=== block 1 ===
Figure 1. Signal wires on met3 (block 1).
Drawn at 8 px/um.
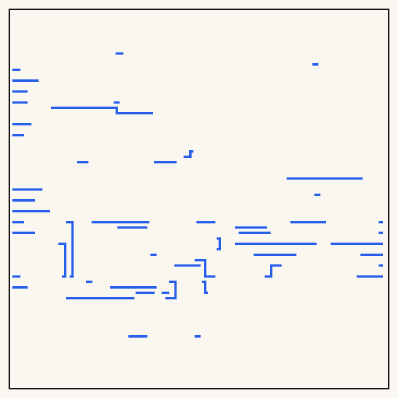
Figure 2. Sequential cells colored by netlist name (block 1).
Drawn at 12 px/um. Other cells in gray.
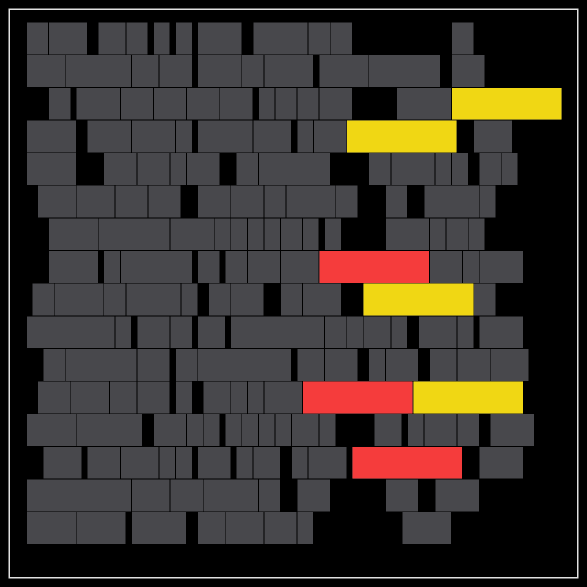
--- src/rtl/mc_ctrl_if.sv ---
// Control bundle between the multi-cycle controller and its datapath.
// Perf counter signals exist only when MC_PERF_CNT_EN is defined.
interface mc_ctrl_if;
    logic [5:0]  op;
    logic [5:0]  func;
    logic        irwrite;
    logic        pcwrite;
    logic [1:0]  brctr;
    logic [1:0]  wactr;
    logic [1:0]  wdctr;
    logic        extctr;
    logic        bctr;
    logic [2:0]  aluctr;
    logic        regwrite;
    logic        memwrite;
    logic [2:0]  state;
`ifdef MC_PERF_CNT_EN
    logic [31:0] cyc_cnt;
    logic [31:0] ret_cnt;
`endif

    modport master (
        input  op, func,
        output irwrite, pcwrite, brctr, wactr, wdctr,
        output extctr, bctr, aluctr, regwrite, memwrite,
        output state
`ifdef MC_PERF_CNT_EN
        , output cyc_cnt, ret_cnt
`endif
    );

    modport slave (
        output op, func,
        input  irwrite, pcwrite, brctr, wactr, wdctr,
        input  extctr, bctr, aluctr, regwrite, memwrite,
        input  state
`ifdef MC_PERF_CNT_EN
        , input cyc_cnt, ret_cnt
`endif
    );
endinterface

--- src/rtl/mc_ctrl.sv ---
// Multi-cycle control unit: FETCH/DECODE/EXE/MEM/WB sequencer.
// Optional MC_PERF_CNT_EN adds cycle and retired-instruction counters.
module mc_ctrl #(
    parameter int IMEM_WAIT = 0
) (
    input  logic        clk,
    input  logic        rst,
    mc_ctrl_if.master   bus
);

    localparam logic [2:0] S_FETCH = 3'd0;
    localparam logic [2:0] S_DEC   = 3'd1;
    localparam logic [2:0] S_EXE   = 3'd2;
    localparam logic [2:0] S_MEM   = 3'd3;
    localparam logic [2:0] S_WB    = 3'd4;

    localparam logic [5:0] OP_R    = 6'b000000;
    localparam logic [5:0] OP_ORI  = 6'b001101;
    localparam logic [5:0] OP_LUI  = 6'b001111;
    localparam logic [5:0] OP_LW   = 6'b100011;
    localparam logic [5:0] OP_SW   = 6'b101011;
    localparam logic [5:0] OP_BEQ  = 6'b000100;
    localparam logic [5:0] OP_J    = 6'b000010;
    localparam logic [5:0] OP_JAL  = 6'b000011;

    localparam logic [5:0] FN_ADDU = 6'b100001;
    localparam logic [5:0] FN_SUBU = 6'b100011;
    localparam logic [5:0] FN_JR   = 6'b001000;

    localparam logic [3:0] C_NOP   = 4'd0;
    localparam logic [3:0] C_ADDU  = 4'd1;
    localparam logic [3:0] C_SUBU  = 4'd2;
    localparam logic [3:0] C_JR    = 4'd3;
    localparam logic [3:0] C_ORI   = 4'd4;
    localparam logic [3:0] C_LUI   = 4'd5;
    localparam logic [3:0] C_LW    = 4'd6;
    localparam logic [3:0] C_SW    = 4'd7;
    localparam logic [3:0] C_BEQ   = 4'd8;
    localparam logic [3:0] C_J     = 4'd9;
    localparam logic [3:0] C_JAL   = 4'd10;

    localparam logic [2:0] ALU_ADD = 3'b000;
    localparam logic [2:0] ALU_SUB = 3'b001;
    localparam logic [2:0] ALU_OR  = 3'b010;
    localparam logic [2:0] ALU_LUI = 3'b011;

    localparam logic [1:0] BR_SEQ  = 2'b00;
    localparam logic [1:0] BR_BEQ  = 2'b01;
    localparam logic [1:0] BR_JMP  = 2'b10;
    localparam logic [1:0] BR_JR   = 2'b11;

    localparam logic [1:0] WA_RT   = 2'b00;
    localparam logic [1:0] WA_RD   = 2'b01;
    localparam logic [1:0] WA_31   = 2'b10;

    localparam logic [1:0] WD_ALU  = 2'b00;
    localparam logic [1:0] WD_DM   = 2'b01;
    localparam logic [1:0] WD_PC4  = 2'b10;

    localparam logic [3:0] WAIT_C  = 4'(IMEM_WAIT);

    logic [2:0] state_q, state_d;
    logic [3:0] cnt_q, cnt_d;
    logic [3:0] cls;

    logic       ex_ext;
    logic       ex_b;
    logic [2:0] ex_alu;

    logic       irw, pcw, rgw, mmw;
    logic [1:0] br, wa, wd;
    logic       ext, bsel;
    logic [2:0] alu;

    always_comb begin
        cls = C_NOP;
        case (bus.op)
            OP_R: begin
                case (bus.func)
                    FN_ADDU: cls = C_ADDU;
                    FN_SUBU: cls = C_SUBU;
                    FN_JR:   cls = C_JR;
                    default: cls = C_NOP;
                endcase
            end
            OP_ORI:  cls = C_ORI;
            OP_LUI:  cls = C_LUI;
            OP_LW:   cls = C_LW;
            OP_SW:   cls = C_SW;
            OP_BEQ:  cls = C_BEQ;
            OP_J:    cls = C_J;
            OP_JAL:  cls = C_JAL;
            default: cls = C_NOP;
        endcase
    end

    // ALU-side selectors set in EXE and held through MEM/WB so the
    // datapath result stays stable up to the write edge.
    always_comb begin
        ex_ext = 1'b0;
        ex_b   = 1'b0;
        ex_alu = ALU_ADD;
        case (cls)
            C_SUBU, C_BEQ: ex_alu = ALU_SUB;
            C_ORI: begin
                ex_b   = 1'b1;
                ex_alu = ALU_OR;
            end
            C_LUI: begin
                ex_b   = 1'b1;
                ex_alu = ALU_LUI;
            end
            C_LW, C_SW: begin
                ex_ext = 1'b1;
                ex_b   = 1'b1;
            end
            default: ;
        endcase
    end

    always_comb begin
        state_d = S_FETCH;
        cnt_d   = cnt_q;
        irw     = 1'b0;
        pcw     = 1'b0;
        rgw     = 1'b0;
        mmw     = 1'b0;
        br      = BR_SEQ;
        wa      = WA_RT;
        wd      = WD_ALU;
        ext     = 1'b0;
        bsel    = 1'b0;
        alu     = ALU_ADD;
        case (state_q)
            S_FETCH: begin
                if (cnt_q == WAIT_C) begin
                    irw     = 1'b1;
                    cnt_d   = 4'd0;
                    state_d = S_DEC;
                end else begin
                    cnt_d   = cnt_q + 4'd1;
                    state_d = S_FETCH;
                end
            end
            S_DEC: begin
                case (cls)
                    C_JR: begin
                        pcw = 1'b1;
                        br  = BR_JR;
                    end
                    C_J: begin
                        pcw = 1'b1;
                        br  = BR_JMP;
                    end
                    // Link write and PC update share one edge.
                    C_JAL: begin
                        pcw = 1'b1;
                        br  = BR_JMP;
                        rgw = 1'b1;
                        wa  = WA_31;
                        wd  = WD_PC4;
                    end
                    C_ADDU, C_SUBU, C_ORI, C_LUI,
                    C_LW, C_SW, C_BEQ: state_d = S_EXE;
                    default: pcw = 1'b1;
                endcase
            end
            S_EXE: begin
                ext  = ex_ext;
                bsel = ex_b;
                alu  = ex_alu;
                case (cls)
                    C_ADDU, C_SUBU,
                    C_ORI, C_LUI: state_d = S_WB;
                    C_LW, C_SW:   state_d = S_MEM;
                    C_BEQ: begin
                        pcw = 1'b1;
                        br  = BR_BEQ;
                    end
                    default: pcw = 1'b1;
                endcase
            end
            S_MEM: begin
                ext  = ex_ext;
                bsel = ex_b;
                alu  = ex_alu;
                case (cls)
                    C_LW: state_d = S_WB;
                    C_SW: begin
                        mmw = 1'b1;
                        pcw = 1'b1;
                    end
                    default: pcw = 1'b1;
                endcase
            end
            S_WB: begin
                ext  = ex_ext;
                bsel = ex_b;
                alu  = ex_alu;
                pcw  = 1'b1;
                case (cls)
                    C_ADDU, C_SUBU: begin
                        rgw = 1'b1;
                        wa  = WA_RD;
                    end
                    C_ORI, C_LUI: rgw = 1'b1;
                    C_LW: begin
                        rgw = 1'b1;
                        wd  = WD_DM;
                    end
                    default: ;
                endcase
            end
            default: begin
                cnt_d   = 4'd0;
                state_d = S_FETCH;
            end
        endcase
    end

    always_ff @(posedge clk or negedge rst) begin
        if (!rst) begin
            state_q <= S_FETCH;
            cnt_q   <= 4'd0;
        end else begin
            state_q <= state_d;
            cnt_q   <= cnt_d;
        end
    end

    // Enables are gated by rst so nothing writes while reset is held.
    assign bus.irwrite  = irw & rst;
    assign bus.pcwrite  = pcw & rst;
    assign bus.regwrite = rgw & rst;
    assign bus.memwrite = mmw & rst;
    assign bus.brctr    = br;
    assign bus.wactr    = wa;
    assign bus.wdctr    = wd;
    assign bus.extctr   = ext;
    assign bus.bctr     = bsel;
    assign bus.aluctr   = alu;
    assign bus.state    = state_q;

`ifdef MC_PERF_CNT_EN
    logic [31:0] cyc_q;
    logic [31:0] ret_q;

    always_ff @(posedge clk or negedge rst) begin
        if (!rst) begin
            cyc_q <= 32'd0;
            ret_q <= 32'd0;
        end else begin
            cyc_q <= cyc_q + 32'd1;
            if (pcw)
                ret_q <= ret_q + 32'd1;
        end
    end

    assign bus.cyc_cnt = cyc_q;
    assign bus.ret_cnt = ret_q;
`endif

endmodule

--- src/flat_wrapper.sv ---
// flat-port wrapper written by rule: the top's interface ports become plain ports
module mc_ctrl_flat 
#(
    parameter int IMEM_WAIT = 0
)
  (clk, rst, bus_op, bus_func, bus_irwrite, bus_pcwrite, bus_brctr, bus_wactr, bus_wdctr, bus_extctr, bus_bctr, bus_aluctr, bus_regwrite, bus_memwrite, bus_state);
  mc_ctrl_if bus_i ();
  input  logic clk;
  input  logic rst;
  input wire logic [$bits(bus_i.op)-1:0] bus_op;
  input wire logic [$bits(bus_i.func)-1:0] bus_func;
  output wire logic [$bits(bus_i.irwrite)-1:0] bus_irwrite;
  output wire logic [$bits(bus_i.pcwrite)-1:0] bus_pcwrite;
  output wire logic [$bits(bus_i.brctr)-1:0] bus_brctr;
  output wire logic [$bits(bus_i.wactr)-1:0] bus_wactr;
  output wire logic [$bits(bus_i.wdctr)-1:0] bus_wdctr;
  output wire logic [$bits(bus_i.extctr)-1:0] bus_extctr;
  output wire logic [$bits(bus_i.bctr)-1:0] bus_bctr;
  output wire logic [$bits(bus_i.aluctr)-1:0] bus_aluctr;
  output wire logic [$bits(bus_i.regwrite)-1:0] bus_regwrite;
  output wire logic [$bits(bus_i.memwrite)-1:0] bus_memwrite;
  output wire logic [$bits(bus_i.state)-1:0] bus_state;
  assign bus_i.op = bus_op;
  assign bus_i.func = bus_func;
  assign bus_irwrite = bus_i.irwrite;
  assign bus_pcwrite = bus_i.pcwrite;
  assign bus_brctr = bus_i.brctr;
  assign bus_wactr = bus_i.wactr;
  assign bus_wdctr = bus_i.wdctr;
  assign bus_extctr = bus_i.extctr;
  assign bus_bctr = bus_i.bctr;
  assign bus_aluctr = bus_i.aluctr;
  assign bus_regwrite = bus_i.regwrite;
  assign bus_memwrite = bus_i.memwrite;
  assign bus_state = bus_i.state;
  mc_ctrl #(.IMEM_WAIT(IMEM_WAIT)) u_core (.clk(clk), .rst(rst), .bus(bus_i));
endmodule
--- config.mk ---
export PLATFORM = sky130hd
export DESIGN_NAME = mc_ctrl_flat
export DESIGN_NICKNAME = d
export VERILOG_FILES = /design/src/rtl/mc_ctrl_if.sv /design/src/rtl/mc_ctrl.sv /design/src/flat_wrapper.sv
export SDC_FILE = /design/constraint.sdc
export NUM_CORES = 1
export LEC_CHECK = 0
export CORE_UTILIZATION = 44
export CTS_CLUSTER_DIAMETER = 200
export DETAILED_ROUTE_END_ITERATION = 8
export GPL_TIMING_DRIVEN = 0
export HOLD_SLACK_MARGIN = 0.12
export PLACE_DENSITY = 0.86
export RECOVER_POWER = 50
export SLEW_MARGIN = 20
export SYNTH_ARGS = -nofsm -noshare
export SYNTH_HDL_FRONTEND = slang
export SYNTH_SLANG_ARGS = --single-unit
--- constraint.sdc ---
create_clock -name clk -period 3 [get_ports clk]
set_clock_uncertainty 0.05 [all_clocks]
set_input_delay 0.75 -clock clk [delete_from_list [all_inputs] [get_ports clk]]
set_output_delay 0.75 -clock clk [all_outputs]
set_load 0.005 [all_outputs]
==> run_results.csv <==
group,metric,value,unit
synthesis,xor_share,0.009722,
synthesis,ys_seq_elements,7,
synthesis,yosys_cells,126,
clocking,cts.clk_slew.worst_paths,60,ps
timing,hold_violations,0,
floorplan,die-height,47.25,um
final_layout,fillers,130,
synthesis,yosys-stat-area,900.9,um2
final_layout,register_area,175.2,um2
floorplan,die-area,2233,um2
critical_path,r2r_cells,7,
detailed_routing,drc,0,
final_layout,inv_count,9,
synthesis,synthTopCellsByArea,"dfrtp_1 19%, nand2_1 7.9%, nor2_1 6.3%",
status,violations,"setup timing",
critical_path,cp_max_fo,8,
synthesis,yosysWarnings,0,
synthesis,ys_types,48,
synthesis,top_area_cell,"dfrtp_1",
timing,fin_crit,3099,ps
critical_path,max_stage_delay,520,ps
detailed_routing,firstDrtPassIters,4,
detailed_routing,routedWlPerCell,15.79,um
final_layout,syn_to_final_growth,70.83,%
synthesis,async_reset_ff_frac,1.000,
synthesis,synth_area,900.9,um2
critical_path,rrSetupSlack,1420,ps
final_layout,sh_comb_area,0.5024,
clocking,cts_made_buffers,3,
floorplan,fp-row-count,16,
timing,setup_ws,-98.77,ps
final_layout,layout_top_cell,"buf_4",
status,status,"complete, but fails checks",
grt,antenna_found_initial,0,
timing,final-setup-viol-count,3,
final_layout,logic_gate_count,103,
final_layout,nNonClkBuffers,61,
detailed_routing,initialDrtViolationCount,42,
synthesis,yosys.area_share.adder,0.02778,
synthesis,synth-edff-count,0,
grt,grt_usage,0.2786,
synthesis,synthMuxAreaShare,0.01111,
critical_path,start_kind,"primary input",
About Figure 1:
The longest straight run is 9.90 um. The wires run mostly horizontal.

About Figure 2:
Red is u_core.bus.state, flops 3. Yellow is u_core.cnt_q, flops 4.

-- power breakdown --
part	internal (uW)	switching, uW	total (uW)
Sequential	103	6.07	109
Clock	49.1	41.2	90.3
Combinational	119	142	261
-- timing repair --
action,in CTS,in global routing
gates resized,87,23
gates cloned,0,0
pin swaps,20,13
buffers inserted,19,9
endpoints found under the setup margin,14,12
hold buffers,0,0
-- metal layers --
metal,wire [um],vias up,track usage
li1,-,577,-
met1,1182,582,0.2995
met2,1899,69,0.5260
met3,156,16,0.04231
met4,93,0,0.1257
met5,0,-,0
-- per-stage QoR --
stage                       util  std cells  setup WS [ps]  setup TNS, ps  area (um2)
final                     0.7925        211         -98.77         -131.9        1539
after global routing      0.7925        211         -145.6         -330.3        1539
after CTS                 0.7352        203         -113.0         -209.9        1428
after detailed placement  0.6256        181         -841.9          -8342        1215
after global placement    0.6256        181         -827.7          -8065        1215
after floorplan                -        126          256.1              0       900.9
-- critical path, delay by kind of cell --
kind            cells  cell delay [ps]
simple gates        2              730
compound gates      2              370
buf+inv             3              440
-- registers in the layout, indices dropped and copies added (netlist names) --
register	cells
u_core.cnt_q	4
u_core.bus.state	3

=== block 2 ===
## config.mk

```make
export PLATFORM = sky130hd
export DESIGN_NAME = data_sram_bridge
export DESIGN_NICKNAME = d
export VERILOG_FILES = /design/src/rtl/data_sram_bridge.sv
export SDC_FILE = /design/constraint.sdc
export NUM_CORES = 1
export LEC_CHECK = 0
export CORE_MARGIN = 5
export CORE_UTILIZATION = 36
export DETAILED_ROUTE_END_ITERATION = 10
export PLACE_DENSITY_LB_ADDON = 0.05
export SYNTH_ARGS = -nofsm -noshare
export SYNTH_HDL_FRONTEND = slang
export SYNTH_SLANG_ARGS = --single-unit
export TNS_END_PERCENT = 20
```

## constraint.sdc

```tcl
create_clock -name clk -period 1.7 [get_ports clk]
set_input_delay 0.34 -clock clk [delete_from_list [all_inputs] [get_ports clk]]
set_output_delay 0.34 -clock clk [all_outputs]
set_load 0.02 [all_outputs]
```

## src/rtl/data_sram_bridge.sv

```systemverilog
// Bridges the CPU data-memory port onto a variable-latency addr_ok/data_ok memory,
// stalling the CPU per access and aborting accesses that exceed TIMEOUT cycles.
module data_sram_bridge #(
    parameter int unsigned TIMEOUT  = 256,
    parameter logic [31:0] ERR_DATA = 32'hDEADBEEF
) (
    input  logic        clk,
    input  logic        reset,
    input  logic        cpu_en,
    input  logic [3:0]  cpu_wen,
    input  logic [31:0] cpu_addr,
    input  logic [31:0] cpu_wdata,
    output logic [31:0] cpu_rdata,
    output logic        cpu_stall,
    output logic        mem_req,
    output logic        mem_wr,
    output logic [3:0]  mem_wstrb,
    output logic [31:0] mem_addr,
    output logic [31:0] mem_wdata,
    input  logic        mem_addr_ok,
    input  logic        mem_data_ok,
    input  logic [31:0] mem_rdata,
    output logic        bus_err
);

    localparam int TW = $clog2(TIMEOUT);

    typedef enum logic [1:0] {
        S_IDLE,
        S_REQ,
        S_WAIT,
        S_DONE
    } state_e;

    state_e      state_q, state_d;
    logic [TW-1:0] timer_q, timer_d;
    logic [3:0]  wen_q, wen_d;
    logic [31:0] addr_q, addr_d;
    logic [31:0] wdata_q, wdata_d;
    logic [31:0] rdata_q, rdata_d;
    logic        bus_err_q, bus_err_d;

    logic accept;
    logic complete;
    logic abort;
    logic is_read;
    logic busy;

    assign busy     = (state_q == S_REQ) || (state_q == S_WAIT);
    assign accept   = ((state_q == S_IDLE) || (state_q == S_DONE)) && cpu_en;
    assign is_read  = (wen_q == 4'b0000);
    // data_ok counts only once the request has been accepted; stray pulses are dropped.
    assign complete = ((state_q == S_REQ) && mem_addr_ok && mem_data_ok)
                    || ((state_q == S_WAIT) && mem_data_ok);
    assign abort    = busy && !complete && (timer_q == TW'(TIMEOUT - 1));

    // State register plus captured request/response registers.
    always_ff @(posedge clk) begin
        // NOTE: sequential state uses non-blocking assignments so every register
        // samples the pre-edge values regardless of statement order.
        if (reset) begin
            state_q   <= S_IDLE;
            timer_q   <= '0;
            wen_q     <= '0;
            addr_q    <= '0;
            wdata_q   <= '0;
            rdata_q   <= '0;
            bus_err_q <= 1'b0;
        end else begin
            state_q   <= state_d;
            timer_q   <= timer_d;
            wen_q     <= wen_d;
            addr_q    <= addr_d;
            wdata_q   <= wdata_d;
            rdata_q   <= rdata_d;
            bus_err_q <= bus_err_d;
        end
    end

    // Next-state logic.
    always_comb begin
        // NOTE: defaulting every combinational output first prevents latch inference
        // on paths a case arm does not assign.
        state_d = state_q;
        unique case (state_q)
            S_IDLE, S_DONE: state_d = cpu_en ? S_REQ : S_IDLE;
            S_REQ: begin
                if (complete || abort) state_d = S_DONE;
                else if (mem_addr_ok)  state_d = S_WAIT;
            end
            S_WAIT: begin
                if (complete || abort) state_d = S_DONE;
            end
            default: state_d = S_IDLE;
        endcase
    end

    // Datapath next values: capture, timer, read data and sticky error.
    always_comb begin
        timer_d   = timer_q;
        wen_d     = wen_q;
        addr_d    = addr_q;
        wdata_d   = wdata_q;
        rdata_d   = rdata_q;
        bus_err_d = bus_err_q;
        if (accept) begin
            timer_d = '0;
            wen_d   = cpu_wen;
            addr_d  = cpu_addr;
            wdata_d = cpu_wdata;
        end else if (busy) begin
            timer_d = timer_q + 1'b1;
        end
        if (complete && is_read) rdata_d = mem_rdata;
        if (abort) begin
            bus_err_d = 1'b1;
            if (is_read) rdata_d = ERR_DATA;
        end
    end

    // Outputs decoded from state and captured fields only.
    always_comb begin
        cpu_stall = busy;
        mem_req   = (state_q == S_REQ);
        mem_wr    = !is_read;
    end

    assign mem_wstrb = wen_q;
    assign mem_addr  = addr_q;
    assign mem_wdata = wdata_q;
    assign cpu_rdata = rdata_q;
    assign bus_err   = bus_err_q;

endmodule
```

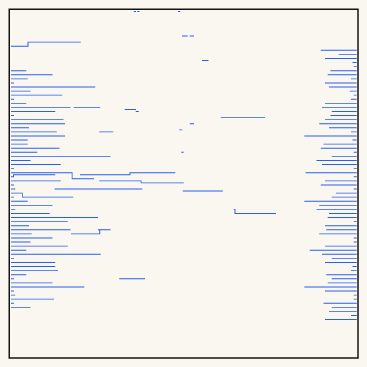
Figure 3: block 2, signal wires on met3.
Drawn at 3 px/um.
The longest straight run is 32.9 um. 135 nets have wire on it.

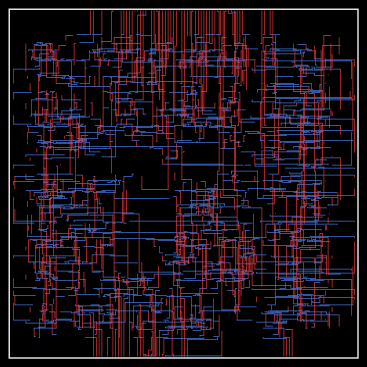
Figure 4: block 2, wiring by layer.
Drawn at 3 px/um. Only two layers are drawn.
Blue is M1, wire length 5,120 um. Red is M2, wire length 5,420 um.

==> run_results.csv <==
group,metric,value,unit
power_and_ir_drop,power_clock,1450,uW
timing,max_clock_freq,0.5883,GHz
critical_path,cp_max_fo,4,
synthesis,synthCells,452,
final_layout,layout_top_cell,"nand2_1",
synthesis,top_cell,"nand2_1",
placed_design,hpwl,9028,um
power_and_ir_drop,p_sw_frac,0.3534,
placed_design,dp_cells,790,
floorplan,die-height,115.8,um
timing,post-route-period-util,0.9999,
final_layout,inv_count,6,
detailed_routing,initialDrtViolationCount,217,
grt,overflow,0,
status,status,"finished clean",
final_layout,flops,111,
synthesis,flop_cell,"dfxtp_1",
timing,hold_violations,0,
detailed_routing,vias,3867,
final_layout,sh_comb_area,0.2433,
synthesis,top_logic_kind,"simple AND/OR/NAND/NOR gates",
synthesis,synthMuxAreaShare,0.01988,
hold_path,hp-class,"primary input to flip-flop",
grt,grt_pass1_wl,18580,um
critical_path,r2r_cells,6,
job,cap_violations,0,
floorplan,ios,209,
power_and_ir_drop,ir_drop,0.8880,mV
detailed_routing,wl,12210,um
clocking,cts.sink_count,111,
placed_design,io_buffers,208,
clocking,cts_made_buffers,9,
synthesis,xor_share,0.01305,
detailed_routing,ant_nets,0,
grt,grt_pass1_vias,3700,
timing,final-setup-viol-count,0,
synthesis,synth_seq_share,0.5517,
synthesis,synthTopCellsByArea,"dfxtp_1 55%, nand2_1 14%, a21oi_1 9.1%",
floorplan,n_tap_cell,140,
placed_design,dp_slack,-149.4,ps
hold_path,min_path_cells,2,
floorplan,chipWidth,115.8,um
synthesis,yosys-stat-area,4028,um2
[critical path, stage by stage, from the launching register on]
cell     delay (ps)
dfxtp_2         350
inv_2            50
ha_4            270
and3b_2         220
and3_4          190
or4_1           470
o31ai_1          70
[routing by layer]
| metal | wire length, um | global-route usage |
|---|---|---|
| met4 | 282 | 0.06187 |
| met2 | 5416 | 0.2631 |
| met3 | 1388 | 0.07781 |
| met5 | 0 | 0 |
| met1 | 5119 | 0.2203 |
[path summary, 6_finish.rpt]
check / from / end / slack [ps]
worst max-delay path: state_q[0]$_SDFFE_PP0P_ / state_q[0]$_SDFFE_PP0P_ / 0.1
worst max register to register: state_q[0]$_SDFFE_PP0P_ / state_q[0]$_SDFFE_PP0P_ / 0.1
worst min register to register: mem_addr[27]$_SDFFE_PP0P_ / mem_addr[27]$_SDFFE_PP0P_ / 460
worst min-delay path: reset / timer_q[0]$_SDFFE_PP0P_ / 390
[state kept, by name, summed over array words and instances (netlist names)]
| name | count |
|---|---|
| mem_wdata | 32 |
| state_q | 2 |
| mem_addr | 32 |
| cpu_rdata | 32 |
| timer_q | 8 |
| mem_wstrb | 4 |
| bus_err | 1 |

=== block 3 ===
`config.mk`:
```
export PLATFORM = sky130hd
export DESIGN_NAME = pulpemu_rst_gen
export DESIGN_NICKNAME = d
export VERILOG_FILES = /design/src/rtl/pulpemu_rst_gen.sv
export SDC_FILE = /design/constraint.sdc
export NUM_CORES = 1
export LEC_CHECK = 0
export ABC_AREA = 1
export CORE_MARGIN = 1.5
export CORE_UTILIZATION = 42
export DETAILED_ROUTE_END_ITERATION = 8
export RECOVER_POWER = 100
export SLEW_MARGIN = 20
export SYNTH_ARGS = -nofsm -noshare
export SYNTH_HDL_FRONTEND = slang
export SYNTH_SLANG_ARGS = --single-unit
```
`constraint.sdc`:
```
create_clock -name ref_clk -period 2.2 [get_ports ref_clk]
set_input_delay 0.66 -clock ref_clk [delete_from_list [all_inputs] [get_ports ref_clk]]
set_output_delay 0.66 -clock ref_clk [all_outputs]
set_load 0.1 [all_outputs]
```
`src/rtl/pulpemu_rst_gen.sv`:
```
// Sequenced reset generator for the FPGA emulation top: merges board reset, clock lock,
// a debounced external pin and a software request, then releases NUM_RST domains in order.
module pulpemu_rst_gen #(
  parameter int NUM_RST         = 3,
  parameter int SYNC_STAGES     = 2,
  parameter int DEBOUNCE_CYCLES = 1024,
  parameter int HOLD_CYCLES     = 256,
  parameter int STAGGER_CYCLES  = 16
) (
  input  logic               ref_clk,
  input  logic               pad_reset,
  input  logic               locked_i,
  input  logic               ext_rst_i,
  input  logic               sw_rst_req_i,
  input  logic               cause_clr_i,
  output logic [NUM_RST-1:0] rst_n_o,
  output logic               rst_done_o,
  output logic [3:0]         rst_cause_o
);

  localparam int DB_W    = $clog2(DEBOUNCE_CYCLES + 1);
  localparam int CNT_MAX = (HOLD_CYCLES > STAGGER_CYCLES) ? HOLD_CYCLES : STAGGER_CYCLES;
  localparam int CNT_W   = $clog2(CNT_MAX + 1);

  typedef enum logic [1:0] {
    WAIT_LOCK,
    HOLD,
    RELEASE,
    RUN
  } state_t;

  state_t                 state;
  logic [SYNC_STAGES-1:0] lock_sync;
  logic [SYNC_STAGES-1:0] ext_sync;
  logic                   lock_s;
  logic                   ext_s;
  logic                   lock_q;
  logic                   ext_db;
  logic [DB_W-1:0]        db_cnt;
  logic [CNT_W-1:0]       cnt;
  logic                   evt;
  logic [3:0]             cause_set;
  logic [NUM_RST-1:0]     rst_n_next;

  assign lock_s = lock_sync[SYNC_STAGES-1];
  assign ext_s  = ext_sync[SYNC_STAGES-1];

  // NOTE: every clocked block uses non-blocking assignments so all flops update together.
  always_ff @(posedge ref_clk or posedge pad_reset) begin
    if (pad_reset) begin
      lock_sync <= '0;
      ext_sync  <= '0;
      lock_q    <= 1'b0;
    end else begin
      lock_sync <= {lock_sync[SYNC_STAGES-2:0], locked_i};
      ext_sync  <= {ext_sync[SYNC_STAGES-2:0], ext_rst_i};
      lock_q    <= lock_s;
    end
  end

  // The debounced value only moves after DEBOUNCE_CYCLES consecutive differing samples.
  always_ff @(posedge ref_clk or posedge pad_reset) begin
    if (pad_reset) begin
      db_cnt <= '0;
      ext_db <= 1'b0;
    end else if (ext_s != ext_db) begin
      if (db_cnt == DB_W'(DEBOUNCE_CYCLES - 1)) begin
        ext_db <= ext_s;
        db_cnt <= '0;
      end else begin
        db_cnt <= db_cnt + 1'b1;
      end
    end else begin
      db_cnt <= '0;
    end
  end

  assign evt = !lock_s | ext_db | sw_rst_req_i;

  // Domains come out of reset by shifting ones in from bit 0.
  assign rst_n_next = (rst_n_o << 1) | NUM_RST'(1);

  // While parked in WAIT_LOCK only a fresh lock drop is recorded, so power-up stays a pad cause.
  // NOTE: a default assignment first keeps this combinational block free of latches.
  always_comb begin
    cause_set = 4'b0000;
    if (state != WAIT_LOCK) begin
      cause_set = {sw_rst_req_i, ext_db, !lock_s, 1'b0};
    end else begin
      cause_set[1] = lock_q & !lock_s;
    end
  end

  always_ff @(posedge ref_clk or posedge pad_reset) begin
    if (pad_reset) begin
      rst_cause_o <= 4'b0001;
    end else begin
      rst_cause_o <= cause_set | (cause_clr_i ? 4'b0000 : rst_cause_o);
    end
  end

  always_ff @(posedge ref_clk or posedge pad_reset) begin
    if (pad_reset) begin
      state      <= WAIT_LOCK;
      cnt        <= '0;
      rst_n_o    <= '0;
      rst_done_o <= 1'b0;
    end else begin
      case (state)
        WAIT_LOCK: begin
          rst_n_o    <= '0;
          rst_done_o <= 1'b0;
          if (!evt) begin
            cnt   <= '0;
            state <= HOLD;
          end
        end
        HOLD: begin
          if (evt) begin
            state <= WAIT_LOCK;
          end else if (cnt == CNT_W'(HOLD_CYCLES - 1)) begin
            cnt     <= '0;
            rst_n_o <= rst_n_next;
            if (&rst_n_next) begin
              rst_done_o <= 1'b1;
              state      <= RUN;
            end else begin
              state <= RELEASE;
            end
          end else begin
            cnt <= cnt + 1'b1;
          end
        end
        RELEASE: begin
          if (evt) begin
            rst_n_o    <= '0;
            rst_done_o <= 1'b0;
            state      <= WAIT_LOCK;
          end else if (cnt == CNT_W'(STAGGER_CYCLES - 1)) begin
            cnt     <= '0;
            rst_n_o <= rst_n_next;
            if (&rst_n_next) begin
              rst_done_o <= 1'b1;
              state      <= RUN;
            end
          end else begin
            cnt <= cnt + 1'b1;
          end
        end
        RUN: begin
          if (evt) begin
            rst_n_o    <= '0;
            rst_done_o <= 1'b0;
            state      <= WAIT_LOCK;
          end
        end
        default: state <= WAIT_LOCK;
      endcase
    end
  end

endmodule

```
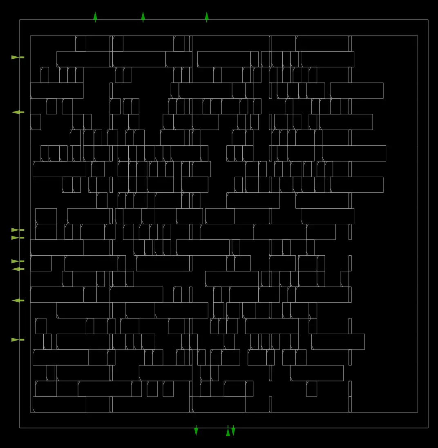
Figure 5: block 3, cell outlines without signal wires.
final core occ: 0.4991
n_taps: 52
# fillers: 446

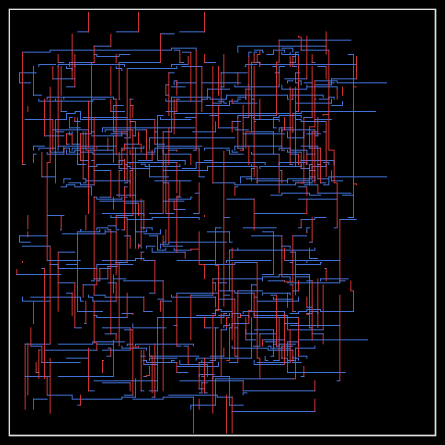
Figure 6: block 3, wiring by layer.
Drawn at 6 px/um. Only two layers are drawn.
Blue is M1, wire length 1,820 um. Red is M2, wire length 1,670 um.

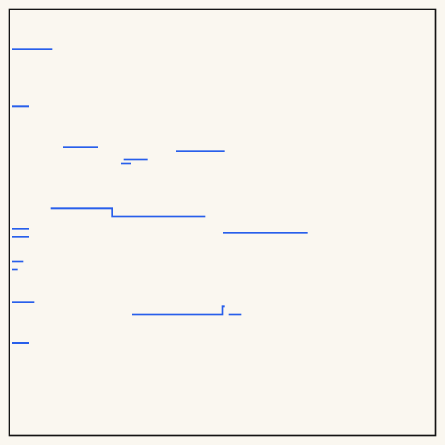
Figure 7: block 3, signal wires on met3.
Drawn at 6 px/um.
The layer holds 2.8% of the routed length. 13 nets have wire on it. The layer carries 99.8 um of wire. The wires run mostly horizontal.

==> run_results.csv <==
group,metric,value,unit
critical_path,critPathBufInv,3,
placed_design,dp_slack,59.75,ps
final_layout,syn_to_final_growth,13.35,%
hold_path,hold_end,"ext_sync[1]$_DFF_PP0_",
critical_path,crit_type,"flip-flop to flip-flop",
critical_path,worstPathArrival,2120,ps
critical_path,cp_num_cells,13,
detailed_routing,route.top_layer_used,"met4",
critical_path,cp-end-kind,"flip-flop",
grt,grt_usage,0.1685,
placed_design,hpwl,2692,um
critical_path,crit_path_top_delay_cell,"dfrtp_1",
detailed_routing,initialDrtViolationCount,79,
job,cap_violations,0,
synthesis,ys_seq_elements,36,
timing,slew_headroom,0.5632,
status,status,"finished clean",
synthesis,synth_seq_share,0.4673,
synthesis,top_area_cell,"dfrtp_1",
synthesis,ys_types,28,
hold_path,hp-class,"flip-flop to flip-flop",
layout by cell type, fill, tap and decap left out, drive strengths merged:
cell type,instances
xor2,4
buf,2
inv,34
clkbuf,15
nand3,25
nor2,34
ha,8
a21oi,8
nor3,5
nand2,58
dlygate4sd3,5
a31oi,1
bufinv,1
xnor2,4
dfstp,1
nand4,5
o22ai,5
o21ai,7
clkinvlp,1
dfrtp,35
layout make-up:
cell class              instances  share of cell area
inverters                      33             0.05660
well taps                      52             0.02973
clock buffers                   5             0.03145
repair buffers                 17             0.05203
flip-flops and latches         36              0.4122
clock inverters                 3             0.02115
multi-input cells             164              0.3968
cell families after synthesis:
logic type / Yosys count / synth area share
compound gates: 21 / 0.06416
flops: 36 / 0.4673
buf+inv: 36 / 0.07518
simple gates: 127 / 0.3052
fa+ha+maj: 8 / 0.05185
xor+xnor: 8 / 0.03629
where the power goes:
part | leakage (uW) | internal (uW) | switching [uW] | total [uW]
logic | 0.000504 | 173 | 497 | 669
registers | 0.000477 | 725 | 60.5 | 785
clock network | 0.0000548 | 341 | 247 | 588
stage by stage:
step	util	instance area, um2
floorplan	-	1931
global placement	0.4937	2165
detailed placement	0.4937	2165
CTS	0.5200	2280
global route	0.4991	2188
finish	0.4991	2188

=== block 4 ===
Figure 8. Sequential cells colored by netlist name (block 4).
Drawn at 2 px/um. Other sequential cells in the stronger gray, the rest of the logic in the fainter gray.
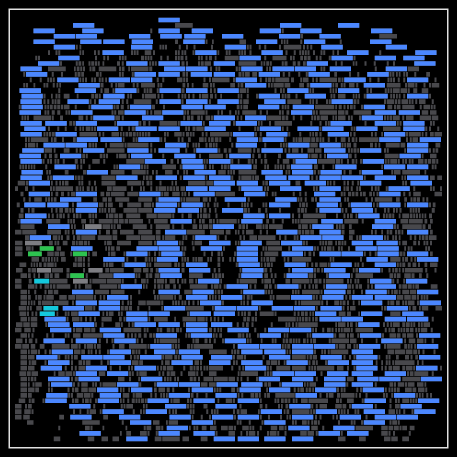
$ cat src/rtl/ahb3lite_pkg.sv
// rtl/ahb3lite_pkg.sv - shared AHB3-Lite bus encodings and memory-slave FSM states
package ahb3lite_pkg;

    typedef enum logic [1:0] {
        IDLE   = 2'b00,
        BUSY   = 2'b01,
        NONSEQ = 2'b10,
        SEQ    = 2'b11
    } HTRANS_state;

    typedef enum logic {
        ERROR = 1'b0,
        OKAY  = 1'b1
    } HRESP_state;

    typedef enum logic {
        READ  = 1'b0,
        WRITE = 1'b1
    } HWRITE_state;

    typedef enum logic [2:0] {
        BYTE     = 3'b000,
        HALFWORD = 3'b001,
        WORD     = 3'b010
    } HSIZE_state;

    typedef enum logic [2:0] {
        ST_IDLE,
        ST_WAIT,
        ST_DATA,
        ST_ERR1,
        ST_ERR2
    } slave_state;

endpackage

$ cat src/rtl/ahb3lite_mem_array.sv
// rtl/ahb3lite_mem_array.sv - word storage with synchronous write, asynchronous read, synchronous clear
module ahb3lite_mem_array #(
    parameter int DATA_WIDTH = 32,
    parameter int DEPTH      = 16,
    parameter int IDX_W      = 4
) (
    input  logic                  clk,
    input  logic                  resetn,
    input  logic                  we,
    input  logic [IDX_W-1:0]      idx,
    input  logic [DATA_WIDTH-1:0] wdata,
    output logic [DATA_WIDTH-1:0] rdata
);

    logic [DATA_WIDTH-1:0] mem [DEPTH];

    // Clear every word on reset (wins over any pending write), otherwise store on we
    always_ff @(posedge clk) begin
        if (!resetn) begin
            for (int i = 0; i < DEPTH; i++) begin
                mem[i] <= '0;
            end
        end else if (we) begin
            mem[idx] <= wdata;
        end
    end

    assign rdata = mem[idx];

endmodule

$ cat src/rtl/ahb3lite_mem_slave.sv
// rtl/ahb3lite_mem_slave.sv - AHB3-Lite word memory slave; AHB_SLAVE_WAIT_EN enables WAIT_CYCLES wait states
module ahb3lite_mem_slave
    import ahb3lite_pkg::*;
#(
    parameter int          ADDR_WIDTH  = 32,
    parameter int          DATA_WIDTH  = 32,
    parameter int          MEM_DEPTH   = 16,
    parameter logic [31:0] BASE_ADDR   = 32'h0,
    parameter int          WAIT_CYCLES = 1
) (
    input  logic                  HCLK,
    input  logic                  HRESETn,
    input  logic                  HSEL,
    input  logic [ADDR_WIDTH-1:0] HADDR,
    input  logic [1:0]            HTRANS,
    input  logic                  HWRITE,
    input  logic [2:0]            HSIZE,
    input  logic [2:0]            HBURST,
    input  logic [DATA_WIDTH-1:0] HWDATA,
    input  logic                  HREADY,
    output logic                  HREADYOUT,
    output logic [DATA_WIDTH-1:0] HRDATA,
    output logic                  HRESP
);

    localparam int IDX_W = (MEM_DEPTH > 1) ? $clog2(MEM_DEPTH) : 1;
    localparam logic [ADDR_WIDTH-1:0] BASE = ADDR_WIDTH'(BASE_ADDR);

    slave_state            state;
    slave_state            state_nxt;
    logic [ADDR_WIDTH-1:0] haddr_q;
    logic                  hwrite_q;
    logic [2:0]            hsize_q;
    logic [ADDR_WIDTH-1:0] offset;
    logic [ADDR_WIDTH-1:0] offset_q;
    logic [IDX_W-1:0]      idx_q;
    logic                  ready_state;
    logic                  accept;
    logic                  addr_err;
    logic                  wait_start;
    logic                  wait_last;
    logic                  mem_we;
    logic [DATA_WIDTH-1:0] mem_rdata;
    logic                  unused_bits;

    // New address phases are only taken in states that drive HREADYOUT high
    assign ready_state = (state == ST_IDLE) || (state == ST_DATA) || (state == ST_ERR2);
    assign accept      = HSEL && HREADY && ready_state &&
                         ((HTRANS == NONSEQ) || (HTRANS == SEQ));

    assign offset   = HADDR - BASE;
    assign addr_err = (HADDR < BASE) || (HADDR[1:0] != 2'b00) || (HSIZE != WORD) ||
                      ((offset >> 2) >= ADDR_WIDTH'(MEM_DEPTH));

    assign offset_q    = haddr_q - BASE;
    assign idx_q       = offset_q[IDX_W+1:2];
    assign unused_bits = &{1'b0, HBURST, hsize_q, offset_q};

    // Capture the address-phase controls of each accepted transfer
    always_ff @(posedge HCLK) begin
        if (!HRESETn) begin
            haddr_q  <= '0;
            hwrite_q <= 1'b0;
            hsize_q  <= '0;
        end else if (accept) begin
            haddr_q  <= HADDR;
            hwrite_q <= HWRITE;
            hsize_q  <= HSIZE;
        end
    end

`ifdef AHB_SLAVE_WAIT_EN
    logic [2:0] wait_cnt;

    assign wait_start = (WAIT_CYCLES != 0);
    assign wait_last  = (wait_cnt <= 3'd1);

    // Load the wait-state budget on accept and count it down while in ST_WAIT
    always_ff @(posedge HCLK) begin
        if (!HRESETn) begin
            wait_cnt <= '0;
        end else if (accept) begin
            wait_cnt <= 3'(WAIT_CYCLES);
        end else if ((state == ST_WAIT) && (wait_cnt != 3'd0)) begin
            wait_cnt <= wait_cnt - 3'd1;
        end
    end
`else
    localparam int unused_wait_cycles = WAIT_CYCLES;

    assign wait_start = 1'b0;
    assign wait_last  = 1'b1;
`endif

    // State register; reset abandons any in-flight transfer
    always_ff @(posedge HCLK) begin
        if (!HRESETn) begin
            state <= ST_IDLE;
        end else begin
            state <= state_nxt;
        end
    end

    // Next state: errors take two cycles, OKAY transfers optionally pass through ST_WAIT
    always_comb begin
        state_nxt = state;
        case (state)
            ST_IDLE, ST_DATA, ST_ERR2: begin
                if (accept) begin
                    if (addr_err) begin
                        state_nxt = ST_ERR1;
                    end else if (wait_start) begin
                        state_nxt = ST_WAIT;
                    end else begin
                        state_nxt = ST_DATA;
                    end
                end else begin
                    state_nxt = ST_IDLE;
                end
            end
            ST_WAIT: begin
                if (wait_last) begin
                    state_nxt = ST_DATA;
                end
            end
            ST_ERR1: state_nxt = ST_ERR2;
            default: state_nxt = ST_IDLE;
        endcase
    end

    // Bus response and memory strobe per state; read data is zero except in a read data cycle
    always_comb begin
        HREADYOUT = 1'b1;
        HRESP     = OKAY;
        HRDATA    = '0;
        mem_we    = 1'b0;
        case (state)
            ST_WAIT: HREADYOUT = 1'b0;
            ST_DATA: begin
                if (hwrite_q) begin
                    mem_we = 1'b1;
                end else begin
                    HRDATA = mem_rdata;
                end
            end
            ST_ERR1: begin
                HREADYOUT = 1'b0;
                HRESP     = ERROR;
            end
            ST_ERR2: HRESP = ERROR;
            default: ;
        endcase
    end

    ahb3lite_mem_array #(
        .DATA_WIDTH (DATA_WIDTH),
        .DEPTH      (MEM_DEPTH),
        .IDX_W      (IDX_W)
    ) u_mem (
        .clk    (HCLK),
        .resetn (HRESETn),
        .we     (mem_we),
        .idx    (idx_q),
        .wdata  (HWDATA),
        .rdata  (mem_rdata)
    );

endmodule

$ cat config.mk
export PLATFORM = sky130hd
export DESIGN_NAME = ahb3lite_mem_slave
export DESIGN_NICKNAME = d
export VERILOG_FILES = /design/src/rtl/ahb3lite_pkg.sv /design/src/rtl/ahb3lite_mem_array.sv /design/src/rtl/ahb3lite_mem_slave.sv
export SDC_FILE = /design/constraint.sdc
export NUM_CORES = 1
export LEC_CHECK = 0
export ABC_AREA = 1
export CAP_MARGIN = 20
export CORE_MARGIN = 2
export CORE_UTILIZATION = 55
export DETAILED_ROUTE_END_ITERATION = 12
export PLACE_DENSITY_LB_ADDON = 0.12
export SLEW_MARGIN = 10
export SYNTH_ARGS = -nofsm -noshare
export SYNTH_HDL_FRONTEND = slang
export SYNTH_SLANG_ARGS = --single-unit
$ cat constraint.sdc
create_clock -name HCLK -period 2.35 [get_ports HCLK]
set_clock_uncertainty 0.15 [all_clocks]
set_input_delay 0.5875 -clock HCLK [delete_from_list [all_inputs] [get_ports HCLK]]
set_output_delay 0.5875 -clock HCLK [all_outputs]
set_load 0.01 [all_outputs]
==> run_results.csv <==
group,metric,value,unit
synthesis,yosys.area_share.aoi,0.008108,
power_and_ir_drop,total_power,21010,uW
floorplan,ios,111,
placed_design,io_buffers,106,
status,status,"complete, but fails checks",
timing,fin_setup_tns,-19520,ps
synthesis,synth_area,25310,um2
floorplan,chipWidth,218.5,um
power_and_ir_drop,intPower,15940,uW
clocking,cts.htree.levels,2,
timing,slew_headroom,0.5890,
power_and_ir_drop,p_sw_frac,0.2410,
final_layout,utilization,0.7018,
detailed_routing,wl,76600,um
hold_path,hp-class,"flip-flop to flip-flop",
synthesis,top_area_cell,"edfxtp_1",
timing,final-setup-viol-count,32,
synthesis,yosys-stat-area,25310,um2
hold_path,worstHoldStart,"haddr_q[4]$_SDFFE_PN0N_",
synthesis,yosys.area_share.adder,0,
grt,grt_pass1_vias,20704,
status,violations,"setup timing",
critical_path,start_kind,"flip-flop",
timing,max_clock_freq,0.3314,GHz
floorplan,fp-row-count,78,
grt,grt_usage,0.3241,
detailed_routing,drc,0,
final_layout,reg_top3,"u_mem.mem: 512 flops, haddr_q: 4 flops, state: 3 flops",
critical_path,rrSetupSlack,160,ps
critical_path,regToRegEndpoint,"u_mem.mem[4][10]$_SDFFCE_PN0P_",
critical_path,crit_required,1610,ps
timing,setup_ws,-667.6,ps
timing,post-route-period-util,1.284,
clocking,cts.sink_count,524,
final_layout,n_antenna_cell,0,
placed_design,dp_cells,3598,
power_and_ir_drop,power_frac_comb,0.115,
About Figure 8:
Cyan is state, flops 3. Blue is u_mem.mem, flops 512, where all over the die. Green is haddr_q, flops 4, where middle left.
Another 5 sequential cells are not colored.

## repair_timing
item / in CTS / in global routing
setup endpoints to repair: 34 / 34
resized: 364 / 102
setup buffers: 28 / 4
pin swaps: 115 / 45
gates cloned: 15 / 3
## power by group through the flow
stage | combinational (uW) | sequential, uW | clock [uW]
after floorplan | 1040 | 10800 | 0
after global placement | 1980 | 10800 | 0
after detailed placement | 2010 | 10800 | 0
after CTS | 2290 | 10600 | 7990
after global routing | 2590 | 10700 | 8350
final | 2420 | 10600 | 7960
## cell families after synthesis
kind of cell,after synthesis
and+or+nand+nor,1656
buffers and inverters,682
DFF,524
AOI/OAI and AO/OA,41
## final cells by class
class	count	area, um2
inverter	493	1873
tap	600	750.7
multi-input combinational	1697	7928
timing repair buffer	325	4053
timing repair inverter	2	31.28
sequential	524	15630
fill	3346	13530
clock inverter	16	101.3
clock buffer	79	1486
## critical path, cell delays in order (launching register included)
cell,delay [ps]
dfxtp_4,470
buf_6,160
inv_8,70
buf_6,130
nand2_1,70
nand3_2,90
nand3_2,100
nand2_1,60
nand2_1,50
nand2_1,50
nor2_1,140
buf_4,160
buf_6,100

=== block 5 ===
Figure 9. Wiring by layer (block 5).
Drawn at 2 px/um. Only two layers are drawn.
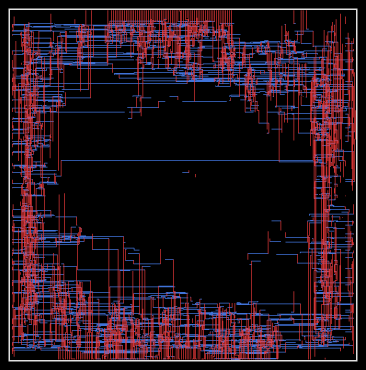
Figure 10. Cell outlines without signal wires (block 5).
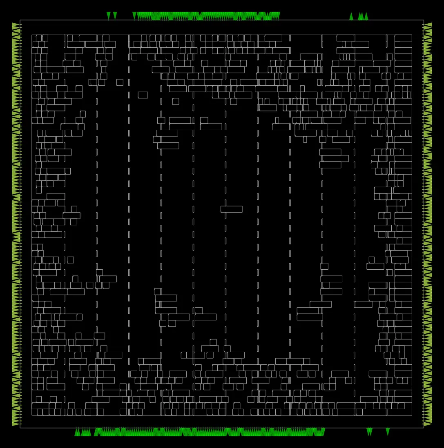
## src/rtl/apb_rr_requester_arbiter.sv

```systemverilog
// Round-robin arbiter sharing one APB requester port among NUM_REQ clients.
// Ports: PCLK/PRESET (sync, active-high); req_* packed client commands with
//   one-hot req_ready; rsp_valid (one-hot pulse) with rsp_rdata/rsp_error;
//   PSEL/PENABLE/PADDR/PWRITE/PWDATA/PSTRB/PPROT out, PRDATA/PREADY/PSLVERR in.
module apb_rr_requester_arbiter #(
  parameter int NUM_REQ = 4,
  parameter int ADDR_W  = 32,
  parameter int DATA_W  = 32,
  parameter int TIMEOUT = 16
) (
  input  logic                       PCLK,
  input  logic                       PRESET,
  input  logic [NUM_REQ-1:0]         req_valid,
  output logic [NUM_REQ-1:0]         req_ready,
  input  logic [NUM_REQ-1:0]         req_write,
  input  logic [NUM_REQ*ADDR_W-1:0]  req_addr,
  input  logic [NUM_REQ*DATA_W-1:0]  req_wdata,
  input  logic [NUM_REQ*DATA_W/8-1:0] req_strb,
  input  logic [NUM_REQ*3-1:0]       req_prot,
  output logic [NUM_REQ-1:0]         rsp_valid,
  output logic [DATA_W-1:0]          rsp_rdata,
  output logic                       rsp_error,
  output logic                       PSEL,
  output logic                       PENABLE,
  output logic [ADDR_W-1:0]          PADDR,
  output logic                       PWRITE,
  output logic [DATA_W-1:0]          PWDATA,
  output logic [DATA_W/8-1:0]        PSTRB,
  output logic [2:0]                 PPROT,
  input  logic [DATA_W-1:0]          PRDATA,
  input  logic                       PREADY,
  input  logic                       PSLVERR
);

  localparam int SW = DATA_W / 8;
  localparam int IW = (NUM_REQ > 1) ? $clog2(NUM_REQ) : 1;
  localparam int CW = (TIMEOUT > 0) ? $clog2(TIMEOUT + 1) : 1;

  typedef enum logic [1:0] {
    IDLE,
    SETUP,
    ACCESS
  } state_t;

  state_t        state;
  state_t        state_nx;
  logic [IW-1:0] ptr;
  logic [IW-1:0] win;
  logic [IW-1:0] owner;
  logic          found;
  logic          accept;
  logic          done;
  logic          abort;
  logic          timed_out;
  logic [CW-1:0] wcnt;

  // First valid client after the last winner, wrapping around.
  always_comb begin
    found = 1'b0;
    win   = ptr;
    for (int k = 1; k <= NUM_REQ; k++) begin
      if (!found && req_valid[(int'(ptr) + k) % NUM_REQ]) begin
        found = 1'b1;
        win   = IW'((int'(ptr) + k) % NUM_REQ);
      end
    end
  end

  // This ACCESS cycle is the TIMEOUT-th one without PREADY.
  assign timed_out = (TIMEOUT != 0) && (wcnt == CW'(TIMEOUT - 1));

  always_comb begin
    state_nx  = state;
    req_ready = '0;
    PSEL      = 1'b0;
    PENABLE   = 1'b0;
    accept    = 1'b0;
    done      = 1'b0;
    abort     = 1'b0;
    unique case (state)
      IDLE: begin
        if (found && !PRESET) begin
          accept         = 1'b1;
          req_ready[win] = 1'b1;
          state_nx       = SETUP;
        end
      end
      SETUP: begin
        PSEL     = 1'b1;
        state_nx = ACCESS;
      end
      ACCESS: begin
        PSEL    = 1'b1;
        PENABLE = 1'b1;
        if (PREADY) begin
          done     = 1'b1;
          state_nx = IDLE;
        end else if (timed_out) begin
          abort    = 1'b1;
          state_nx = IDLE;
        end
      end
      default: state_nx = IDLE;
    endcase
  end

  always_ff @(posedge PCLK) begin
    if (PRESET) state <= IDLE;
    else        state <= state_nx;
  end

  always_ff @(posedge PCLK) begin
    if (PRESET) begin
      ptr       <= IW'(NUM_REQ - 1);
      owner     <= '0;
      wcnt      <= '0;
      PADDR     <= '0;
      PWRITE    <= 1'b0;
      PWDATA    <= '0;
      PSTRB     <= '0;
      PPROT     <= '0;
      rsp_valid <= '0;
      rsp_rdata <= '0;
      rsp_error <= 1'b0;
    end else begin
      rsp_valid <= '0;
      rsp_rdata <= '0;
      rsp_error <= 1'b0;
      if (accept) begin
        ptr    <= win;
        owner  <= win;
        wcnt   <= '0;
        PWRITE <= req_write[win];
        PADDR  <= req_addr[int'(win)*ADDR_W +: ADDR_W];
        PWDATA <= req_wdata[int'(win)*DATA_W +: DATA_W];
        PPROT  <= req_prot[int'(win)*3 +: 3];
        // Reads never carry strobes.
        PSTRB  <= req_write[win] ? req_strb[int'(win)*SW +: SW] : '0;
      end
      if (state == ACCESS && !PREADY) wcnt <= wcnt + CW'(1);
      if (done) begin
        rsp_valid[owner] <= 1'b1;
        rsp_rdata        <= PWRITE ? '0 : PRDATA;
        rsp_error        <= PSLVERR;
      end
      if (abort) begin
        rsp_valid[owner] <= 1'b1;
        rsp_error        <= 1'b1;
      end
    end
  end

endmodule

```

## config.mk

```make
export PLATFORM = sky130hd
export DESIGN_NAME = apb_rr_requester_arbiter
export DESIGN_NICKNAME = d
export VERILOG_FILES = /design/src/rtl/apb_rr_requester_arbiter.sv
export SDC_FILE = /design/constraint.sdc
export NUM_CORES = 1
export LEC_CHECK = 0
export CORE_AREA = 5 5 168 170
export CTS_CLUSTER_DIAMETER = 50
export DETAILED_ROUTE_END_ITERATION = 8
export DIE_AREA = 0 0 173 175
export DONT_BUFFER_PORTS = 1
export GPL_TIMING_DRIVEN = 1
export MAX_ROUTING_LAYER = met4
export REMOVE_ABC_BUFFERS = 1
export SETUP_SLACK_MARGIN = 0.5
export SYNTH_ARGS = -nofsm -noshare
export SYNTH_HDL_FRONTEND = slang
export SYNTH_SLANG_ARGS = --single-unit
```

## constraint.sdc

```tcl
create_clock -name PCLK -period 5.64 [get_ports PCLK]
set_clock_uncertainty 0.1 [all_clocks]
set_input_delay 1.128 -clock PCLK [delete_from_list [all_inputs] [get_ports PCLK]]
set_output_delay 1.128 -clock PCLK [all_outputs]
set_load 0.005 [all_outputs]
```

==> run_results.csv <==
group,metric,value,unit
status,status,"finished clean",
synthesis,ys_seq_elements,120,
placed_design,gp_congestion,0.8117,
floorplan,fp_util,0.2599,
clocking,cts_tree,"built",
placed_design,dp_cells,1025,
power_and_ir_drop,leakage,0.002849,uW
final_layout,clock_buffers,17,
clocking,cts.clk_slew.worst_paths,60,ps
synthesis,synth_seq_share,0.3478,
detailed_routing,firstDrtPassIters,5,
power_and_ir_drop,powerDensity,430.2,nW/um2
detailed_routing,routedWlPerCell,24.44,um
floorplan,n_tap_cell,341,
synthesis,async_reset_ff_frac,0,
critical_path,start_kind,"primary input",
timing,post-route-period-util,0.7370,
final_layout,layout-drive-gt1-share,0.1399,
timing,slew_headroom,0.4166,
synthesis,yosys.area_share.adder,0.009056,
final_layout,utilization,0.2856,
critical_path,max_stage_delay,680,ps
clocking,clock_latency,410,ps
final_layout,flops,120,
floorplan,core,26580,um2
clocking,cts.sink_count,120,
hold_path,hp-class,"flip-flop to flip-flop",
job,cap_violations,0,
clocking,cts.htree.levels,4,
synthesis,netlist.area_leader.share,0.3478,
critical_path,crit_path_top_delay_cell,"nor3_1",
final_layout,reg_top3,"PADDR: 32 flops, PWDATA: 32 flops, rsp_rdata: 32 flops",
synthesis,yosys_cells,766,
clocking,clockBufferDepth,2,
timing,fin_setup_tns,0,ps
timing,max_clock_freq,0.2406,GHz
## Picture notes: Figure 9
Blue is M1, wire length 10,500 um. Red is M2, wire length 12,500 um.

## Picture notes: Figure 10
fin cells: 1,058
row count: 60
# fillers: 2,827

path summary, 6_finish.rpt:
| path | depth (start not counted) | slack, ps | startpoint | end |
|---|---|---|---|---|
| max | 4 | 1480 | req_valid[1] | req_ready[1] |
| min | 1 | 380 | owner[1]$_SDFFE_PP0P_ | rsp_valid[1]$_SDFF_PP0_ |
| max reg2reg | 6 | 2740 | ptr[0]$_SDFFE_PP1P_ | PWDATA[13]$_SDFFE_PP0P_ |
| min reg2reg | 1 | 380 | owner[1]$_SDFFE_PP0P_ | rsp_valid[1]$_SDFF_PP0_ |
report_power, final:
part / internal [uW] / total [uW] / leakage (uW) / switching [uW]
logic: 354 / 952 / 0.00158 / 598
registers: 1000 / 1160 / 0.000986 / 156
clock network: 698 / 1150 / 0.000286 / 455
routing by layer:
| layer | track usage | vias to the layer above |
|---|---|---|
| met1 | 0.1917 | 2929 |
| met3 | 0.05366 | 32 |
| met5 | - | - |
| met4 | 0.04988 | 0 |
| met2 | 0.2719 | 370 |
| li1 | - | 2810 |
critical path: cells and delay by family:
family           cells  cell delay (ps)
and+or+nand+nor      4             1800

=== block 6 ===
===== config.mk =====
export PLATFORM = sky130hd
export DESIGN_NAME = door_supervisor_flat
export DESIGN_NICKNAME = d
export VERILOG_FILES = /design/src/rtl/door_pkg.sv /design/src/rtl/door_supervisor_if.sv /design/src/rtl/door_debounce.sv /design/src/rtl/door_supervisor.sv /design/src/flat_wrapper.sv
export SDC_FILE = /design/constraint.sdc
export NUM_CORES = 1
export LEC_CHECK = 0
export ABC_AREA = 1
export CORE_MARGIN = 2
export CORE_UTILIZATION = 54
export DETAILED_ROUTE_END_ITERATION = 16
export PLACE_DENSITY = 0.75
export REMOVE_ABC_BUFFERS = 1
export SLEW_MARGIN = 10
export SYNTH_ARGS = -nofsm -noshare
export SYNTH_HDL_FRONTEND = slang
export SYNTH_SLANG_ARGS = --single-unit

===== constraint.sdc =====
create_clock -name clk -period 1.7 [get_ports clk]
set_input_delay 0.255 -clock clk [delete_from_list [all_inputs] [get_ports clk]]
set_output_delay 0.255 -clock clk [all_outputs]
set_load 0.03 [all_outputs]

===== src/rtl/door_pkg.sv =====
// door_pkg: shared state encoding, direction type and state_o codes for the door supervisor
package door_pkg;

    typedef enum logic [2:0] {
        INIT    = 3'd0,
        AT_TOP  = 3'd1,
        AT_BOT  = 3'd2,
        MOVE_UP = 3'd3,
        MOVE_DN = 3'd4,
        STOPPED = 3'd5,
        PAUSE   = 3'd6,
        FAULT   = 3'd7
    } state_t;

    typedef enum logic {
        DN = 1'b0,
        UP = 1'b1
    } dir_t;

    localparam logic [2:0] ST_INIT    = 3'd0;
    localparam logic [2:0] ST_AT_TOP  = 3'd1;
    localparam logic [2:0] ST_AT_BOT  = 3'd2;
    localparam logic [2:0] ST_MOVE_UP = 3'd3;
    localparam logic [2:0] ST_MOVE_DN = 3'd4;
    localparam logic [2:0] ST_STOPPED = 3'd5;
    localparam logic [2:0] ST_PAUSE   = 3'd6;
    localparam logic [2:0] ST_FAULT   = 3'd7;

endpackage


===== src/rtl/door_supervisor_if.sv =====
// door_if: board-side pins of the door supervisor (raw inputs in, motor driver pins out)
interface door_if;

    logic       btn_wall;
    logic       btn_remote;
    logic       obstruct;
    logic       up_limit;
    logic       dn_limit;
    logic       fault_clr;
    logic       motor_up;
    logic       motor_dn;
    logic       fault;
    logic [2:0] state_o;

    modport master (
        output btn_wall, btn_remote, obstruct, up_limit, dn_limit, fault_clr,
        input  motor_up, motor_dn, fault, state_o
    );

    modport slave (
        input  btn_wall, btn_remote, obstruct, up_limit, dn_limit, fault_clr,
        output motor_up, motor_dn, fault, state_o
    );

endinterface


===== src/rtl/door_debounce.sv =====
// door_debounce: 2-flop sync, DEB_CYC consecutive-high qualifier, one pulse per press
module door_debounce #(
    parameter int DEB_CYC = 4,
    parameter int CNT_W   = 16
) (
    input  logic clk,
    input  logic rst,
    input  logic btn_i,
    output logic press_o
);

    localparam logic [CNT_W-1:0] DEB_LAST = CNT_W'(DEB_CYC - 1);

    logic [1:0]       sync_q;
    logic [CNT_W-1:0] cnt_q, cnt_d;
    logic             fired_q, fired_d;
    logic             press_q, press_d;

    // Count consecutive high cycles; fire once, then stay quiet until the level drops
    always_comb begin
        press_d = sync_q[1] && !fired_q && (cnt_q == DEB_LAST);
        fired_d = sync_q[1] && (fired_q || press_d);
        cnt_d   = (!sync_q[1] || fired_q || press_d) ? '0 : cnt_q + 1'b1;
    end

    // Synchronizer and qualifier state
    always_ff @(posedge clk or posedge rst) begin
        if (rst) begin
            sync_q  <= '0;
            cnt_q   <= '0;
            fired_q <= 1'b0;
            press_q <= 1'b0;
        end else begin
            sync_q  <= {sync_q[0], btn_i};
            cnt_q   <= cnt_d;
            fired_q <= fired_d;
            press_q <= press_d;
        end
    end

    assign press_o = press_q;

endmodule


===== src/rtl/door_supervisor.sv =====
// door_supervisor: garage-door motor sequencer with limits, obstruction reverse, timeout and fault latch
// Optional auto-close from the top position is enabled by defining DOOR_AUTO_CLOSE_EN.
module door_supervisor
    import door_pkg::*;
#(
    parameter int TIMEOUT_CYC    = 1000,
    parameter int DEB_CYC        = 4,
    parameter int REV_PAUSE      = 8,
    parameter int AUTO_CLOSE_CYC = 500,
    parameter int CNT_W          = 16
) (
    input logic   clk,
    input logic   rst,
    door_if.slave pins_io
);

`ifdef DOOR_AUTO_CLOSE_EN
    localparam bit AC_EN = 1'b1;
`else
    localparam bit AC_EN = 1'b0;
`endif

    localparam logic [CNT_W-1:0] TO_LAST  = CNT_W'(TIMEOUT_CYC - 1);
    localparam logic [CNT_W-1:0] REV_LAST = CNT_W'(REV_PAUSE - 1);
    localparam logic [CNT_W-1:0] AC_LAST  = CNT_W'(AUTO_CLOSE_CYC - 1);

    logic [1:0]       up_s, dn_s, obs_s, clr_s;
    logic             wall_p, remote_p, req;
    logic             up, dn, obs, clr, count_en;
    state_t           state_q, state_d;
    dir_t             last_dir_q, last_dir_d;
    logic [CNT_W-1:0] cnt_q, cnt_d;
    logic             motor_up_q, motor_dn_q, fault_q;

    door_debounce #(.DEB_CYC(DEB_CYC), .CNT_W(CNT_W)) u_wall (
        .clk(clk), .rst(rst), .btn_i(pins_io.btn_wall), .press_o(wall_p)
    );

    door_debounce #(.DEB_CYC(DEB_CYC), .CNT_W(CNT_W)) u_remote (
        .clk(clk), .rst(rst), .btn_i(pins_io.btn_remote), .press_o(remote_p)
    );

    // Sensor synchronizers run through reset so INIT sees true limit levels on release
    always_ff @(posedge clk) begin
        up_s  <= {up_s[0], pins_io.up_limit};
        dn_s  <= {dn_s[0], pins_io.dn_limit};
        obs_s <= {obs_s[0], pins_io.obstruct};
        clr_s <= {clr_s[0], pins_io.fault_clr};
    end

    assign up  = up_s[1];
    assign dn  = dn_s[1];
    assign obs = obs_s[1];
    assign clr = clr_s[1];
    assign req = wall_p || remote_p;

    // Next-state, travel direction memory and shared timer
    always_comb begin
        state_d    = state_q;
        last_dir_d = last_dir_q;
        case (state_q)
            INIT: begin
                state_d    = (up && dn) ? FAULT : up ? AT_TOP : dn ? AT_BOT : STOPPED;
                last_dir_d = DN;
            end
            AT_TOP:  state_d = (req || (AC_EN && !obs && cnt_q == AC_LAST)) ? MOVE_DN : AT_TOP;
            AT_BOT:  state_d = req ? MOVE_UP : AT_BOT;
            MOVE_DN: begin
                state_d    = dn ? AT_BOT : obs ? PAUSE : (cnt_q == TO_LAST) ? FAULT : req ? STOPPED : MOVE_DN;
                last_dir_d = (!dn && !obs && cnt_q != TO_LAST && req) ? DN : last_dir_q;
            end
            MOVE_UP: begin
                state_d    = up ? AT_TOP : (cnt_q == TO_LAST) ? FAULT : req ? STOPPED : MOVE_UP;
                last_dir_d = (!up && cnt_q != TO_LAST && req) ? UP : last_dir_q;
            end
            STOPPED: state_d = !req ? STOPPED : (last_dir_q == UP) ? MOVE_DN : MOVE_UP;
            PAUSE:   state_d = (cnt_q == REV_LAST) ? MOVE_UP : PAUSE;
            FAULT:   state_d = clr ? INIT : FAULT;
            default: state_d = INIT;
        endcase
        count_en = (state_q inside {MOVE_UP, MOVE_DN, PAUSE}) || (AC_EN && state_q == AT_TOP && !obs);
        cnt_d    = (state_d == state_q && count_en) ? cnt_q + 1'b1 : '0;
    end

    // State register and outputs decoded from next state so pins change with state_o
    always_ff @(posedge clk or posedge rst) begin
        if (rst) begin
            state_q    <= INIT;
            last_dir_q <= DN;
            cnt_q      <= '0;
            motor_up_q <= 1'b0;
            motor_dn_q <= 1'b0;
            fault_q    <= 1'b0;
        end else begin
            state_q    <= state_d;
            last_dir_q <= last_dir_d;
            cnt_q      <= cnt_d;
            motor_up_q <= (state_d == MOVE_UP);
            motor_dn_q <= (state_d == MOVE_DN);
            fault_q    <= (state_d == FAULT);
        end
    end

    assign pins_io.motor_up = motor_up_q;
    assign pins_io.motor_dn = motor_dn_q;
    assign pins_io.fault    = fault_q;
    assign pins_io.state_o  = state_q;

endmodule


===== src/flat_wrapper.sv =====
// flat-port wrapper written by rule: the top's interface ports become plain ports
module door_supervisor_flat import door_pkg::*;
#(
    parameter int TIMEOUT_CYC    = 1000,
    parameter int DEB_CYC        = 4,
    parameter int REV_PAUSE      = 8,
    parameter int AUTO_CLOSE_CYC = 500,
    parameter int CNT_W          = 16
)
  (clk, rst, pins_io_btn_wall, pins_io_btn_remote, pins_io_obstruct, pins_io_up_limit, pins_io_dn_limit, pins_io_fault_clr, pins_io_motor_up, pins_io_motor_dn, pins_io_fault, pins_io_state_o);
  door_if pins_io_i ();
  input logic clk;
  input logic rst;
  input wire logic [$bits(pins_io_i.btn_wall)-1:0] pins_io_btn_wall;
  input wire logic [$bits(pins_io_i.btn_remote)-1:0] pins_io_btn_remote;
  input wire logic [$bits(pins_io_i.obstruct)-1:0] pins_io_obstruct;
  input wire logic [$bits(pins_io_i.up_limit)-1:0] pins_io_up_limit;
  input wire logic [$bits(pins_io_i.dn_limit)-1:0] pins_io_dn_limit;
  input wire logic [$bits(pins_io_i.fault_clr)-1:0] pins_io_fault_clr;
  output wire logic [$bits(pins_io_i.motor_up)-1:0] pins_io_motor_up;
  output wire logic [$bits(pins_io_i.motor_dn)-1:0] pins_io_motor_dn;
  output wire logic [$bits(pins_io_i.fault)-1:0] pins_io_fault;
  output wire logic [$bits(pins_io_i.state_o)-1:0] pins_io_state_o;
  assign pins_io_i.btn_wall = pins_io_btn_wall;
  assign pins_io_i.btn_remote = pins_io_btn_remote;
  assign pins_io_i.obstruct = pins_io_obstruct;
  assign pins_io_i.up_limit = pins_io_up_limit;
  assign pins_io_i.dn_limit = pins_io_dn_limit;
  assign pins_io_i.fault_clr = pins_io_fault_clr;
  assign pins_io_motor_up = pins_io_i.motor_up;
  assign pins_io_motor_dn = pins_io_i.motor_dn;
  assign pins_io_fault = pins_io_i.fault;
  assign pins_io_state_o = pins_io_i.state_o;
  door_supervisor #(.TIMEOUT_CYC(TIMEOUT_CYC), .DEB_CYC(DEB_CYC), .REV_PAUSE(REV_PAUSE), .AUTO_CLOSE_CYC(AUTO_CLOSE_CYC), .CNT_W(CNT_W)) u_core (.clk(clk), .rst(rst), .pins_io(pins_io_i));
endmodule

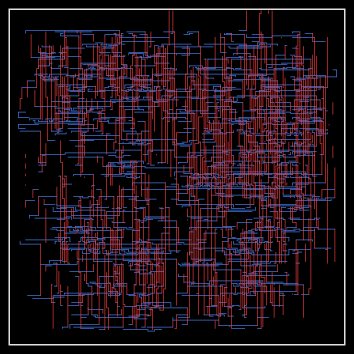
Figure 11: block 6, wiring by layer.
Drawn at 4 px/um. Only two layers are drawn.
Blue is M1, wire length 3,550 um. Red is M2, wire length 4,630 um.

==> run_results.csv <==
group,metric,value,unit
status,status,"complete, but fails checks",
status,violations,"setup timing",
timing,final-setup-viol-count,22,
timing,setup_ws,-276.2,ps
critical_path,rrSetupSlack,-280,ps
power_and_ir_drop,power_frac_seq,0.393,
timing,slew_violations,0,
synthesis,synthMuxAreaShare,0,
power_and_ir_drop,powerDensity,1006,nW/um2
placed_design,dp_slack,-195.3,ps
synthesis,synthTopCellsByArea,"dfrtp_1 46%, nand2_1 10%, nor2_1 7.3%",
timing,worst-slew-pin-transition,341.1,ps
synthesis,top_cell,"nand2_1",
grt,use_met1,0.2841,
clocking,cts_tree,"built",
synthesis,xor_share,0.02823,
power_and_ir_drop,p_clk_frac,0.283,
clocking,clock_latency,360,ps
grt,use_met3,0.04352,
clocking,clockBufferDepth,2,
power_and_ir_drop,leakage,0.002184,uW
timing,slew_headroom,0.7717,
final_layout,syn_to_final_growth,40.43,%
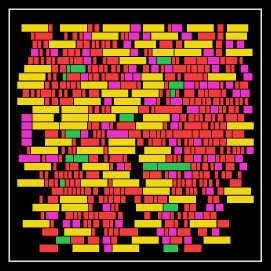
Figure 12: block 6, placement by cell class.
Drawn at 3 px/um.
Yellow is sequential cells, cells 71. Red is remaining logic cells, cells 352. Green is clock drivers and dummy loads, cells 16. Magenta is remaining buffers and delay cells, cells 79.

==> layout make-up <==
cell class,instances,area [um2]
Inverter,60,235.2
Fill cell,373,1232
Sequential cell,71,1739
Tap cell,75,93.84
Clock inverter,4,47.55
Multi-Input combinational cell,292,1856
Timing Repair Buffer,79,676.9
Clock buffer,12,145.1
==> through the flow <==
stage | cells | power (uW) | hold slack, ps
floorplan | 422 | 2519 | 282.7
global placement | 553 | 2918 | 314.8
detailed placement | 553 | 2936 | 319.3
CTS | 580 | 4456 | 296.0
global route | 593 | 5030 | 327.0
finish | 593 | 4823 | 276.2
==> repair_timing <==
action | 4_1_cts | 5_1_grt
endpoints found under the setup margin | 25 | 47
pin swaps | 26 | 40
setup buffers | 10 | 18
resized | 42 | 91
gates cloned | 1 | 0
==> critical path, stage by stage (launching register included) <==
cell and delay (ps):
dfrtp_2 450, buf_4 170, o21ai_1 170, nand2_1 100
nor2_1 200, nand3_2 130, nand3_1 90, nand2_1 90
nor2_4 220, nand2_4 160, nor2_4 130

=== block 7 ===
Figure 13. Placement by cell class (block 7).
Drawn at 4 px/um.
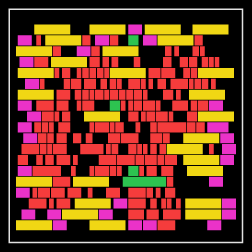
Figure 14. Sequential cells colored by netlist name (block 7).
Drawn at 10 px/um. Other sequential cells in the stronger gray, the rest of the logic in the fainter gray.
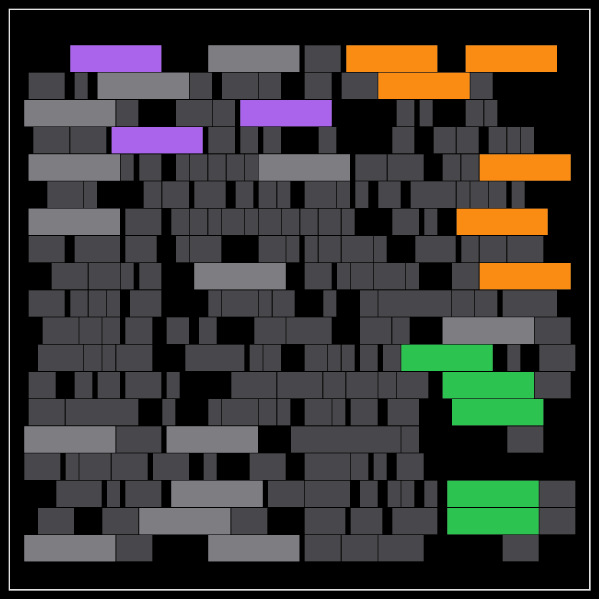
## src/rtl/mdc_dispense_sequencer_if.sv

```systemverilog
// Front-panel inputs and actuator/status outputs of the coffee dispense sequencer.
// The testbench drives through the master modport; the sequencer uses the slave modport.
interface mdc_dispense_sequencer_if #(
   parameter int CREDIT_W = 5
);
   logic                i_mc;
   logic                i_md;
   logic                i_bc;
   logic                i_bt;
   logic                i_bcan;
   logic                i_ha;
   logic                i_hc;
   logic                i_ht;
   logic                o_heat_on;
   logic                o_pump_on;
   logic                o_cafe_sel;
   logic                o_te_sel;
   logic                o_coin_reject;
   logic                o_change_valid;
   logic [CREDIT_W-1:0] o_change_amt;
   logic [CREDIT_W-1:0] o_credit;
   logic                o_busy;
   logic [1:0]          o_err;

   modport master (
      output i_mc, i_md, i_bc, i_bt, i_bcan, i_ha, i_hc, i_ht,
      input  o_heat_on, o_pump_on, o_cafe_sel, o_te_sel, o_coin_reject,
             o_change_valid, o_change_amt, o_credit, o_busy, o_err
   );

   modport slave (
      input  i_mc, i_md, i_bc, i_bt, i_bcan, i_ha, i_hc, i_ht,
      output o_heat_on, o_pump_on, o_cafe_sel, o_te_sel, o_coin_reject,
             o_change_valid, o_change_amt, o_credit, o_busy, o_err
   );
endinterface

```

## src/rtl/mdc_dispense_sequencer.sv

```systemverilog
// Coin credit accumulator and heat/pour dispense FSM with change return.
// Optional idle-credit auto-cancel is enabled by defining MDC_SEQ_AUTOCANCEL_EN.
module mdc_dispense_sequencer #(
   parameter int CREDIT_W   = 5,
   parameter int PRICE_CAFE = 10,
   parameter int PRICE_TE   = 5,
   parameter int MAX_CREDIT = 20,
   parameter int CNT_W      = 6,
   parameter int T_HEAT     = 8,
   parameter int T_POUR     = 12,
   parameter int TIMEOUT    = 63
)(
   input  logic                      clk,
   input  logic                      rst,
   mdc_dispense_sequencer_if.slave   bus
);
   typedef enum logic [2:0] {
      S_IDLE   = 3'd0,
      S_CREDIT = 3'd1,
      S_CHECK  = 3'd2,
      S_HEAT   = 3'd3,
      S_POUR   = 3'd4,
      S_CHANGE = 3'd5
   } state_t;

   localparam logic [CREDIT_W:0]  LP_ZERO       = {(CREDIT_W+1){1'b0}};
   localparam logic [CREDIT_W:0]  LP_PRICE_CAFE = (CREDIT_W+1)'(PRICE_CAFE);
   localparam logic [CREDIT_W:0]  LP_PRICE_TE   = (CREDIT_W+1)'(PRICE_TE);
   localparam logic [CREDIT_W:0]  LP_MAX        = (CREDIT_W+1)'(MAX_CREDIT);
   localparam logic [CREDIT_W:0]  LP_COIN5      = (CREDIT_W+1)'(5);
   localparam logic [CREDIT_W:0]  LP_COIN10     = (CREDIT_W+1)'(10);
   localparam logic [CNT_W-1:0]   LP_CNT_ZERO   = {CNT_W{1'b0}};
   localparam logic [CNT_W-1:0]   LP_HEAT_LAST  = CNT_W'(T_HEAT - 1);
   localparam logic [CNT_W-1:0]   LP_POUR_LAST  = CNT_W'(T_POUR - 1);
   localparam logic [CNT_W-1:0]   LP_TMO_LAST   = CNT_W'(TIMEOUT - 1);

   state_t              r_state, w_state_nx;
   logic [CNT_W-1:0]    r_cnt, w_cnt_nx;
   logic [CREDIT_W-1:0] r_credit, w_credit_nx;
   logic                r_cafe_sel, w_cafe_nx;
   logic                r_te_sel, w_te_nx;
   logic [1:0]          r_err, w_err_nx;
   logic                r_coin_reject, w_rej_nx;
   logic                r_heat_on, r_pump_on, r_busy;
   logic                r_change_valid;
   logic [CREDIT_W-1:0] r_change_amt;
   logic [CNT_W-1:0]    r_tmo, w_tmo_nx;
   logic [CREDIT_W:0]   w_refund;
   logic                w_go_change;

   wire                 w_any_coin = bus.i_mc | bus.i_md;
   wire                 w_any_btn  = bus.i_bc | bus.i_bt;
   wire [CREDIT_W:0]    w_credit_x = {1'b0, r_credit};
   wire [CREDIT_W:0]    w_coin_amt = (bus.i_mc ? LP_COIN5 : LP_ZERO) + (bus.i_md ? LP_COIN10 : LP_ZERO);
   wire [CREDIT_W:0]    w_sum      = w_credit_x + w_coin_amt;
   wire [CREDIT_W:0]    w_price    = r_cafe_sel ? LP_PRICE_CAFE : LP_PRICE_TE;
   wire [CREDIT_W:0]    w_btn_price = bus.i_bc ? LP_PRICE_CAFE : LP_PRICE_TE;

   // Next-state, credit, selection, error and refund decisions.
   always_comb begin
      w_state_nx  = r_state;
      w_cnt_nx    = r_cnt;
      w_credit_nx = r_credit;
      w_cafe_nx   = r_cafe_sel;
      w_te_nx     = r_te_sel;
      w_err_nx    = r_err;
      w_rej_nx    = 1'b0;
      w_refund    = LP_ZERO;
      w_go_change = 1'b0;
      w_tmo_nx    = LP_CNT_ZERO;
      case (r_state)
         S_IDLE, S_CREDIT: begin
            if ((r_state == S_CREDIT) && bus.i_bcan) begin
               w_err_nx    = 2'b00;
               w_refund    = w_credit_x;
               w_go_change = 1'b1;
               w_rej_nx    = w_any_coin;
            end else if ((r_state == S_CREDIT) && w_any_btn) begin
               // Coffee wins over tea; a coin in the same cycle cannot be added.
               w_rej_nx = w_any_coin;
               if (w_credit_x < w_btn_price) begin
                  w_err_nx = 2'b01;
               end else begin
                  w_err_nx   = 2'b00;
                  w_cafe_nx  = bus.i_bc;
                  w_te_nx    = ~bus.i_bc;
                  w_state_nx = S_CHECK;
               end
            end else if (w_any_coin) begin
               if (w_sum <= LP_MAX) begin
                  w_credit_nx = w_sum[CREDIT_W-1:0];
                  w_err_nx    = 2'b00;
                  w_state_nx  = S_CREDIT;
               end else begin
                  w_rej_nx = 1'b1;
               end
`ifdef MDC_SEQ_AUTOCANCEL_EN
            end else if (r_state == S_CREDIT) begin
               if (r_tmo == LP_TMO_LAST) begin
                  w_err_nx    = 2'b00;
                  w_refund    = w_credit_x;
                  w_go_change = 1'b1;
               end else begin
                  w_tmo_nx = r_tmo + {{(CNT_W-1){1'b0}}, 1'b1};
               end
`endif
            end else begin
               w_state_nx = r_state;
            end
         end
         S_CHECK: begin
            w_rej_nx = w_any_coin;
            if (bus.i_ha && (r_cafe_sel ? bus.i_hc : bus.i_ht)) begin
               w_state_nx = S_HEAT;
               w_cnt_nx   = LP_CNT_ZERO;
            end else begin
               w_err_nx    = 2'b10;
               w_refund    = w_credit_x;
               w_go_change = 1'b1;
            end
         end
         S_HEAT: begin
            w_rej_nx = w_any_coin;
            if (!bus.i_ha) begin
               w_err_nx    = 2'b11;
               w_refund    = w_credit_x;
               w_go_change = 1'b1;
            end else if (r_cnt == LP_HEAT_LAST) begin
               w_state_nx = S_POUR;
               w_cnt_nx   = LP_CNT_ZERO;
            end else begin
               w_cnt_nx = r_cnt + {{(CNT_W-1){1'b0}}, 1'b1};
            end
         end
         S_POUR: begin
            w_rej_nx = w_any_coin;
            if (!bus.i_ha) begin
               w_err_nx    = 2'b11;
               w_refund    = w_credit_x - w_price;
               w_go_change = 1'b1;
            end else if (r_cnt == LP_POUR_LAST) begin
               w_refund    = w_credit_x - w_price;
               w_go_change = 1'b1;
            end else begin
               w_cnt_nx = r_cnt + {{(CNT_W-1){1'b0}}, 1'b1};
            end
         end
         S_CHANGE: begin
            w_rej_nx   = w_any_coin;
            w_state_nx = S_IDLE;
         end
         default: begin
            w_state_nx = S_IDLE;
         end
      endcase
      if (w_go_change) begin
         w_state_nx  = S_CHANGE;
         w_credit_nx = {CREDIT_W{1'b0}};
         w_cafe_nx   = 1'b0;
         w_te_nx     = 1'b0;
      end else begin
         w_state_nx = w_state_nx;
      end
   end

   // State and registered outputs; outputs are decoded from the next state.
   always_ff @(posedge clk or posedge rst) begin
      if (rst) begin
         r_state        <= S_IDLE;
         r_cnt          <= LP_CNT_ZERO;
         r_credit       <= {CREDIT_W{1'b0}};
         r_cafe_sel     <= 1'b0;
         r_te_sel       <= 1'b0;
         r_err          <= 2'b00;
         r_coin_reject  <= 1'b0;
         r_heat_on      <= 1'b0;
         r_pump_on      <= 1'b0;
         r_busy         <= 1'b0;
         r_change_valid <= 1'b0;
         r_change_amt   <= {CREDIT_W{1'b0}};
         r_tmo          <= LP_CNT_ZERO;
      end else begin
         r_state        <= w_state_nx;
         r_cnt          <= w_cnt_nx;
         r_credit       <= w_credit_nx;
         r_cafe_sel     <= w_cafe_nx;
         r_te_sel       <= w_te_nx;
         r_err          <= w_err_nx;
         r_coin_reject  <= w_rej_nx;
         r_heat_on      <= (w_state_nx == S_HEAT);
         r_pump_on      <= (w_state_nx == S_POUR);
         r_busy         <= (w_state_nx == S_CHECK) || (w_state_nx == S_HEAT) ||
                           (w_state_nx == S_POUR)  || (w_state_nx == S_CHANGE);
         r_change_valid <= w_go_change && (w_refund != LP_ZERO);
         r_change_amt   <= w_go_change ? w_refund[CREDIT_W-1:0] : {CREDIT_W{1'b0}};
         r_tmo          <= w_tmo_nx;
      end
   end

   assign bus.o_heat_on      = r_heat_on;
   assign bus.o_pump_on      = r_pump_on;
   assign bus.o_cafe_sel     = r_cafe_sel;
   assign bus.o_te_sel       = r_te_sel;
   assign bus.o_coin_reject  = r_coin_reject;
   assign bus.o_change_valid = r_change_valid;
   assign bus.o_change_amt   = r_change_amt;
   assign bus.o_credit       = r_credit;
   assign bus.o_busy         = r_busy;
   assign bus.o_err          = r_err;
endmodule
```

## src/flat_wrapper.sv

```systemverilog
// flat-port wrapper written by rule: the top's interface ports become plain ports
module mdc_dispense_sequencer_flat 
#(
   parameter int CREDIT_W   = 5,
   parameter int PRICE_CAFE = 10,
   parameter int PRICE_TE   = 5,
   parameter int MAX_CREDIT = 20,
   parameter int CNT_W      = 6,
   parameter int T_HEAT     = 8,
   parameter int T_POUR     = 12,
   parameter int TIMEOUT    = 63
)
  (clk, rst, bus_i_mc, bus_i_md, bus_i_bc, bus_i_bt, bus_i_bcan, bus_i_ha, bus_i_hc, bus_i_ht, bus_o_heat_on, bus_o_pump_on, bus_o_cafe_sel, bus_o_te_sel, bus_o_coin_reject, bus_o_change_valid, bus_o_change_amt, bus_o_credit, bus_o_busy, bus_o_err);
  mdc_dispense_sequencer_if #(.CREDIT_W(CREDIT_W)) bus_i ();
  input  logic clk;
  input  logic rst;
  input wire logic [$bits(bus_i.i_mc)-1:0] bus_i_mc;
  input wire logic [$bits(bus_i.i_md)-1:0] bus_i_md;
  input wire logic [$bits(bus_i.i_bc)-1:0] bus_i_bc;
  input wire logic [$bits(bus_i.i_bt)-1:0] bus_i_bt;
  input wire logic [$bits(bus_i.i_bcan)-1:0] bus_i_bcan;
  input wire logic [$bits(bus_i.i_ha)-1:0] bus_i_ha;
  input wire logic [$bits(bus_i.i_hc)-1:0] bus_i_hc;
  input wire logic [$bits(bus_i.i_ht)-1:0] bus_i_ht;
  output wire logic [$bits(bus_i.o_heat_on)-1:0] bus_o_heat_on;
  output wire logic [$bits(bus_i.o_pump_on)-1:0] bus_o_pump_on;
  output wire logic [$bits(bus_i.o_cafe_sel)-1:0] bus_o_cafe_sel;
  output wire logic [$bits(bus_i.o_te_sel)-1:0] bus_o_te_sel;
  output wire logic [$bits(bus_i.o_coin_reject)-1:0] bus_o_coin_reject;
  output wire logic [$bits(bus_i.o_change_valid)-1:0] bus_o_change_valid;
  output wire logic [$bits(bus_i.o_change_amt)-1:0] bus_o_change_amt;
  output wire logic [$bits(bus_i.o_credit)-1:0] bus_o_credit;
  output wire logic [$bits(bus_i.o_busy)-1:0] bus_o_busy;
  output wire logic [$bits(bus_i.o_err)-1:0] bus_o_err;
  assign bus_i.i_mc = bus_i_mc;
  assign bus_i.i_md = bus_i_md;
  assign bus_i.i_bc = bus_i_bc;
  assign bus_i.i_bt = bus_i_bt;
  assign bus_i.i_bcan = bus_i_bcan;
  assign bus_i.i_ha = bus_i_ha;
  assign bus_i.i_hc = bus_i_hc;
  assign bus_i.i_ht = bus_i_ht;
  assign bus_o_heat_on = bus_i.o_heat_on;
  assign bus_o_pump_on = bus_i.o_pump_on;
  assign bus_o_cafe_sel = bus_i.o_cafe_sel;
  assign bus_o_te_sel = bus_i.o_te_sel;
  assign bus_o_coin_reject = bus_i.o_coin_reject;
  assign bus_o_change_valid = bus_i.o_change_valid;
  assign bus_o_change_amt = bus_i.o_change_amt;
  assign bus_o_credit = bus_i.o_credit;
  assign bus_o_busy = bus_i.o_busy;
  assign bus_o_err = bus_i.o_err;
  mdc_dispense_sequencer #(.CREDIT_W(CREDIT_W), .PRICE_CAFE(PRICE_CAFE), .PRICE_TE(PRICE_TE), .MAX_CREDIT(MAX_CREDIT), .CNT_W(CNT_W), .T_HEAT(T_HEAT), .T_POUR(T_POUR), .TIMEOUT(TIMEOUT)) u_core (.clk(clk), .rst(rst), .bus(bus_i));
endmodule
```

## config.mk

```make
export PLATFORM = sky130hd
export DESIGN_NAME = mdc_dispense_sequencer_flat
export DESIGN_NICKNAME = d
export VERILOG_FILES = /design/src/rtl/mdc_dispense_sequencer_if.sv /design/src/rtl/mdc_dispense_sequencer.sv /design/src/flat_wrapper.sv
export SDC_FILE = /design/constraint.sdc
export NUM_CORES = 1
export LEC_CHECK = 0
export CAP_MARGIN = 20
export CORE_UTILIZATION = 57
export CTS_CLUSTER_SIZE = 24
export DETAILED_ROUTE_END_ITERATION = 6
export PLACE_DENSITY = 0.84
export SYNTH_ARGS = -nofsm -noshare
export SYNTH_HDL_FRONTEND = slang
export SYNTH_SLANG_ARGS = --single-unit
```

## constraint.sdc

```tcl
create_clock -name clk -period 7.7 [get_ports clk]
set_clock_uncertainty 0.05 [all_clocks]
set_input_delay 1.54 -clock clk [delete_from_list [all_inputs] [get_ports clk]]
set_output_delay 1.54 -clock clk [all_outputs]
set_load 0.005 [all_outputs]
```

==> run_results.csv <==
group,metric,value,unit
timing,slew_headroom,0.5898,
job,log.warning_count,26,
clocking,cts_root_buf,"clkbuf_4",
placed_design,hpwl,3009,um
power_and_ir_drop,power.switching,315.9,uW
synthesis,yosysWarnings,0,
clocking,cts.sink_count,28,
synthesis,ys_types,42,
synthesis,async_reset_ff_frac,1.000,
final_layout,register_area,700.7,um2
placed_design,dp_cells,248,
final_layout,syn_to_final_growth,20.65,%
power_and_ir_drop,intPower,458.8,uW
synthesis,netlist.area_leader.share,0.3933,
synthesis,synth_area,1782,um2
grt,use_met3,0.02902,
hold_path,worstHoldStart,"u_core.r_cnt[1]$_DFFE_PP0P_",
detailed_routing,ant_nets,0,
power_and_ir_drop,ir_drop,0.2304,mV
status,status,"complete, but fails checks",
synthesis,simple_gate_share,0.1840,
synthesis,top_logic_kind,"AND-OR/OR-AND gates",
grt,grt_max_degree,29,
synthesis,yosys-stat-area,1782,um2
synthesis,flop_cell,"dfrtp_1",
clocking,cts_setup_buffers,0,
critical_path,critPathTopFamily,"simple AND/OR/NAND/NOR gates",
synthesis,synth-edff-count,0,
timing,fin_crit,4257,ps
status,violations,"DRC",
final_layout,clock_buffers,3,
detailed_routing,met1_length,1745,um
floorplan,fp-row-count,19,
critical_path,cp-end-kind,"flip-flop",
detailed_routing,routedWlPerCell,15.69,um
final_layout,n_antenna_cell,0,
detailed_routing,drc,1,
Notes on Figure 13 above:
Green is clock drivers and dummy loads, cells 4. Red is remaining logic cells, cells 161. Yellow is sequential cells, cells 28. Magenta is remaining buffers and delay cells, cells 29.

Notes on Figure 14 above:
Green is u_core.bus.o_change_amt, flops 5. Purple is u_core.r_state, flops 3. Orange is u_core.r_cnt, flops 6, where upper right.
Another 14 sequential cells are not colored.

## stage by stage
| stage | hold slack, ps | total power (uW) |
|---|---|---|
| floorplan | 417.7 | 524.7 |
| global placement | 437.3 | 649.9 |
| detailed placement | 457.2 | 671.8 |
| CTS | 489.5 | 771.9 |
| global route | 515.3 | 835.5 |
| finish | 488.4 | 774.7 |
## power groups by stage
stage | clock network [uW] | registers, uW | logic [uW]
4_1_cts | 99.2 | 245 | 427
3_3_place_gp | 0 | 245 | 405
5_1_grt | 105 | 253 | 478
6_report | 99.0 | 247 | 429
2_1_floorplan | 0 | 236 | 288
3_5_place_dp | 0 | 249 | 423
## Yosys cell counts, types with 3 or more instances
cell type	n
nor3_1	3
xnor2_1	3
nand3_1	5
nand2b_1	5
o21ai_0	16
mux2i_1	9
a21o_1	4
nor2_1	18
and3_1	4
nor2b_1	5
nand2_1	15
a21oi_1	13
a22o_1	4
ha_1	12
inv_1	13
or2_2	3
dfrtp_1	28
## tightest hold or removal path, delay by kind of cell, from the launching register on
kind,cells,cell delay [ps]
AND/OR/NAND/NOR,1,50
flip-flops,1,400
AND-OR/OR-AND,1,60

=== block 8 ===
Figure 15. Placement by cell class (block 8).
Drawn at 3 px/um.
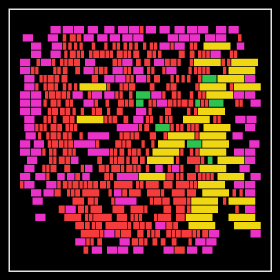
## src/rtl/reg_write_arbiter_pkg.sv

```systemverilog
// reg_write_arbiter_pkg: shared lite16 register-file defaults and register index names
package reg_write_arbiter_pkg;
  localparam int DEF_NUM_REQ  = 4;
  localparam int DEF_NUM_REGS = 8;
  localparam int DEF_ADDR_W   = 3;
  localparam int DEF_DATA_W   = 16;
  typedef enum logic [2:0] {R0, R1, R2, R3, R4, R5, R6, R7} reg_idx_e;
endpackage

```

## src/rtl/reg_write_arbiter_rr_picker.sv

```systemverilog
// rr_picker: combinational round-robin search starting at ptr, wrapping N-1 -> 0
module rr_picker #(
  parameter int N  = 4,
  parameter int PW = $clog2(N)
) (
  input  logic [N-1:0]  req,
  input  logic [PW-1:0] ptr,
  output logic [N-1:0]  win_oh,
  output logic [PW-1:0] win_idx,
  output logic          any
);
  always_comb begin
    win_oh  = '0;
    win_idx = '0;
    any     = 1'b0;
    for (int k = 0; k < N; k++) begin
      if (!any && req[(int'(ptr) + k) % N]) begin
        any = 1'b1;
        win_idx = PW'((int'(ptr) + k) % N);
        win_oh[(int'(ptr) + k) % N] = 1'b1;
      end
    end
  end
endmodule

```

## src/rtl/reg_write_arbiter.sv

```systemverilog
// reg_write_arbiter: round-robin sharing of the register file write port,
// registered one-hot grant, register enable decode and shared data bus.
module reg_write_arbiter
  import reg_write_arbiter_pkg::*;
#(
  parameter int NUM_REQ  = DEF_NUM_REQ,
  parameter int NUM_REGS = DEF_NUM_REGS,
  parameter int ADDR_W   = DEF_ADDR_W,
  parameter int DATA_W   = DEF_DATA_W
) (
  input  logic                        clk,
  input  logic                        rst,
  input  logic                        stall,
  input  logic [NUM_REQ-1:0]          req,
  input  logic [NUM_REQ*ADDR_W-1:0]   req_addr,
  input  logic [NUM_REQ*DATA_W-1:0]   req_data,
  output logic [NUM_REQ-1:0]          gnt,
  output logic [NUM_REGS-1:0]         reg_en,
  output logic [DATA_W-1:0]           wr_data,
  output logic [ADDR_W-1:0]           wr_addr,
  output logic                        wr_err
);
  localparam int PTR_W = $clog2(NUM_REQ);
  localparam logic [ADDR_W:0] REG_LIM = (ADDR_W + 1)'(NUM_REGS);
  logic [PTR_W-1:0]   ptr, win_idx;
  logic [NUM_REQ-1:0] win_oh, eligible;
  logic               win_any, sel_ok;
  logic [ADDR_W-1:0]  sel_addr;
  logic [DATA_W-1:0]  sel_data;
  // the requester granted this cycle sits out the closing edge
  assign eligible = req & ~gnt & {NUM_REQ{~stall}};
  assign sel_addr = req_addr[win_idx*ADDR_W +: ADDR_W];
  assign sel_data = req_data[win_idx*DATA_W +: DATA_W];
  assign sel_ok   = {1'b0, sel_addr} < REG_LIM;
  rr_picker #(.N(NUM_REQ), .PW(PTR_W)) u_pick (
    .req(eligible), .ptr(ptr), .win_oh(win_oh), .win_idx(win_idx), .any(win_any)
  );
  always_ff @(posedge clk or posedge rst) begin
    if (rst) begin
      gnt     <= '0;
      reg_en  <= '0;
      wr_data <= '0;
      wr_addr <= '0;
      wr_err  <= 1'b0;
      ptr     <= '0;
    end else if (win_any) begin
      gnt     <= win_oh;
      reg_en  <= sel_ok ? NUM_REGS'(1) << sel_addr : '0;
      wr_err  <= ~sel_ok;
      wr_addr <= sel_addr;
      wr_data <= sel_data;
      ptr     <= (win_idx == PTR_W'(NUM_REQ - 1)) ? '0 : win_idx + 1'b1;
    end else begin
      gnt    <= '0;
      reg_en <= '0;
      wr_err <= 1'b0;
    end
  end
endmodule

```

## config.mk

```make
export PLATFORM = sky130hd
export DESIGN_NAME = reg_write_arbiter
export DESIGN_NICKNAME = d
export VERILOG_FILES = /design/src/rtl/reg_write_arbiter_pkg.sv /design/src/rtl/reg_write_arbiter_rr_picker.sv /design/src/rtl/reg_write_arbiter.sv
export SDC_FILE = /design/constraint.sdc
export NUM_CORES = 1
export LEC_CHECK = 0
export ABC_AREA = 1
export CAP_MARGIN = 10
export CORE_MARGIN = 3
export CORE_UTILIZATION = 44
export DETAILED_ROUTE_END_ITERATION = 8
export PLACE_DENSITY = 0.81
export SYNTH_ARGS = -nofsm -noshare
export SYNTH_HDL_FRONTEND = slang
export SYNTH_SLANG_ARGS = --single-unit
```

## constraint.sdc

```tcl
create_clock -name clk -period 2.85 [get_ports clk]
set_clock_uncertainty 0.15 [all_clocks]
set_input_delay 0.285 -clock clk [delete_from_list [all_inputs] [get_ports clk]]
set_output_delay 0.285 -clock clk [all_outputs]
set_load 0.05 [all_outputs]
```

==> run_results.csv <==
group,metric,value,unit
status,status,"finished clean",
final_layout,nNetsFinal,639,
final_layout,syn_to_final_growth,46.45,%
clocking,cts_tree,"built",
final_layout,largest_class,"logic gates",
detailed_routing,wl,8808,um
final_layout,fillers,504,
final_layout,sh_comb_area,0.3716,
grt,grt_pass1_wl,14150,um
floorplan,n_tap_cell,75,
final_layout,n_antenna_cell,0,
synthesis,yosysWarnings,0,
clocking,clock_latency,280,ps
critical_path,r2r_cells,14,
critical_path,crit_type,"flip-flop to flip-flop",
detailed_routing,firstDrtPassIters,5,
critical_path,start_kind,"flip-flop",
floorplan,ios,115,
final_layout,utilization,0.6865,
synthesis,synth.avg_cell_area,6.532,um2
grt,grt_usage,0.2342,
grt,overflow,0,
timing,slew_headroom,0.6610,
grt,grt_pass1_vias,2920,
job,cap_violations,0,
timing,setup_ws,164.3,ps
final_layout,comb_area,1564,um2
timing,fin_crit,2686,ps
clocking,ctsHoldBuffers,0,
final_layout,logic_gate_count,296,
placed_design,io_buffers,113,
floorplan,die-area,7538,um2
final_layout,flops,33,
About Figure 15:
Yellow is sequential cells, cells 33. Red is remaining logic cells, cells 380. Green is clock drivers and dummy loads, cells 8. Magenta is remaining buffers and delay cells, cells 128.

-- layout by cell type (no fill, tap or decap) --
master,netlist,routed
nand4_1,43,43
a21oi_4,1,1
nor2_2,1,1
inv_2,2,2
conb_1,1,1
nand3b_4,1,1
ha_1,8,8
clkinv_2,0,2
nand3_2,4,4
o221ai_1,4,4
o21ai_2,1,1
a22oi_1,4,4
xnor2_1,1,1
nand2_4,3,3
nand2_1,143,143
inv_6,1,1
inv_1,81,81
nor3_4,1,1
dfrtp_1,33,33
nand2_2,7,7
nor2_1,11,11
clkdlybuf4s50_1,0,113
nor2_4,1,1
o21ai_0,1,1
nand3_4,3,3
buf_12,0,6
nand3_1,57,57
buf_4,4,9
clkbuf_8,0,5
clkinvlp_4,0,1
-- critical path, stage by stage (launching register included) --
cell and delay [ps]:
dfrtp_1 420, inv_6 80, ha_1 350, inv_1 190, nand3_1 100, nand2_1 160
nand3_4 130, nor3_4 200, inv_2 50, nand2_2 170, buf_12 170, nand3_1 80
nand2_1 130, nand2_1 90, nor2_1 110
-- cells by family after synthesis --
group / share of synthesized area
simple gates: 0.4719
buf+inv: 0.1685
flops: 0.2873
compound gates: 0.03309
fa+ha+maj: 0.03483
xor+xnor: 0.003048
other cells: 0.001305

=== block 9 ===
Figure 16. Wiring by layer (block 9).
Drawn at 6 px/um. Only two layers are drawn.
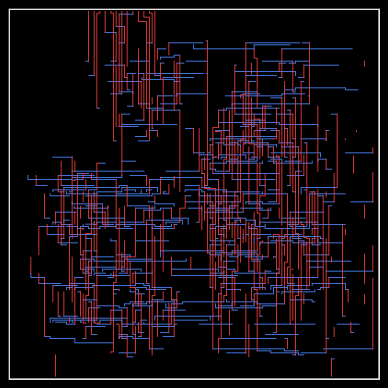
Figure 17. Sequential cells colored by netlist name (block 9).
Drawn at 10 px/um. Other sequential cells in the stronger gray, the rest of the logic in the fainter gray.
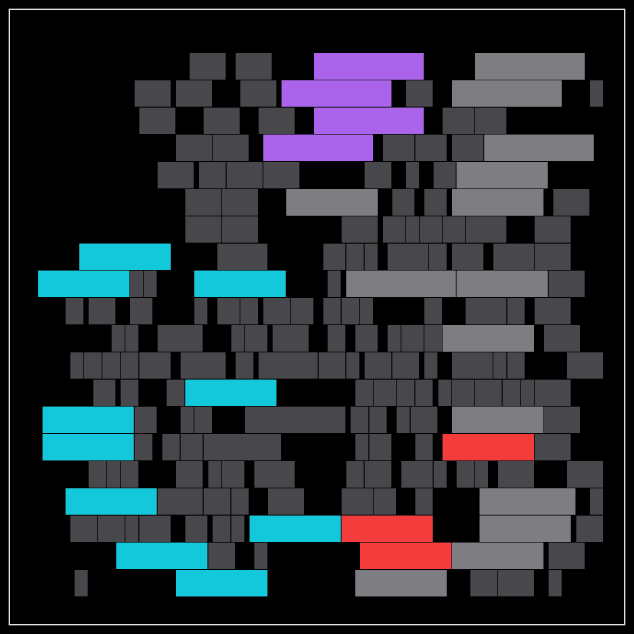
[src/rtl/detect_sequencer_if.sv]
// PIPE-side signal bundle between the detect sequencer and the PHY.
// The sequencer (master) owns the transmit controls; the PHY (slave) reports
// receiver-detect completion and per-lane status.
interface detect_sequencer_if #(
   parameter int NUM_LANES = 4
);
   logic                   TxDetectRx_Loopback;
   logic [3:0]             PowerDown;
   logic                   TxElecIdle;
   logic                   PhyStatus;
   logic [3*NUM_LANES-1:0] RxStatus;

   modport master (
      output TxDetectRx_Loopback,
      output PowerDown,
      output TxElecIdle,
      input  PhyStatus,
      input  RxStatus
   );

   modport slave (
      input  TxDetectRx_Loopback,
      input  PowerDown,
      input  TxElecIdle,
      output PhyStatus,
      output RxStatus
   );
endinterface

[src/rtl/detect_sequencer.sv]
// LTSSM Detect sequencer: alternates Detect.Quiet and Detect.Active across all
// lanes, gathers per-lane receiver-detect results from the PHY and applies the
// two-pass partial-detect rule before reporting the detected-lane mask.
module detect_sequencer #(
   parameter int NUM_LANES    = 4,
   parameter int QUIET_CYCLES = 1000,
   parameter int PHY_TIMEOUT  = 256
) (
   input  logic                  pclk,
   input  logic                  reset_n,
   input  logic                  start,
   input  logic                  abort,
   input  logic                  elec_idle_req,
   detect_sequencer_if.master    pipe,
   output logic                  busy,
   output logic                  done,
   output logic [NUM_LANES-1:0]  lanes_detected,
   output logic                  phy_timeout_err
);

   localparam int CNT_MAX = (QUIET_CYCLES > PHY_TIMEOUT) ? QUIET_CYCLES : PHY_TIMEOUT;
   localparam int CNT_W   = $clog2(CNT_MAX + 1);
   localparam logic [CNT_W-1:0] QUIET_LAST   = CNT_W'(QUIET_CYCLES - 1);
   localparam logic [CNT_W-1:0] TIMEOUT_LAST = CNT_W'(PHY_TIMEOUT - 1);
   localparam logic [3:0]       PD_P1        = 4'b0010;
   localparam logic [2:0]       RX_PRESENT   = 3'b011;

   typedef enum logic [2:0] {
      IDLE,
      QUIET,
      ACTIVE,
      EVAL,
      DONE
   } state_t;

   state_t               state;
   logic [CNT_W-1:0]     cnt;
   logic                 pass;
   logic                 tx_detect;
   logic                 tx_elec_idle;
   logic [3:0]           power_down;
   logic [NUM_LANES-1:0] cur_mask;
   logic [NUM_LANES-1:0] first_mask;
   logic [NUM_LANES-1:0] rx_present;

   assign pipe.TxDetectRx_Loopback = tx_detect;
   assign pipe.TxElecIdle          = tx_elec_idle;
   assign pipe.PowerDown           = power_down;

   // Per-lane "receiver present" decode of the PHY status bus.
   always_comb begin
      rx_present = '0;
      for (int i = 0; i < NUM_LANES; i++) begin
         rx_present[i] = (pipe.RxStatus[3*i +: 3] == RX_PRESENT);
      end
   end

   // Detect-result datapath: current pass capture and the first partial pass
   // kept for comparison; always written before being consumed, so no reset.
   always_ff @(posedge pclk) begin
      if (state == ACTIVE) begin
         cur_mask <= pipe.PhyStatus ? rx_present : '0;
      end
      if (state == EVAL && cur_mask != '0 && !(&cur_mask) && !pass) begin
         first_mask <= cur_mask;
      end
   end

   // Control FSM with registered PIPE and LTSSM outputs; abort has priority
   // over every decision made outside IDLE.
   always_ff @(posedge pclk or negedge reset_n) begin
      if (!reset_n) begin
         state           <= IDLE;
         cnt             <= '0;
         pass            <= 1'b0;
         tx_detect       <= 1'b0;
         tx_elec_idle    <= 1'b1;
         power_down      <= PD_P1;
         busy            <= 1'b0;
         done            <= 1'b0;
         lanes_detected  <= '0;
         phy_timeout_err <= 1'b0;
      end else if (abort && state != IDLE) begin
         state        <= IDLE;
         cnt          <= '0;
         pass         <= 1'b0;
         tx_detect    <= 1'b0;
         tx_elec_idle <= elec_idle_req;
         power_down   <= PD_P1;
         busy         <= 1'b0;
         done         <= 1'b0;
      end else begin
         power_down <= PD_P1;
         case (state)
            IDLE: begin
               tx_elec_idle <= elec_idle_req;
               if (start) begin
                  state           <= QUIET;
                  cnt             <= '0;
                  pass            <= 1'b0;
                  busy            <= 1'b1;
                  tx_elec_idle    <= 1'b1;
                  lanes_detected  <= '0;
                  phy_timeout_err <= 1'b0;
               end
            end
            QUIET: begin
               tx_elec_idle <= 1'b1;
               if (cnt == QUIET_LAST) begin
                  state     <= ACTIVE;
                  cnt       <= '0;
                  tx_detect <= 1'b1;
               end else begin
                  cnt <= cnt + 1'b1;
               end
            end
            ACTIVE: begin
               if (pipe.PhyStatus) begin
                  state     <= EVAL;
                  cnt       <= '0;
                  tx_detect <= 1'b0;
               end else if (cnt == TIMEOUT_LAST) begin
                  state           <= EVAL;
                  cnt             <= '0;
                  tx_detect       <= 1'b0;
                  phy_timeout_err <= 1'b1;
               end else begin
                  cnt <= cnt + 1'b1;
               end
            end
            EVAL: begin
               cnt <= '0;
               if (cur_mask == '0) begin
                  state <= QUIET;
                  pass  <= 1'b0;
               end else if (&cur_mask) begin
                  state          <= DONE;
                  done           <= 1'b1;
                  lanes_detected <= cur_mask;
                  pass           <= 1'b0;
               end else if (!pass) begin
                  state <= QUIET;
                  pass  <= 1'b1;
               end else if (cur_mask == first_mask) begin
                  state          <= DONE;
                  done           <= 1'b1;
                  lanes_detected <= cur_mask;
                  pass           <= 1'b0;
               end else begin
                  state <= QUIET;
                  pass  <= 1'b0;
               end
            end
            DONE: begin
               state        <= IDLE;
               done         <= 1'b0;
               busy         <= 1'b0;
               tx_elec_idle <= elec_idle_req;
            end
            default: begin
               state     <= IDLE;
               busy      <= 1'b0;
               done      <= 1'b0;
               tx_detect <= 1'b0;
            end
         endcase
      end
   end

endmodule
[src/flat_wrapper.sv]
// flat-port wrapper written by rule: the top's interface ports become plain ports
module detect_sequencer_flat 
#(
   parameter int NUM_LANES    = 4,
   parameter int QUIET_CYCLES = 1000,
   parameter int PHY_TIMEOUT  = 256
)
  (pclk, reset_n, start, abort, elec_idle_req, busy, done, lanes_detected, phy_timeout_err, pipe_TxDetectRx_Loopback, pipe_PowerDown, pipe_TxElecIdle, pipe_PhyStatus, pipe_RxStatus);
  detect_sequencer_if #(.NUM_LANES(NUM_LANES)) pipe_i ();
  input  logic pclk;
  input  logic reset_n;
  input  logic start;
  input  logic abort;
  input  logic elec_idle_req;
  output logic busy;
  output logic done;
  output logic [NUM_LANES-1:0] lanes_detected;
  output logic phy_timeout_err;
  output wire logic [$bits(pipe_i.TxDetectRx_Loopback)-1:0] pipe_TxDetectRx_Loopback;
  output wire logic [$bits(pipe_i.PowerDown)-1:0] pipe_PowerDown;
  output wire logic [$bits(pipe_i.TxElecIdle)-1:0] pipe_TxElecIdle;
  input wire logic [$bits(pipe_i.PhyStatus)-1:0] pipe_PhyStatus;
  input wire logic [$bits(pipe_i.RxStatus)-1:0] pipe_RxStatus;
  assign pipe_TxDetectRx_Loopback = pipe_i.TxDetectRx_Loopback;
  assign pipe_PowerDown = pipe_i.PowerDown;
  assign pipe_TxElecIdle = pipe_i.TxElecIdle;
  assign pipe_i.PhyStatus = pipe_PhyStatus;
  assign pipe_i.RxStatus = pipe_RxStatus;
  detect_sequencer #(.NUM_LANES(NUM_LANES), .QUIET_CYCLES(QUIET_CYCLES), .PHY_TIMEOUT(PHY_TIMEOUT)) u_core (.pclk(pclk), .reset_n(reset_n), .start(start), .abort(abort), .elec_idle_req(elec_idle_req), .pipe(pipe_i), .busy(busy), .done(done), .lanes_detected(lanes_detected), .phy_timeout_err(phy_timeout_err));
endmodule
[config.mk]
export PLATFORM = sky130hd
export DESIGN_NAME = detect_sequencer_flat
export DESIGN_NICKNAME = d
export VERILOG_FILES = /design/src/rtl/detect_sequencer_if.sv /design/src/rtl/detect_sequencer.sv /design/src/flat_wrapper.sv
export SDC_FILE = /design/constraint.sdc
export NUM_CORES = 1
export LEC_CHECK = 0
export CAP_MARGIN = 15
export CORE_MARGIN = 2
export CORE_UTILIZATION = 52
export CTS_CLUSTER_DIAMETER = 80
export CTS_CLUSTER_SIZE = 20
export DETAILED_ROUTE_END_ITERATION = 8
export PLACE_DENSITY = 0.79
export SLEW_MARGIN = 20
export SYNTH_ARGS = -nofsm -noshare
export SYNTH_HDL_FRONTEND = slang
export SYNTH_SLANG_ARGS = --single-unit
[constraint.sdc]
create_clock -name pclk -period 2.7 [get_ports pclk]
set_clock_uncertainty 0.05 [all_clocks]
set_input_delay 0.27 -clock pclk [delete_from_list [all_inputs] [get_ports pclk]]
set_output_delay 0.27 -clock pclk [all_outputs]
set_load 0.005 [all_outputs]
==> run_results.csv <==
group,metric,value,unit
critical_path,r2r_cells,5,
timing,slew_headroom,0.5866,
synthesis,yosys_cells,166,
status,status,"finished clean",
timing,final-setup-viol-count,0,
detailed_routing,firstDrtPassIters,4,
final_layout,syn_to_final_growth,19.50,%
grt,grt_pass1_wl,5761,um
final_layout,comb_area,817.0,um2
clocking,clockBufferDepth,2,
timing,post-route-period-util,0.7566,
placed_design,hpwl,2647,um
job,cap_violations,0,
timing,max_clock_freq,0.4895,GHz
timing,rsz0062_at_grt,"no",
grt,grt_pass1_vias,1340,
clocking,clock_latency,330,ps
critical_path,r2r-start,"u_core.state[1]$_DFFE_PN0P_",
critical_path,max_stage_delay,610,ps
critical_path,critPathBufInv,0,
placed_design,io_buffers,26,
detailed_routing,routedWlPerCell,14.77,um
final_layout,inv_count,6,
power_and_ir_drop,ir_drop,0.3376,mV
Notes on Figure 16 above:
Red is M2, wire length 1,810 um. Blue is M1, wire length 1,450 um.

Notes on Figure 17 above:
Purple is u_core.cur_mask, flops 4, where top center. Red is u_core.state, flops 3. Cyan is u_core.cnt, flops 10.

-- through the flow --
| step | utilization | worst slack [ps] | hold slack (ps) |
|---|---|---|---|
| 6_report | 0.6597 | 657.1 | 225.9 |
| 5_1_grt | 0.6597 | 510.2 | 266.6 |
| 4_1_cts | 0.6597 | 703.0 | 225.3 |
| 3_5_place_dp | 0.6403 | 476.1 | 442.0 |
| 3_3_place_gp | 0.6403 | 576.0 | 422.5 |
| 2_1_floorplan | - | 773.6 | -75.59 |
-- cell families after synthesis --
kind of cell,share of synthesized area
multiplexers,0.03214
XOR/XNOR,0.02556
flip-flops,0.4770
buffers and inverters,0.05040
other,0.004384
adder cells (fa/ha/maj),0.007303
AND/OR/NAND/NOR,0.2432
AND-OR/OR-AND,0.1600
-- per-layer routing --
metal,share of wire,track usage,up-vias
met2,0.52,0.3571,51
met4,0.015,0.09119,0
met5,0,0,-
met1,0.41,0.2510,676
met3,0.056,0.05672,5
li1,-,-,669
-- power breakdown --
part / total, uW / switching, uW / internal (uW)
combinational: 576 / 292 / 285
sequential: 725 / 124 / 601
clock: 281 / 155 / 126
total: 1580 / 570 / 1010

=== block 10 ===
**src/rtl/operand_scoreboard_pkg.sv**
```systemverilog
// Shared constants and counter-operation encoding for the operand scoreboard.
package operand_scoreboard_pkg;

   localparam int unsigned NREG   = 32;
   localparam int unsigned ADDR_W = 5;
   localparam int unsigned CNT_W  = 2;

   localparam logic [ADDR_W-1:0] REG_ZERO = '0;

   typedef enum logic [1:0] {
      CntHold = 2'd0,
      CntInc  = 2'd1,
      CntDec  = 2'd2,
      CntClr  = 2'd3
   } cnt_op_e;

   // Clear wins; simultaneous inc and dec cancel out.
   function automatic cnt_op_e cnt_op(input logic clr, input logic inc, input logic dec);
      if (clr) begin
         return CntClr;
      end else if (inc && !dec) begin
         return CntInc;
      end else if (dec && !inc) begin
         return CntDec;
      end
      return CntHold;
   endfunction

endpackage

```
**src/rtl/scb_counter.sv**
```systemverilog
// Saturating up/down pending-write counter for one register, with an underflow pulse
// raised when a decrement arrives while the count is already zero.
module scb_counter
   import operand_scoreboard_pkg::*;
#(
   parameter int unsigned Width = CNT_W
) (
   input  logic       clk_i,
   input  logic       rst_ni,
   input  logic [1:0] op_i,
   output logic       zero_o,
   output logic       one_o,
   output logic       sat_o,
   output logic       underflow_o
);

   logic [Width-1:0] cnt_q, cnt_d;

   assign zero_o = (cnt_q == '0);
   assign one_o  = (cnt_q == Width'(1));
   assign sat_o  = (cnt_q == '1);

   always_comb begin
      cnt_d       = cnt_q;
      underflow_o = 1'b0;
      unique case (cnt_op_e'(op_i))
         CntInc: begin
            if (!sat_o) cnt_d = cnt_q + Width'(1);
         end
         CntDec: begin
            if (zero_o) underflow_o = 1'b1;
            else        cnt_d = cnt_q - Width'(1);
         end
         CntClr:  cnt_d = '0;
         default: cnt_d = cnt_q;
      endcase
   end

   always_ff @(posedge clk_i) begin
      if (!rst_ni) cnt_q <= '0;
      else         cnt_q <= cnt_d;
   end

endmodule

```
**src/rtl/operand_scoreboard.sv**
```systemverilog
// D-stage register read side: per-GPR in-flight write tracking, RAW stall and W->D bypass.
// Define SCB_STATS_EN to add the Stall_Cnt stall-cycle counter output.
module operand_scoreboard
   import operand_scoreboard_pkg::*;
(
   input  logic              Clk,
   input  logic              Rst,
   input  logic              D_Valid,
   input  logic [ADDR_W-1:0] D_Rs,
   input  logic [ADDR_W-1:0] D_Rt,
   input  logic              D_UseRs,
   input  logic              D_UseRt,
   input  logic [ADDR_W-1:0] D_Dst,
   input  logic              D_DstEn,
   input  logic [31:0]       RD1_In,
   input  logic [31:0]       RD2_In,
   input  logic              W_En,
   input  logic [ADDR_W-1:0] W_Addr,
   input  logic [31:0]       W_Data,
   input  logic              Flush,
   output logic              D_Stall,
   output logic              D_Issue,
   output logic [31:0]       D_RsData,
   output logic [31:0]       D_RtData,
   output logic              Err
`ifdef SCB_STATS_EN
   ,
   output logic [31:0]       Stall_Cnt
`endif
);

   logic [NREG-1:1] zero_v, one_v, sat_v, unf_v, inc_v, dec_v;
   logic [NREG-1:0] busy_v, satf_v;
   logic            err_q, err_d;

   assign busy_v[0] = 1'b0;
   assign satf_v[0] = 1'b0;

   for (genvar r = 1; r < NREG; r++) begin : g_reg
      logic [1:0] op;

      assign inc_v[r] = D_Issue & D_DstEn & (D_Dst == ADDR_W'(r));
      assign dec_v[r] = W_En & (W_Addr == ADDR_W'(r));
      assign op       = cnt_op(Flush, inc_v[r], dec_v[r]);

      scb_counter #(
         .Width (CNT_W)
      ) u_cnt (
         .clk_i       (Clk),
         .rst_ni      (Rst),
         .op_i        (op),
         .zero_o      (zero_v[r]),
         .one_o       (one_v[r]),
         .sat_o       (sat_v[r]),
         .underflow_o (unf_v[r])
      );

      // The last outstanding write retiring this cycle is covered by the bypass.
      assign busy_v[r] = ~zero_v[r] & ~(dec_v[r] & one_v[r]);
      assign satf_v[r] = sat_v[r];
   end

   always_comb begin
      D_Stall = D_Valid & ((D_UseRs & busy_v[D_Rs]) |
                           (D_UseRt & busy_v[D_Rt]) |
                           (D_DstEn & satf_v[D_Dst]));
      D_Issue = D_Valid & ~D_Stall;
   end

   always_comb begin
      if (D_Rs == REG_ZERO)                 D_RsData = '0;
      else if (W_En && (W_Addr == D_Rs))    D_RsData = W_Data;
      else                                  D_RsData = RD1_In;

      if (D_Rt == REG_ZERO)                 D_RtData = '0;
      else if (W_En && (W_Addr == D_Rt))    D_RtData = W_Data;
      else                                  D_RtData = RD2_In;
   end

   assign err_d = err_q | (|unf_v);
   assign Err   = err_q;

   always_ff @(posedge Clk) begin
      if (!Rst) err_q <= 1'b0;
      else      err_q <= err_d;
   end

`ifdef SCB_STATS_EN
   logic [31:0] stall_cnt_q, stall_cnt_d;

   assign stall_cnt_d = D_Stall ? stall_cnt_q + 32'd1 : stall_cnt_q;
   assign Stall_Cnt   = stall_cnt_q;

   always_ff @(posedge Clk) begin
      if (!Rst) stall_cnt_q <= '0;
      else      stall_cnt_q <= stall_cnt_d;
   end
`endif

endmodule

```
**config.mk**
```make
export PLATFORM = sky130hd
export DESIGN_NAME = operand_scoreboard
export DESIGN_NICKNAME = d
export VERILOG_FILES = /design/src/rtl/operand_scoreboard_pkg.sv /design/src/rtl/scb_counter.sv /design/src/rtl/operand_scoreboard.sv
export SDC_FILE = /design/constraint.sdc
export NUM_CORES = 1
export LEC_CHECK = 0
export ABC_CLOCK_PERIOD_IN_PS = 4900
export CORE_ASPECT_RATIO = 1.4
export CORE_MARGIN = 3
export CORE_UTILIZATION = 25
export CTS_BUF_LIST = sky130_fd_sc_hd__clkbuf_4 sky130_fd_sc_hd__clkbuf_8
export DETAILED_ROUTE_END_ITERATION = 12
export PLACE_DENSITY = 0.55
export SLEW_MARGIN = 20
export SYNTH_ARGS = -nofsm -noshare
export SYNTH_HDL_FRONTEND = slang
export SYNTH_SLANG_ARGS = --single-unit
```
**constraint.sdc**
```tcl
create_clock -name Clk -period 4.9 [get_ports Clk]
set_clock_uncertainty 0.05 [all_clocks]
set_input_delay 1.47 -clock Clk [delete_from_list [all_inputs] [get_ports Clk]]
set_output_delay 1.47 -clock Clk [all_outputs]
set_load 0.01 [all_outputs]
```
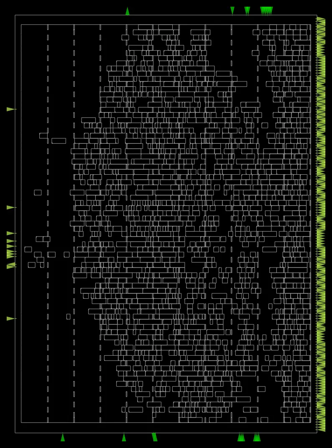
Figure 18: block 10, cell outlines without signal wires.
core footprint: 31,890 um2
Seq cells: 63
fin cells: 1,947
n_taps: 434
Seq area share: 0.08890

==> run_results.csv <==
group,metric,value,unit
synthesis,yosysWarnings,0,
timing,slew_headroom,0.3253,
final_layout,n_antenna_cell,2,
final_layout,inv_count,69,
power_and_ir_drop,power.switching,685.8,uW
detailed_routing,dr_wl_met3,2041,um
status,status,"complete, but fails checks",
timing,final-setup-viol-count,14,
status,violations,"setup timing",
power_and_ir_drop,powerSeq,560,uW
detailed_routing,initialDrtViolationCount,516,
timing,setup_ws,-323.8,ps
synthesis,top_logic_kind,"simple AND/OR/NAND/NOR gates",
power_and_ir_drop,p_clk_frac,0.265,
critical_path,rrSetupSlack,770,ps
synthesis,simple_gate_share,0.2697,
timing,rsz0062_at_grt,"yes",
power_and_ir_drop,top_power_group,"combinational cells",
hold_path,min_path_cells,2,
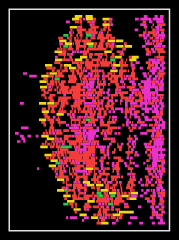
Figure 19: block 10, placement by cell class.
Drawn at 1 px/um.
Yellow is sequential cells, cells 63. Green is clock drivers and dummy loads, cells 15. Magenta is remaining buffers and delay cells, cells 463. Red is remaining logic cells, cells 970.

-- synthesized netlist by cell type (7+ instances only) --
cell type	instances	area share
nor2_1	199	0.091
nand2_1	127	0.058
ha_1	124	0.19
inv_1	69	0.032
mux2i_1	64	0.078
a21boi_0	63	0.058
dfxtp_1	63	0.15
or3_1	62	0.047
clkbuf_1	41	0.019
a21oi_1	37	0.023
xnor2_1	33	0.035
nor4_1	28	0.021
a31oi_1	27	0.021
a22oi_1	17	0.016
buf_2	14	0.0086
mux4_2	9	0.025
a311oi_1	8	0.0086
o221ai_1	8	0.0086
xor2_1	8	0.0086
buf_1	7	0.0032
nor2b_1	7	0.0054
nor4_2	7	0.011
o22ai_1	7	0.0054
-- metrics by stage --
stage	utilization	instance area (um2)	power (uW)	setup WS [ps]	hold slack, ps
after floorplan	-	8214	894.1	-43.05	407.8
after CTS	0.4091	13050	1863	-378.6	433.2
after detailed placement	0.3731	11900	1278	-1258	431.2
after global placement	0.3731	11900	1274	-1180	421.4
final	0.4449	14190	1944	-323.8	425.3
after global routing	0.4448	14180	2046	-424.9	450.9
-- registers in the layout, summed over array words and instances, names as in the netlist --
signal,flops
Err,1
g.u_cnt.cnt_q,62


==> notes/layouts.md <==
Pictures saved along the way, in no particular order.

Cell outlines without signal wires.
image #1
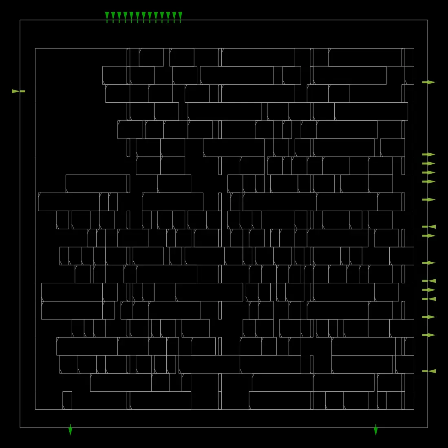
image #2
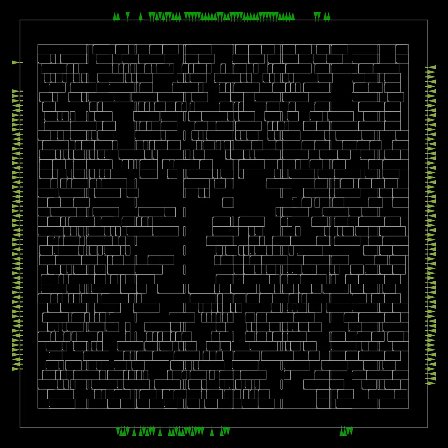
image #3
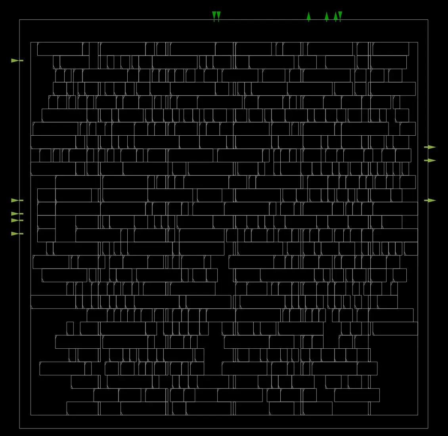
image #4
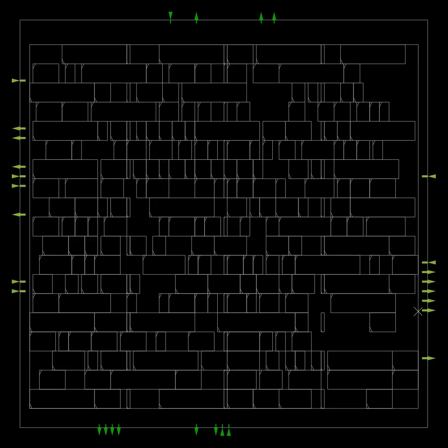
image #5
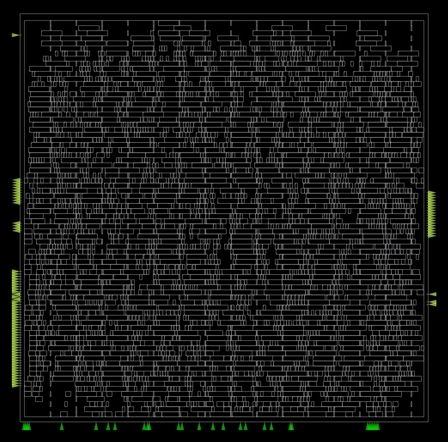
image #6
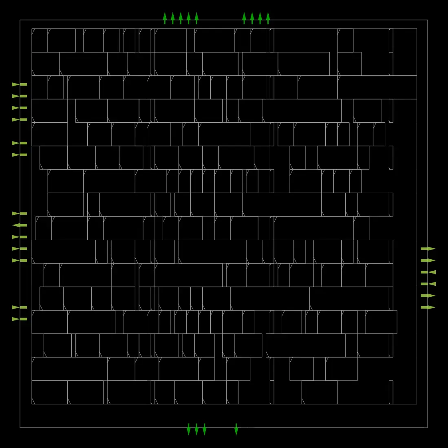
- image #1 = block 9
- image #5 = block 4
- image #4 = block 7
- image #2 = block 2
- image #6 = block 1
- image #3 = block 6
The one with the most cells is image #5.
The one with the fewest sequential cells is image #6.


==> screenshots <==
Sequential cells colored by netlist name.
panel A
Drawn at 6 px/um. Other sequential cells in the stronger gray, the rest of the logic in the fainter gray.
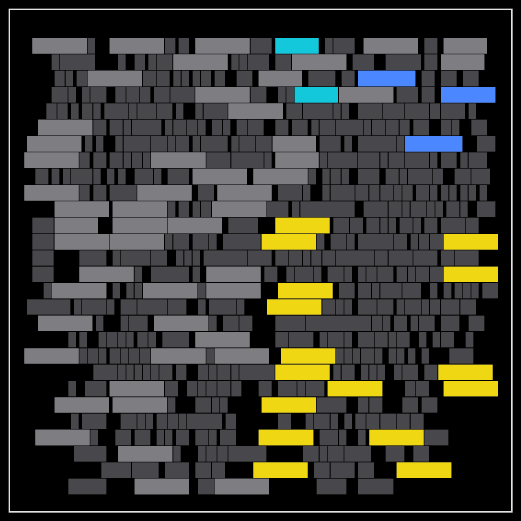
panel B
Drawn at 4 px/um. Other sequential cells in the stronger gray, the rest of the logic in the fainter gray.
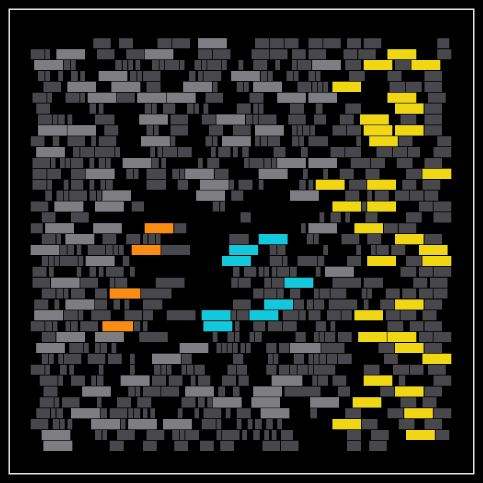
panel C
Drawn at 6 px/um. Other sequential cells in the stronger gray, the rest of the logic in the fainter gray.
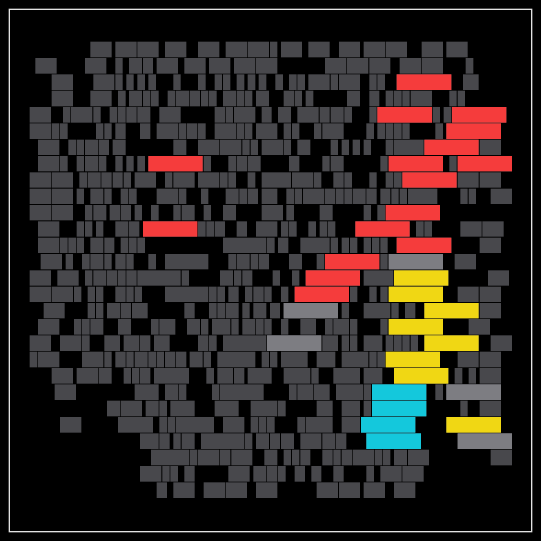
panel D
Drawn at 3 px/um. Other sequential cells in the stronger gray, the rest of the logic in the fainter gray.
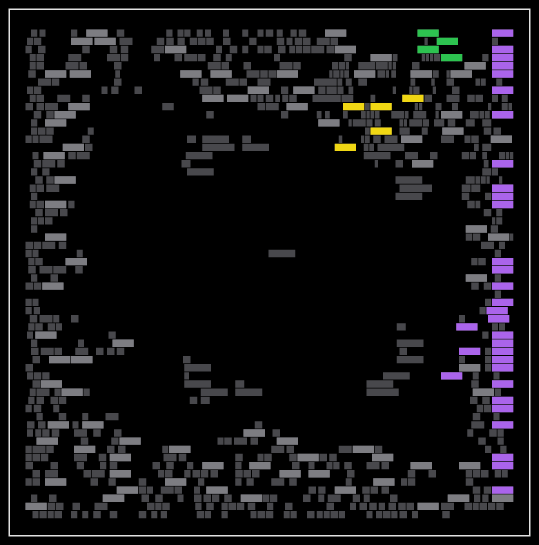
panel E
Drawn at 8 px/um. Other sequential cells in the stronger gray, the rest of the logic in the fainter gray.
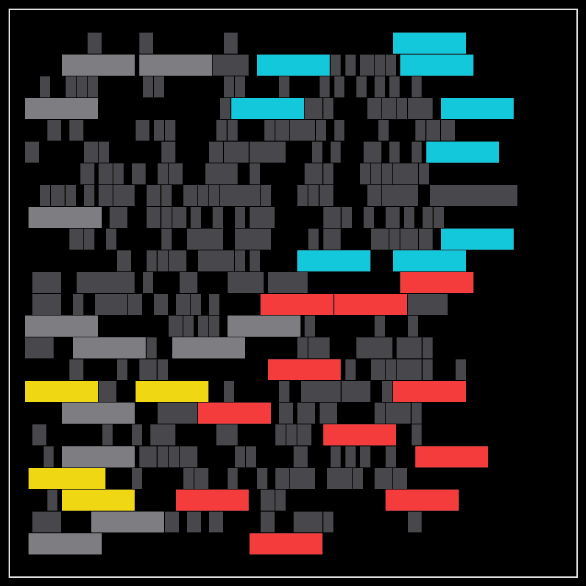
Of these, fewest cells: panel E
Of these, largest die: panel D
panel D -> block 5
panel A -> block 6
panel B -> block 2
panel C -> block 8
panel E -> block 3

Power and IR drop assume default switching activity.
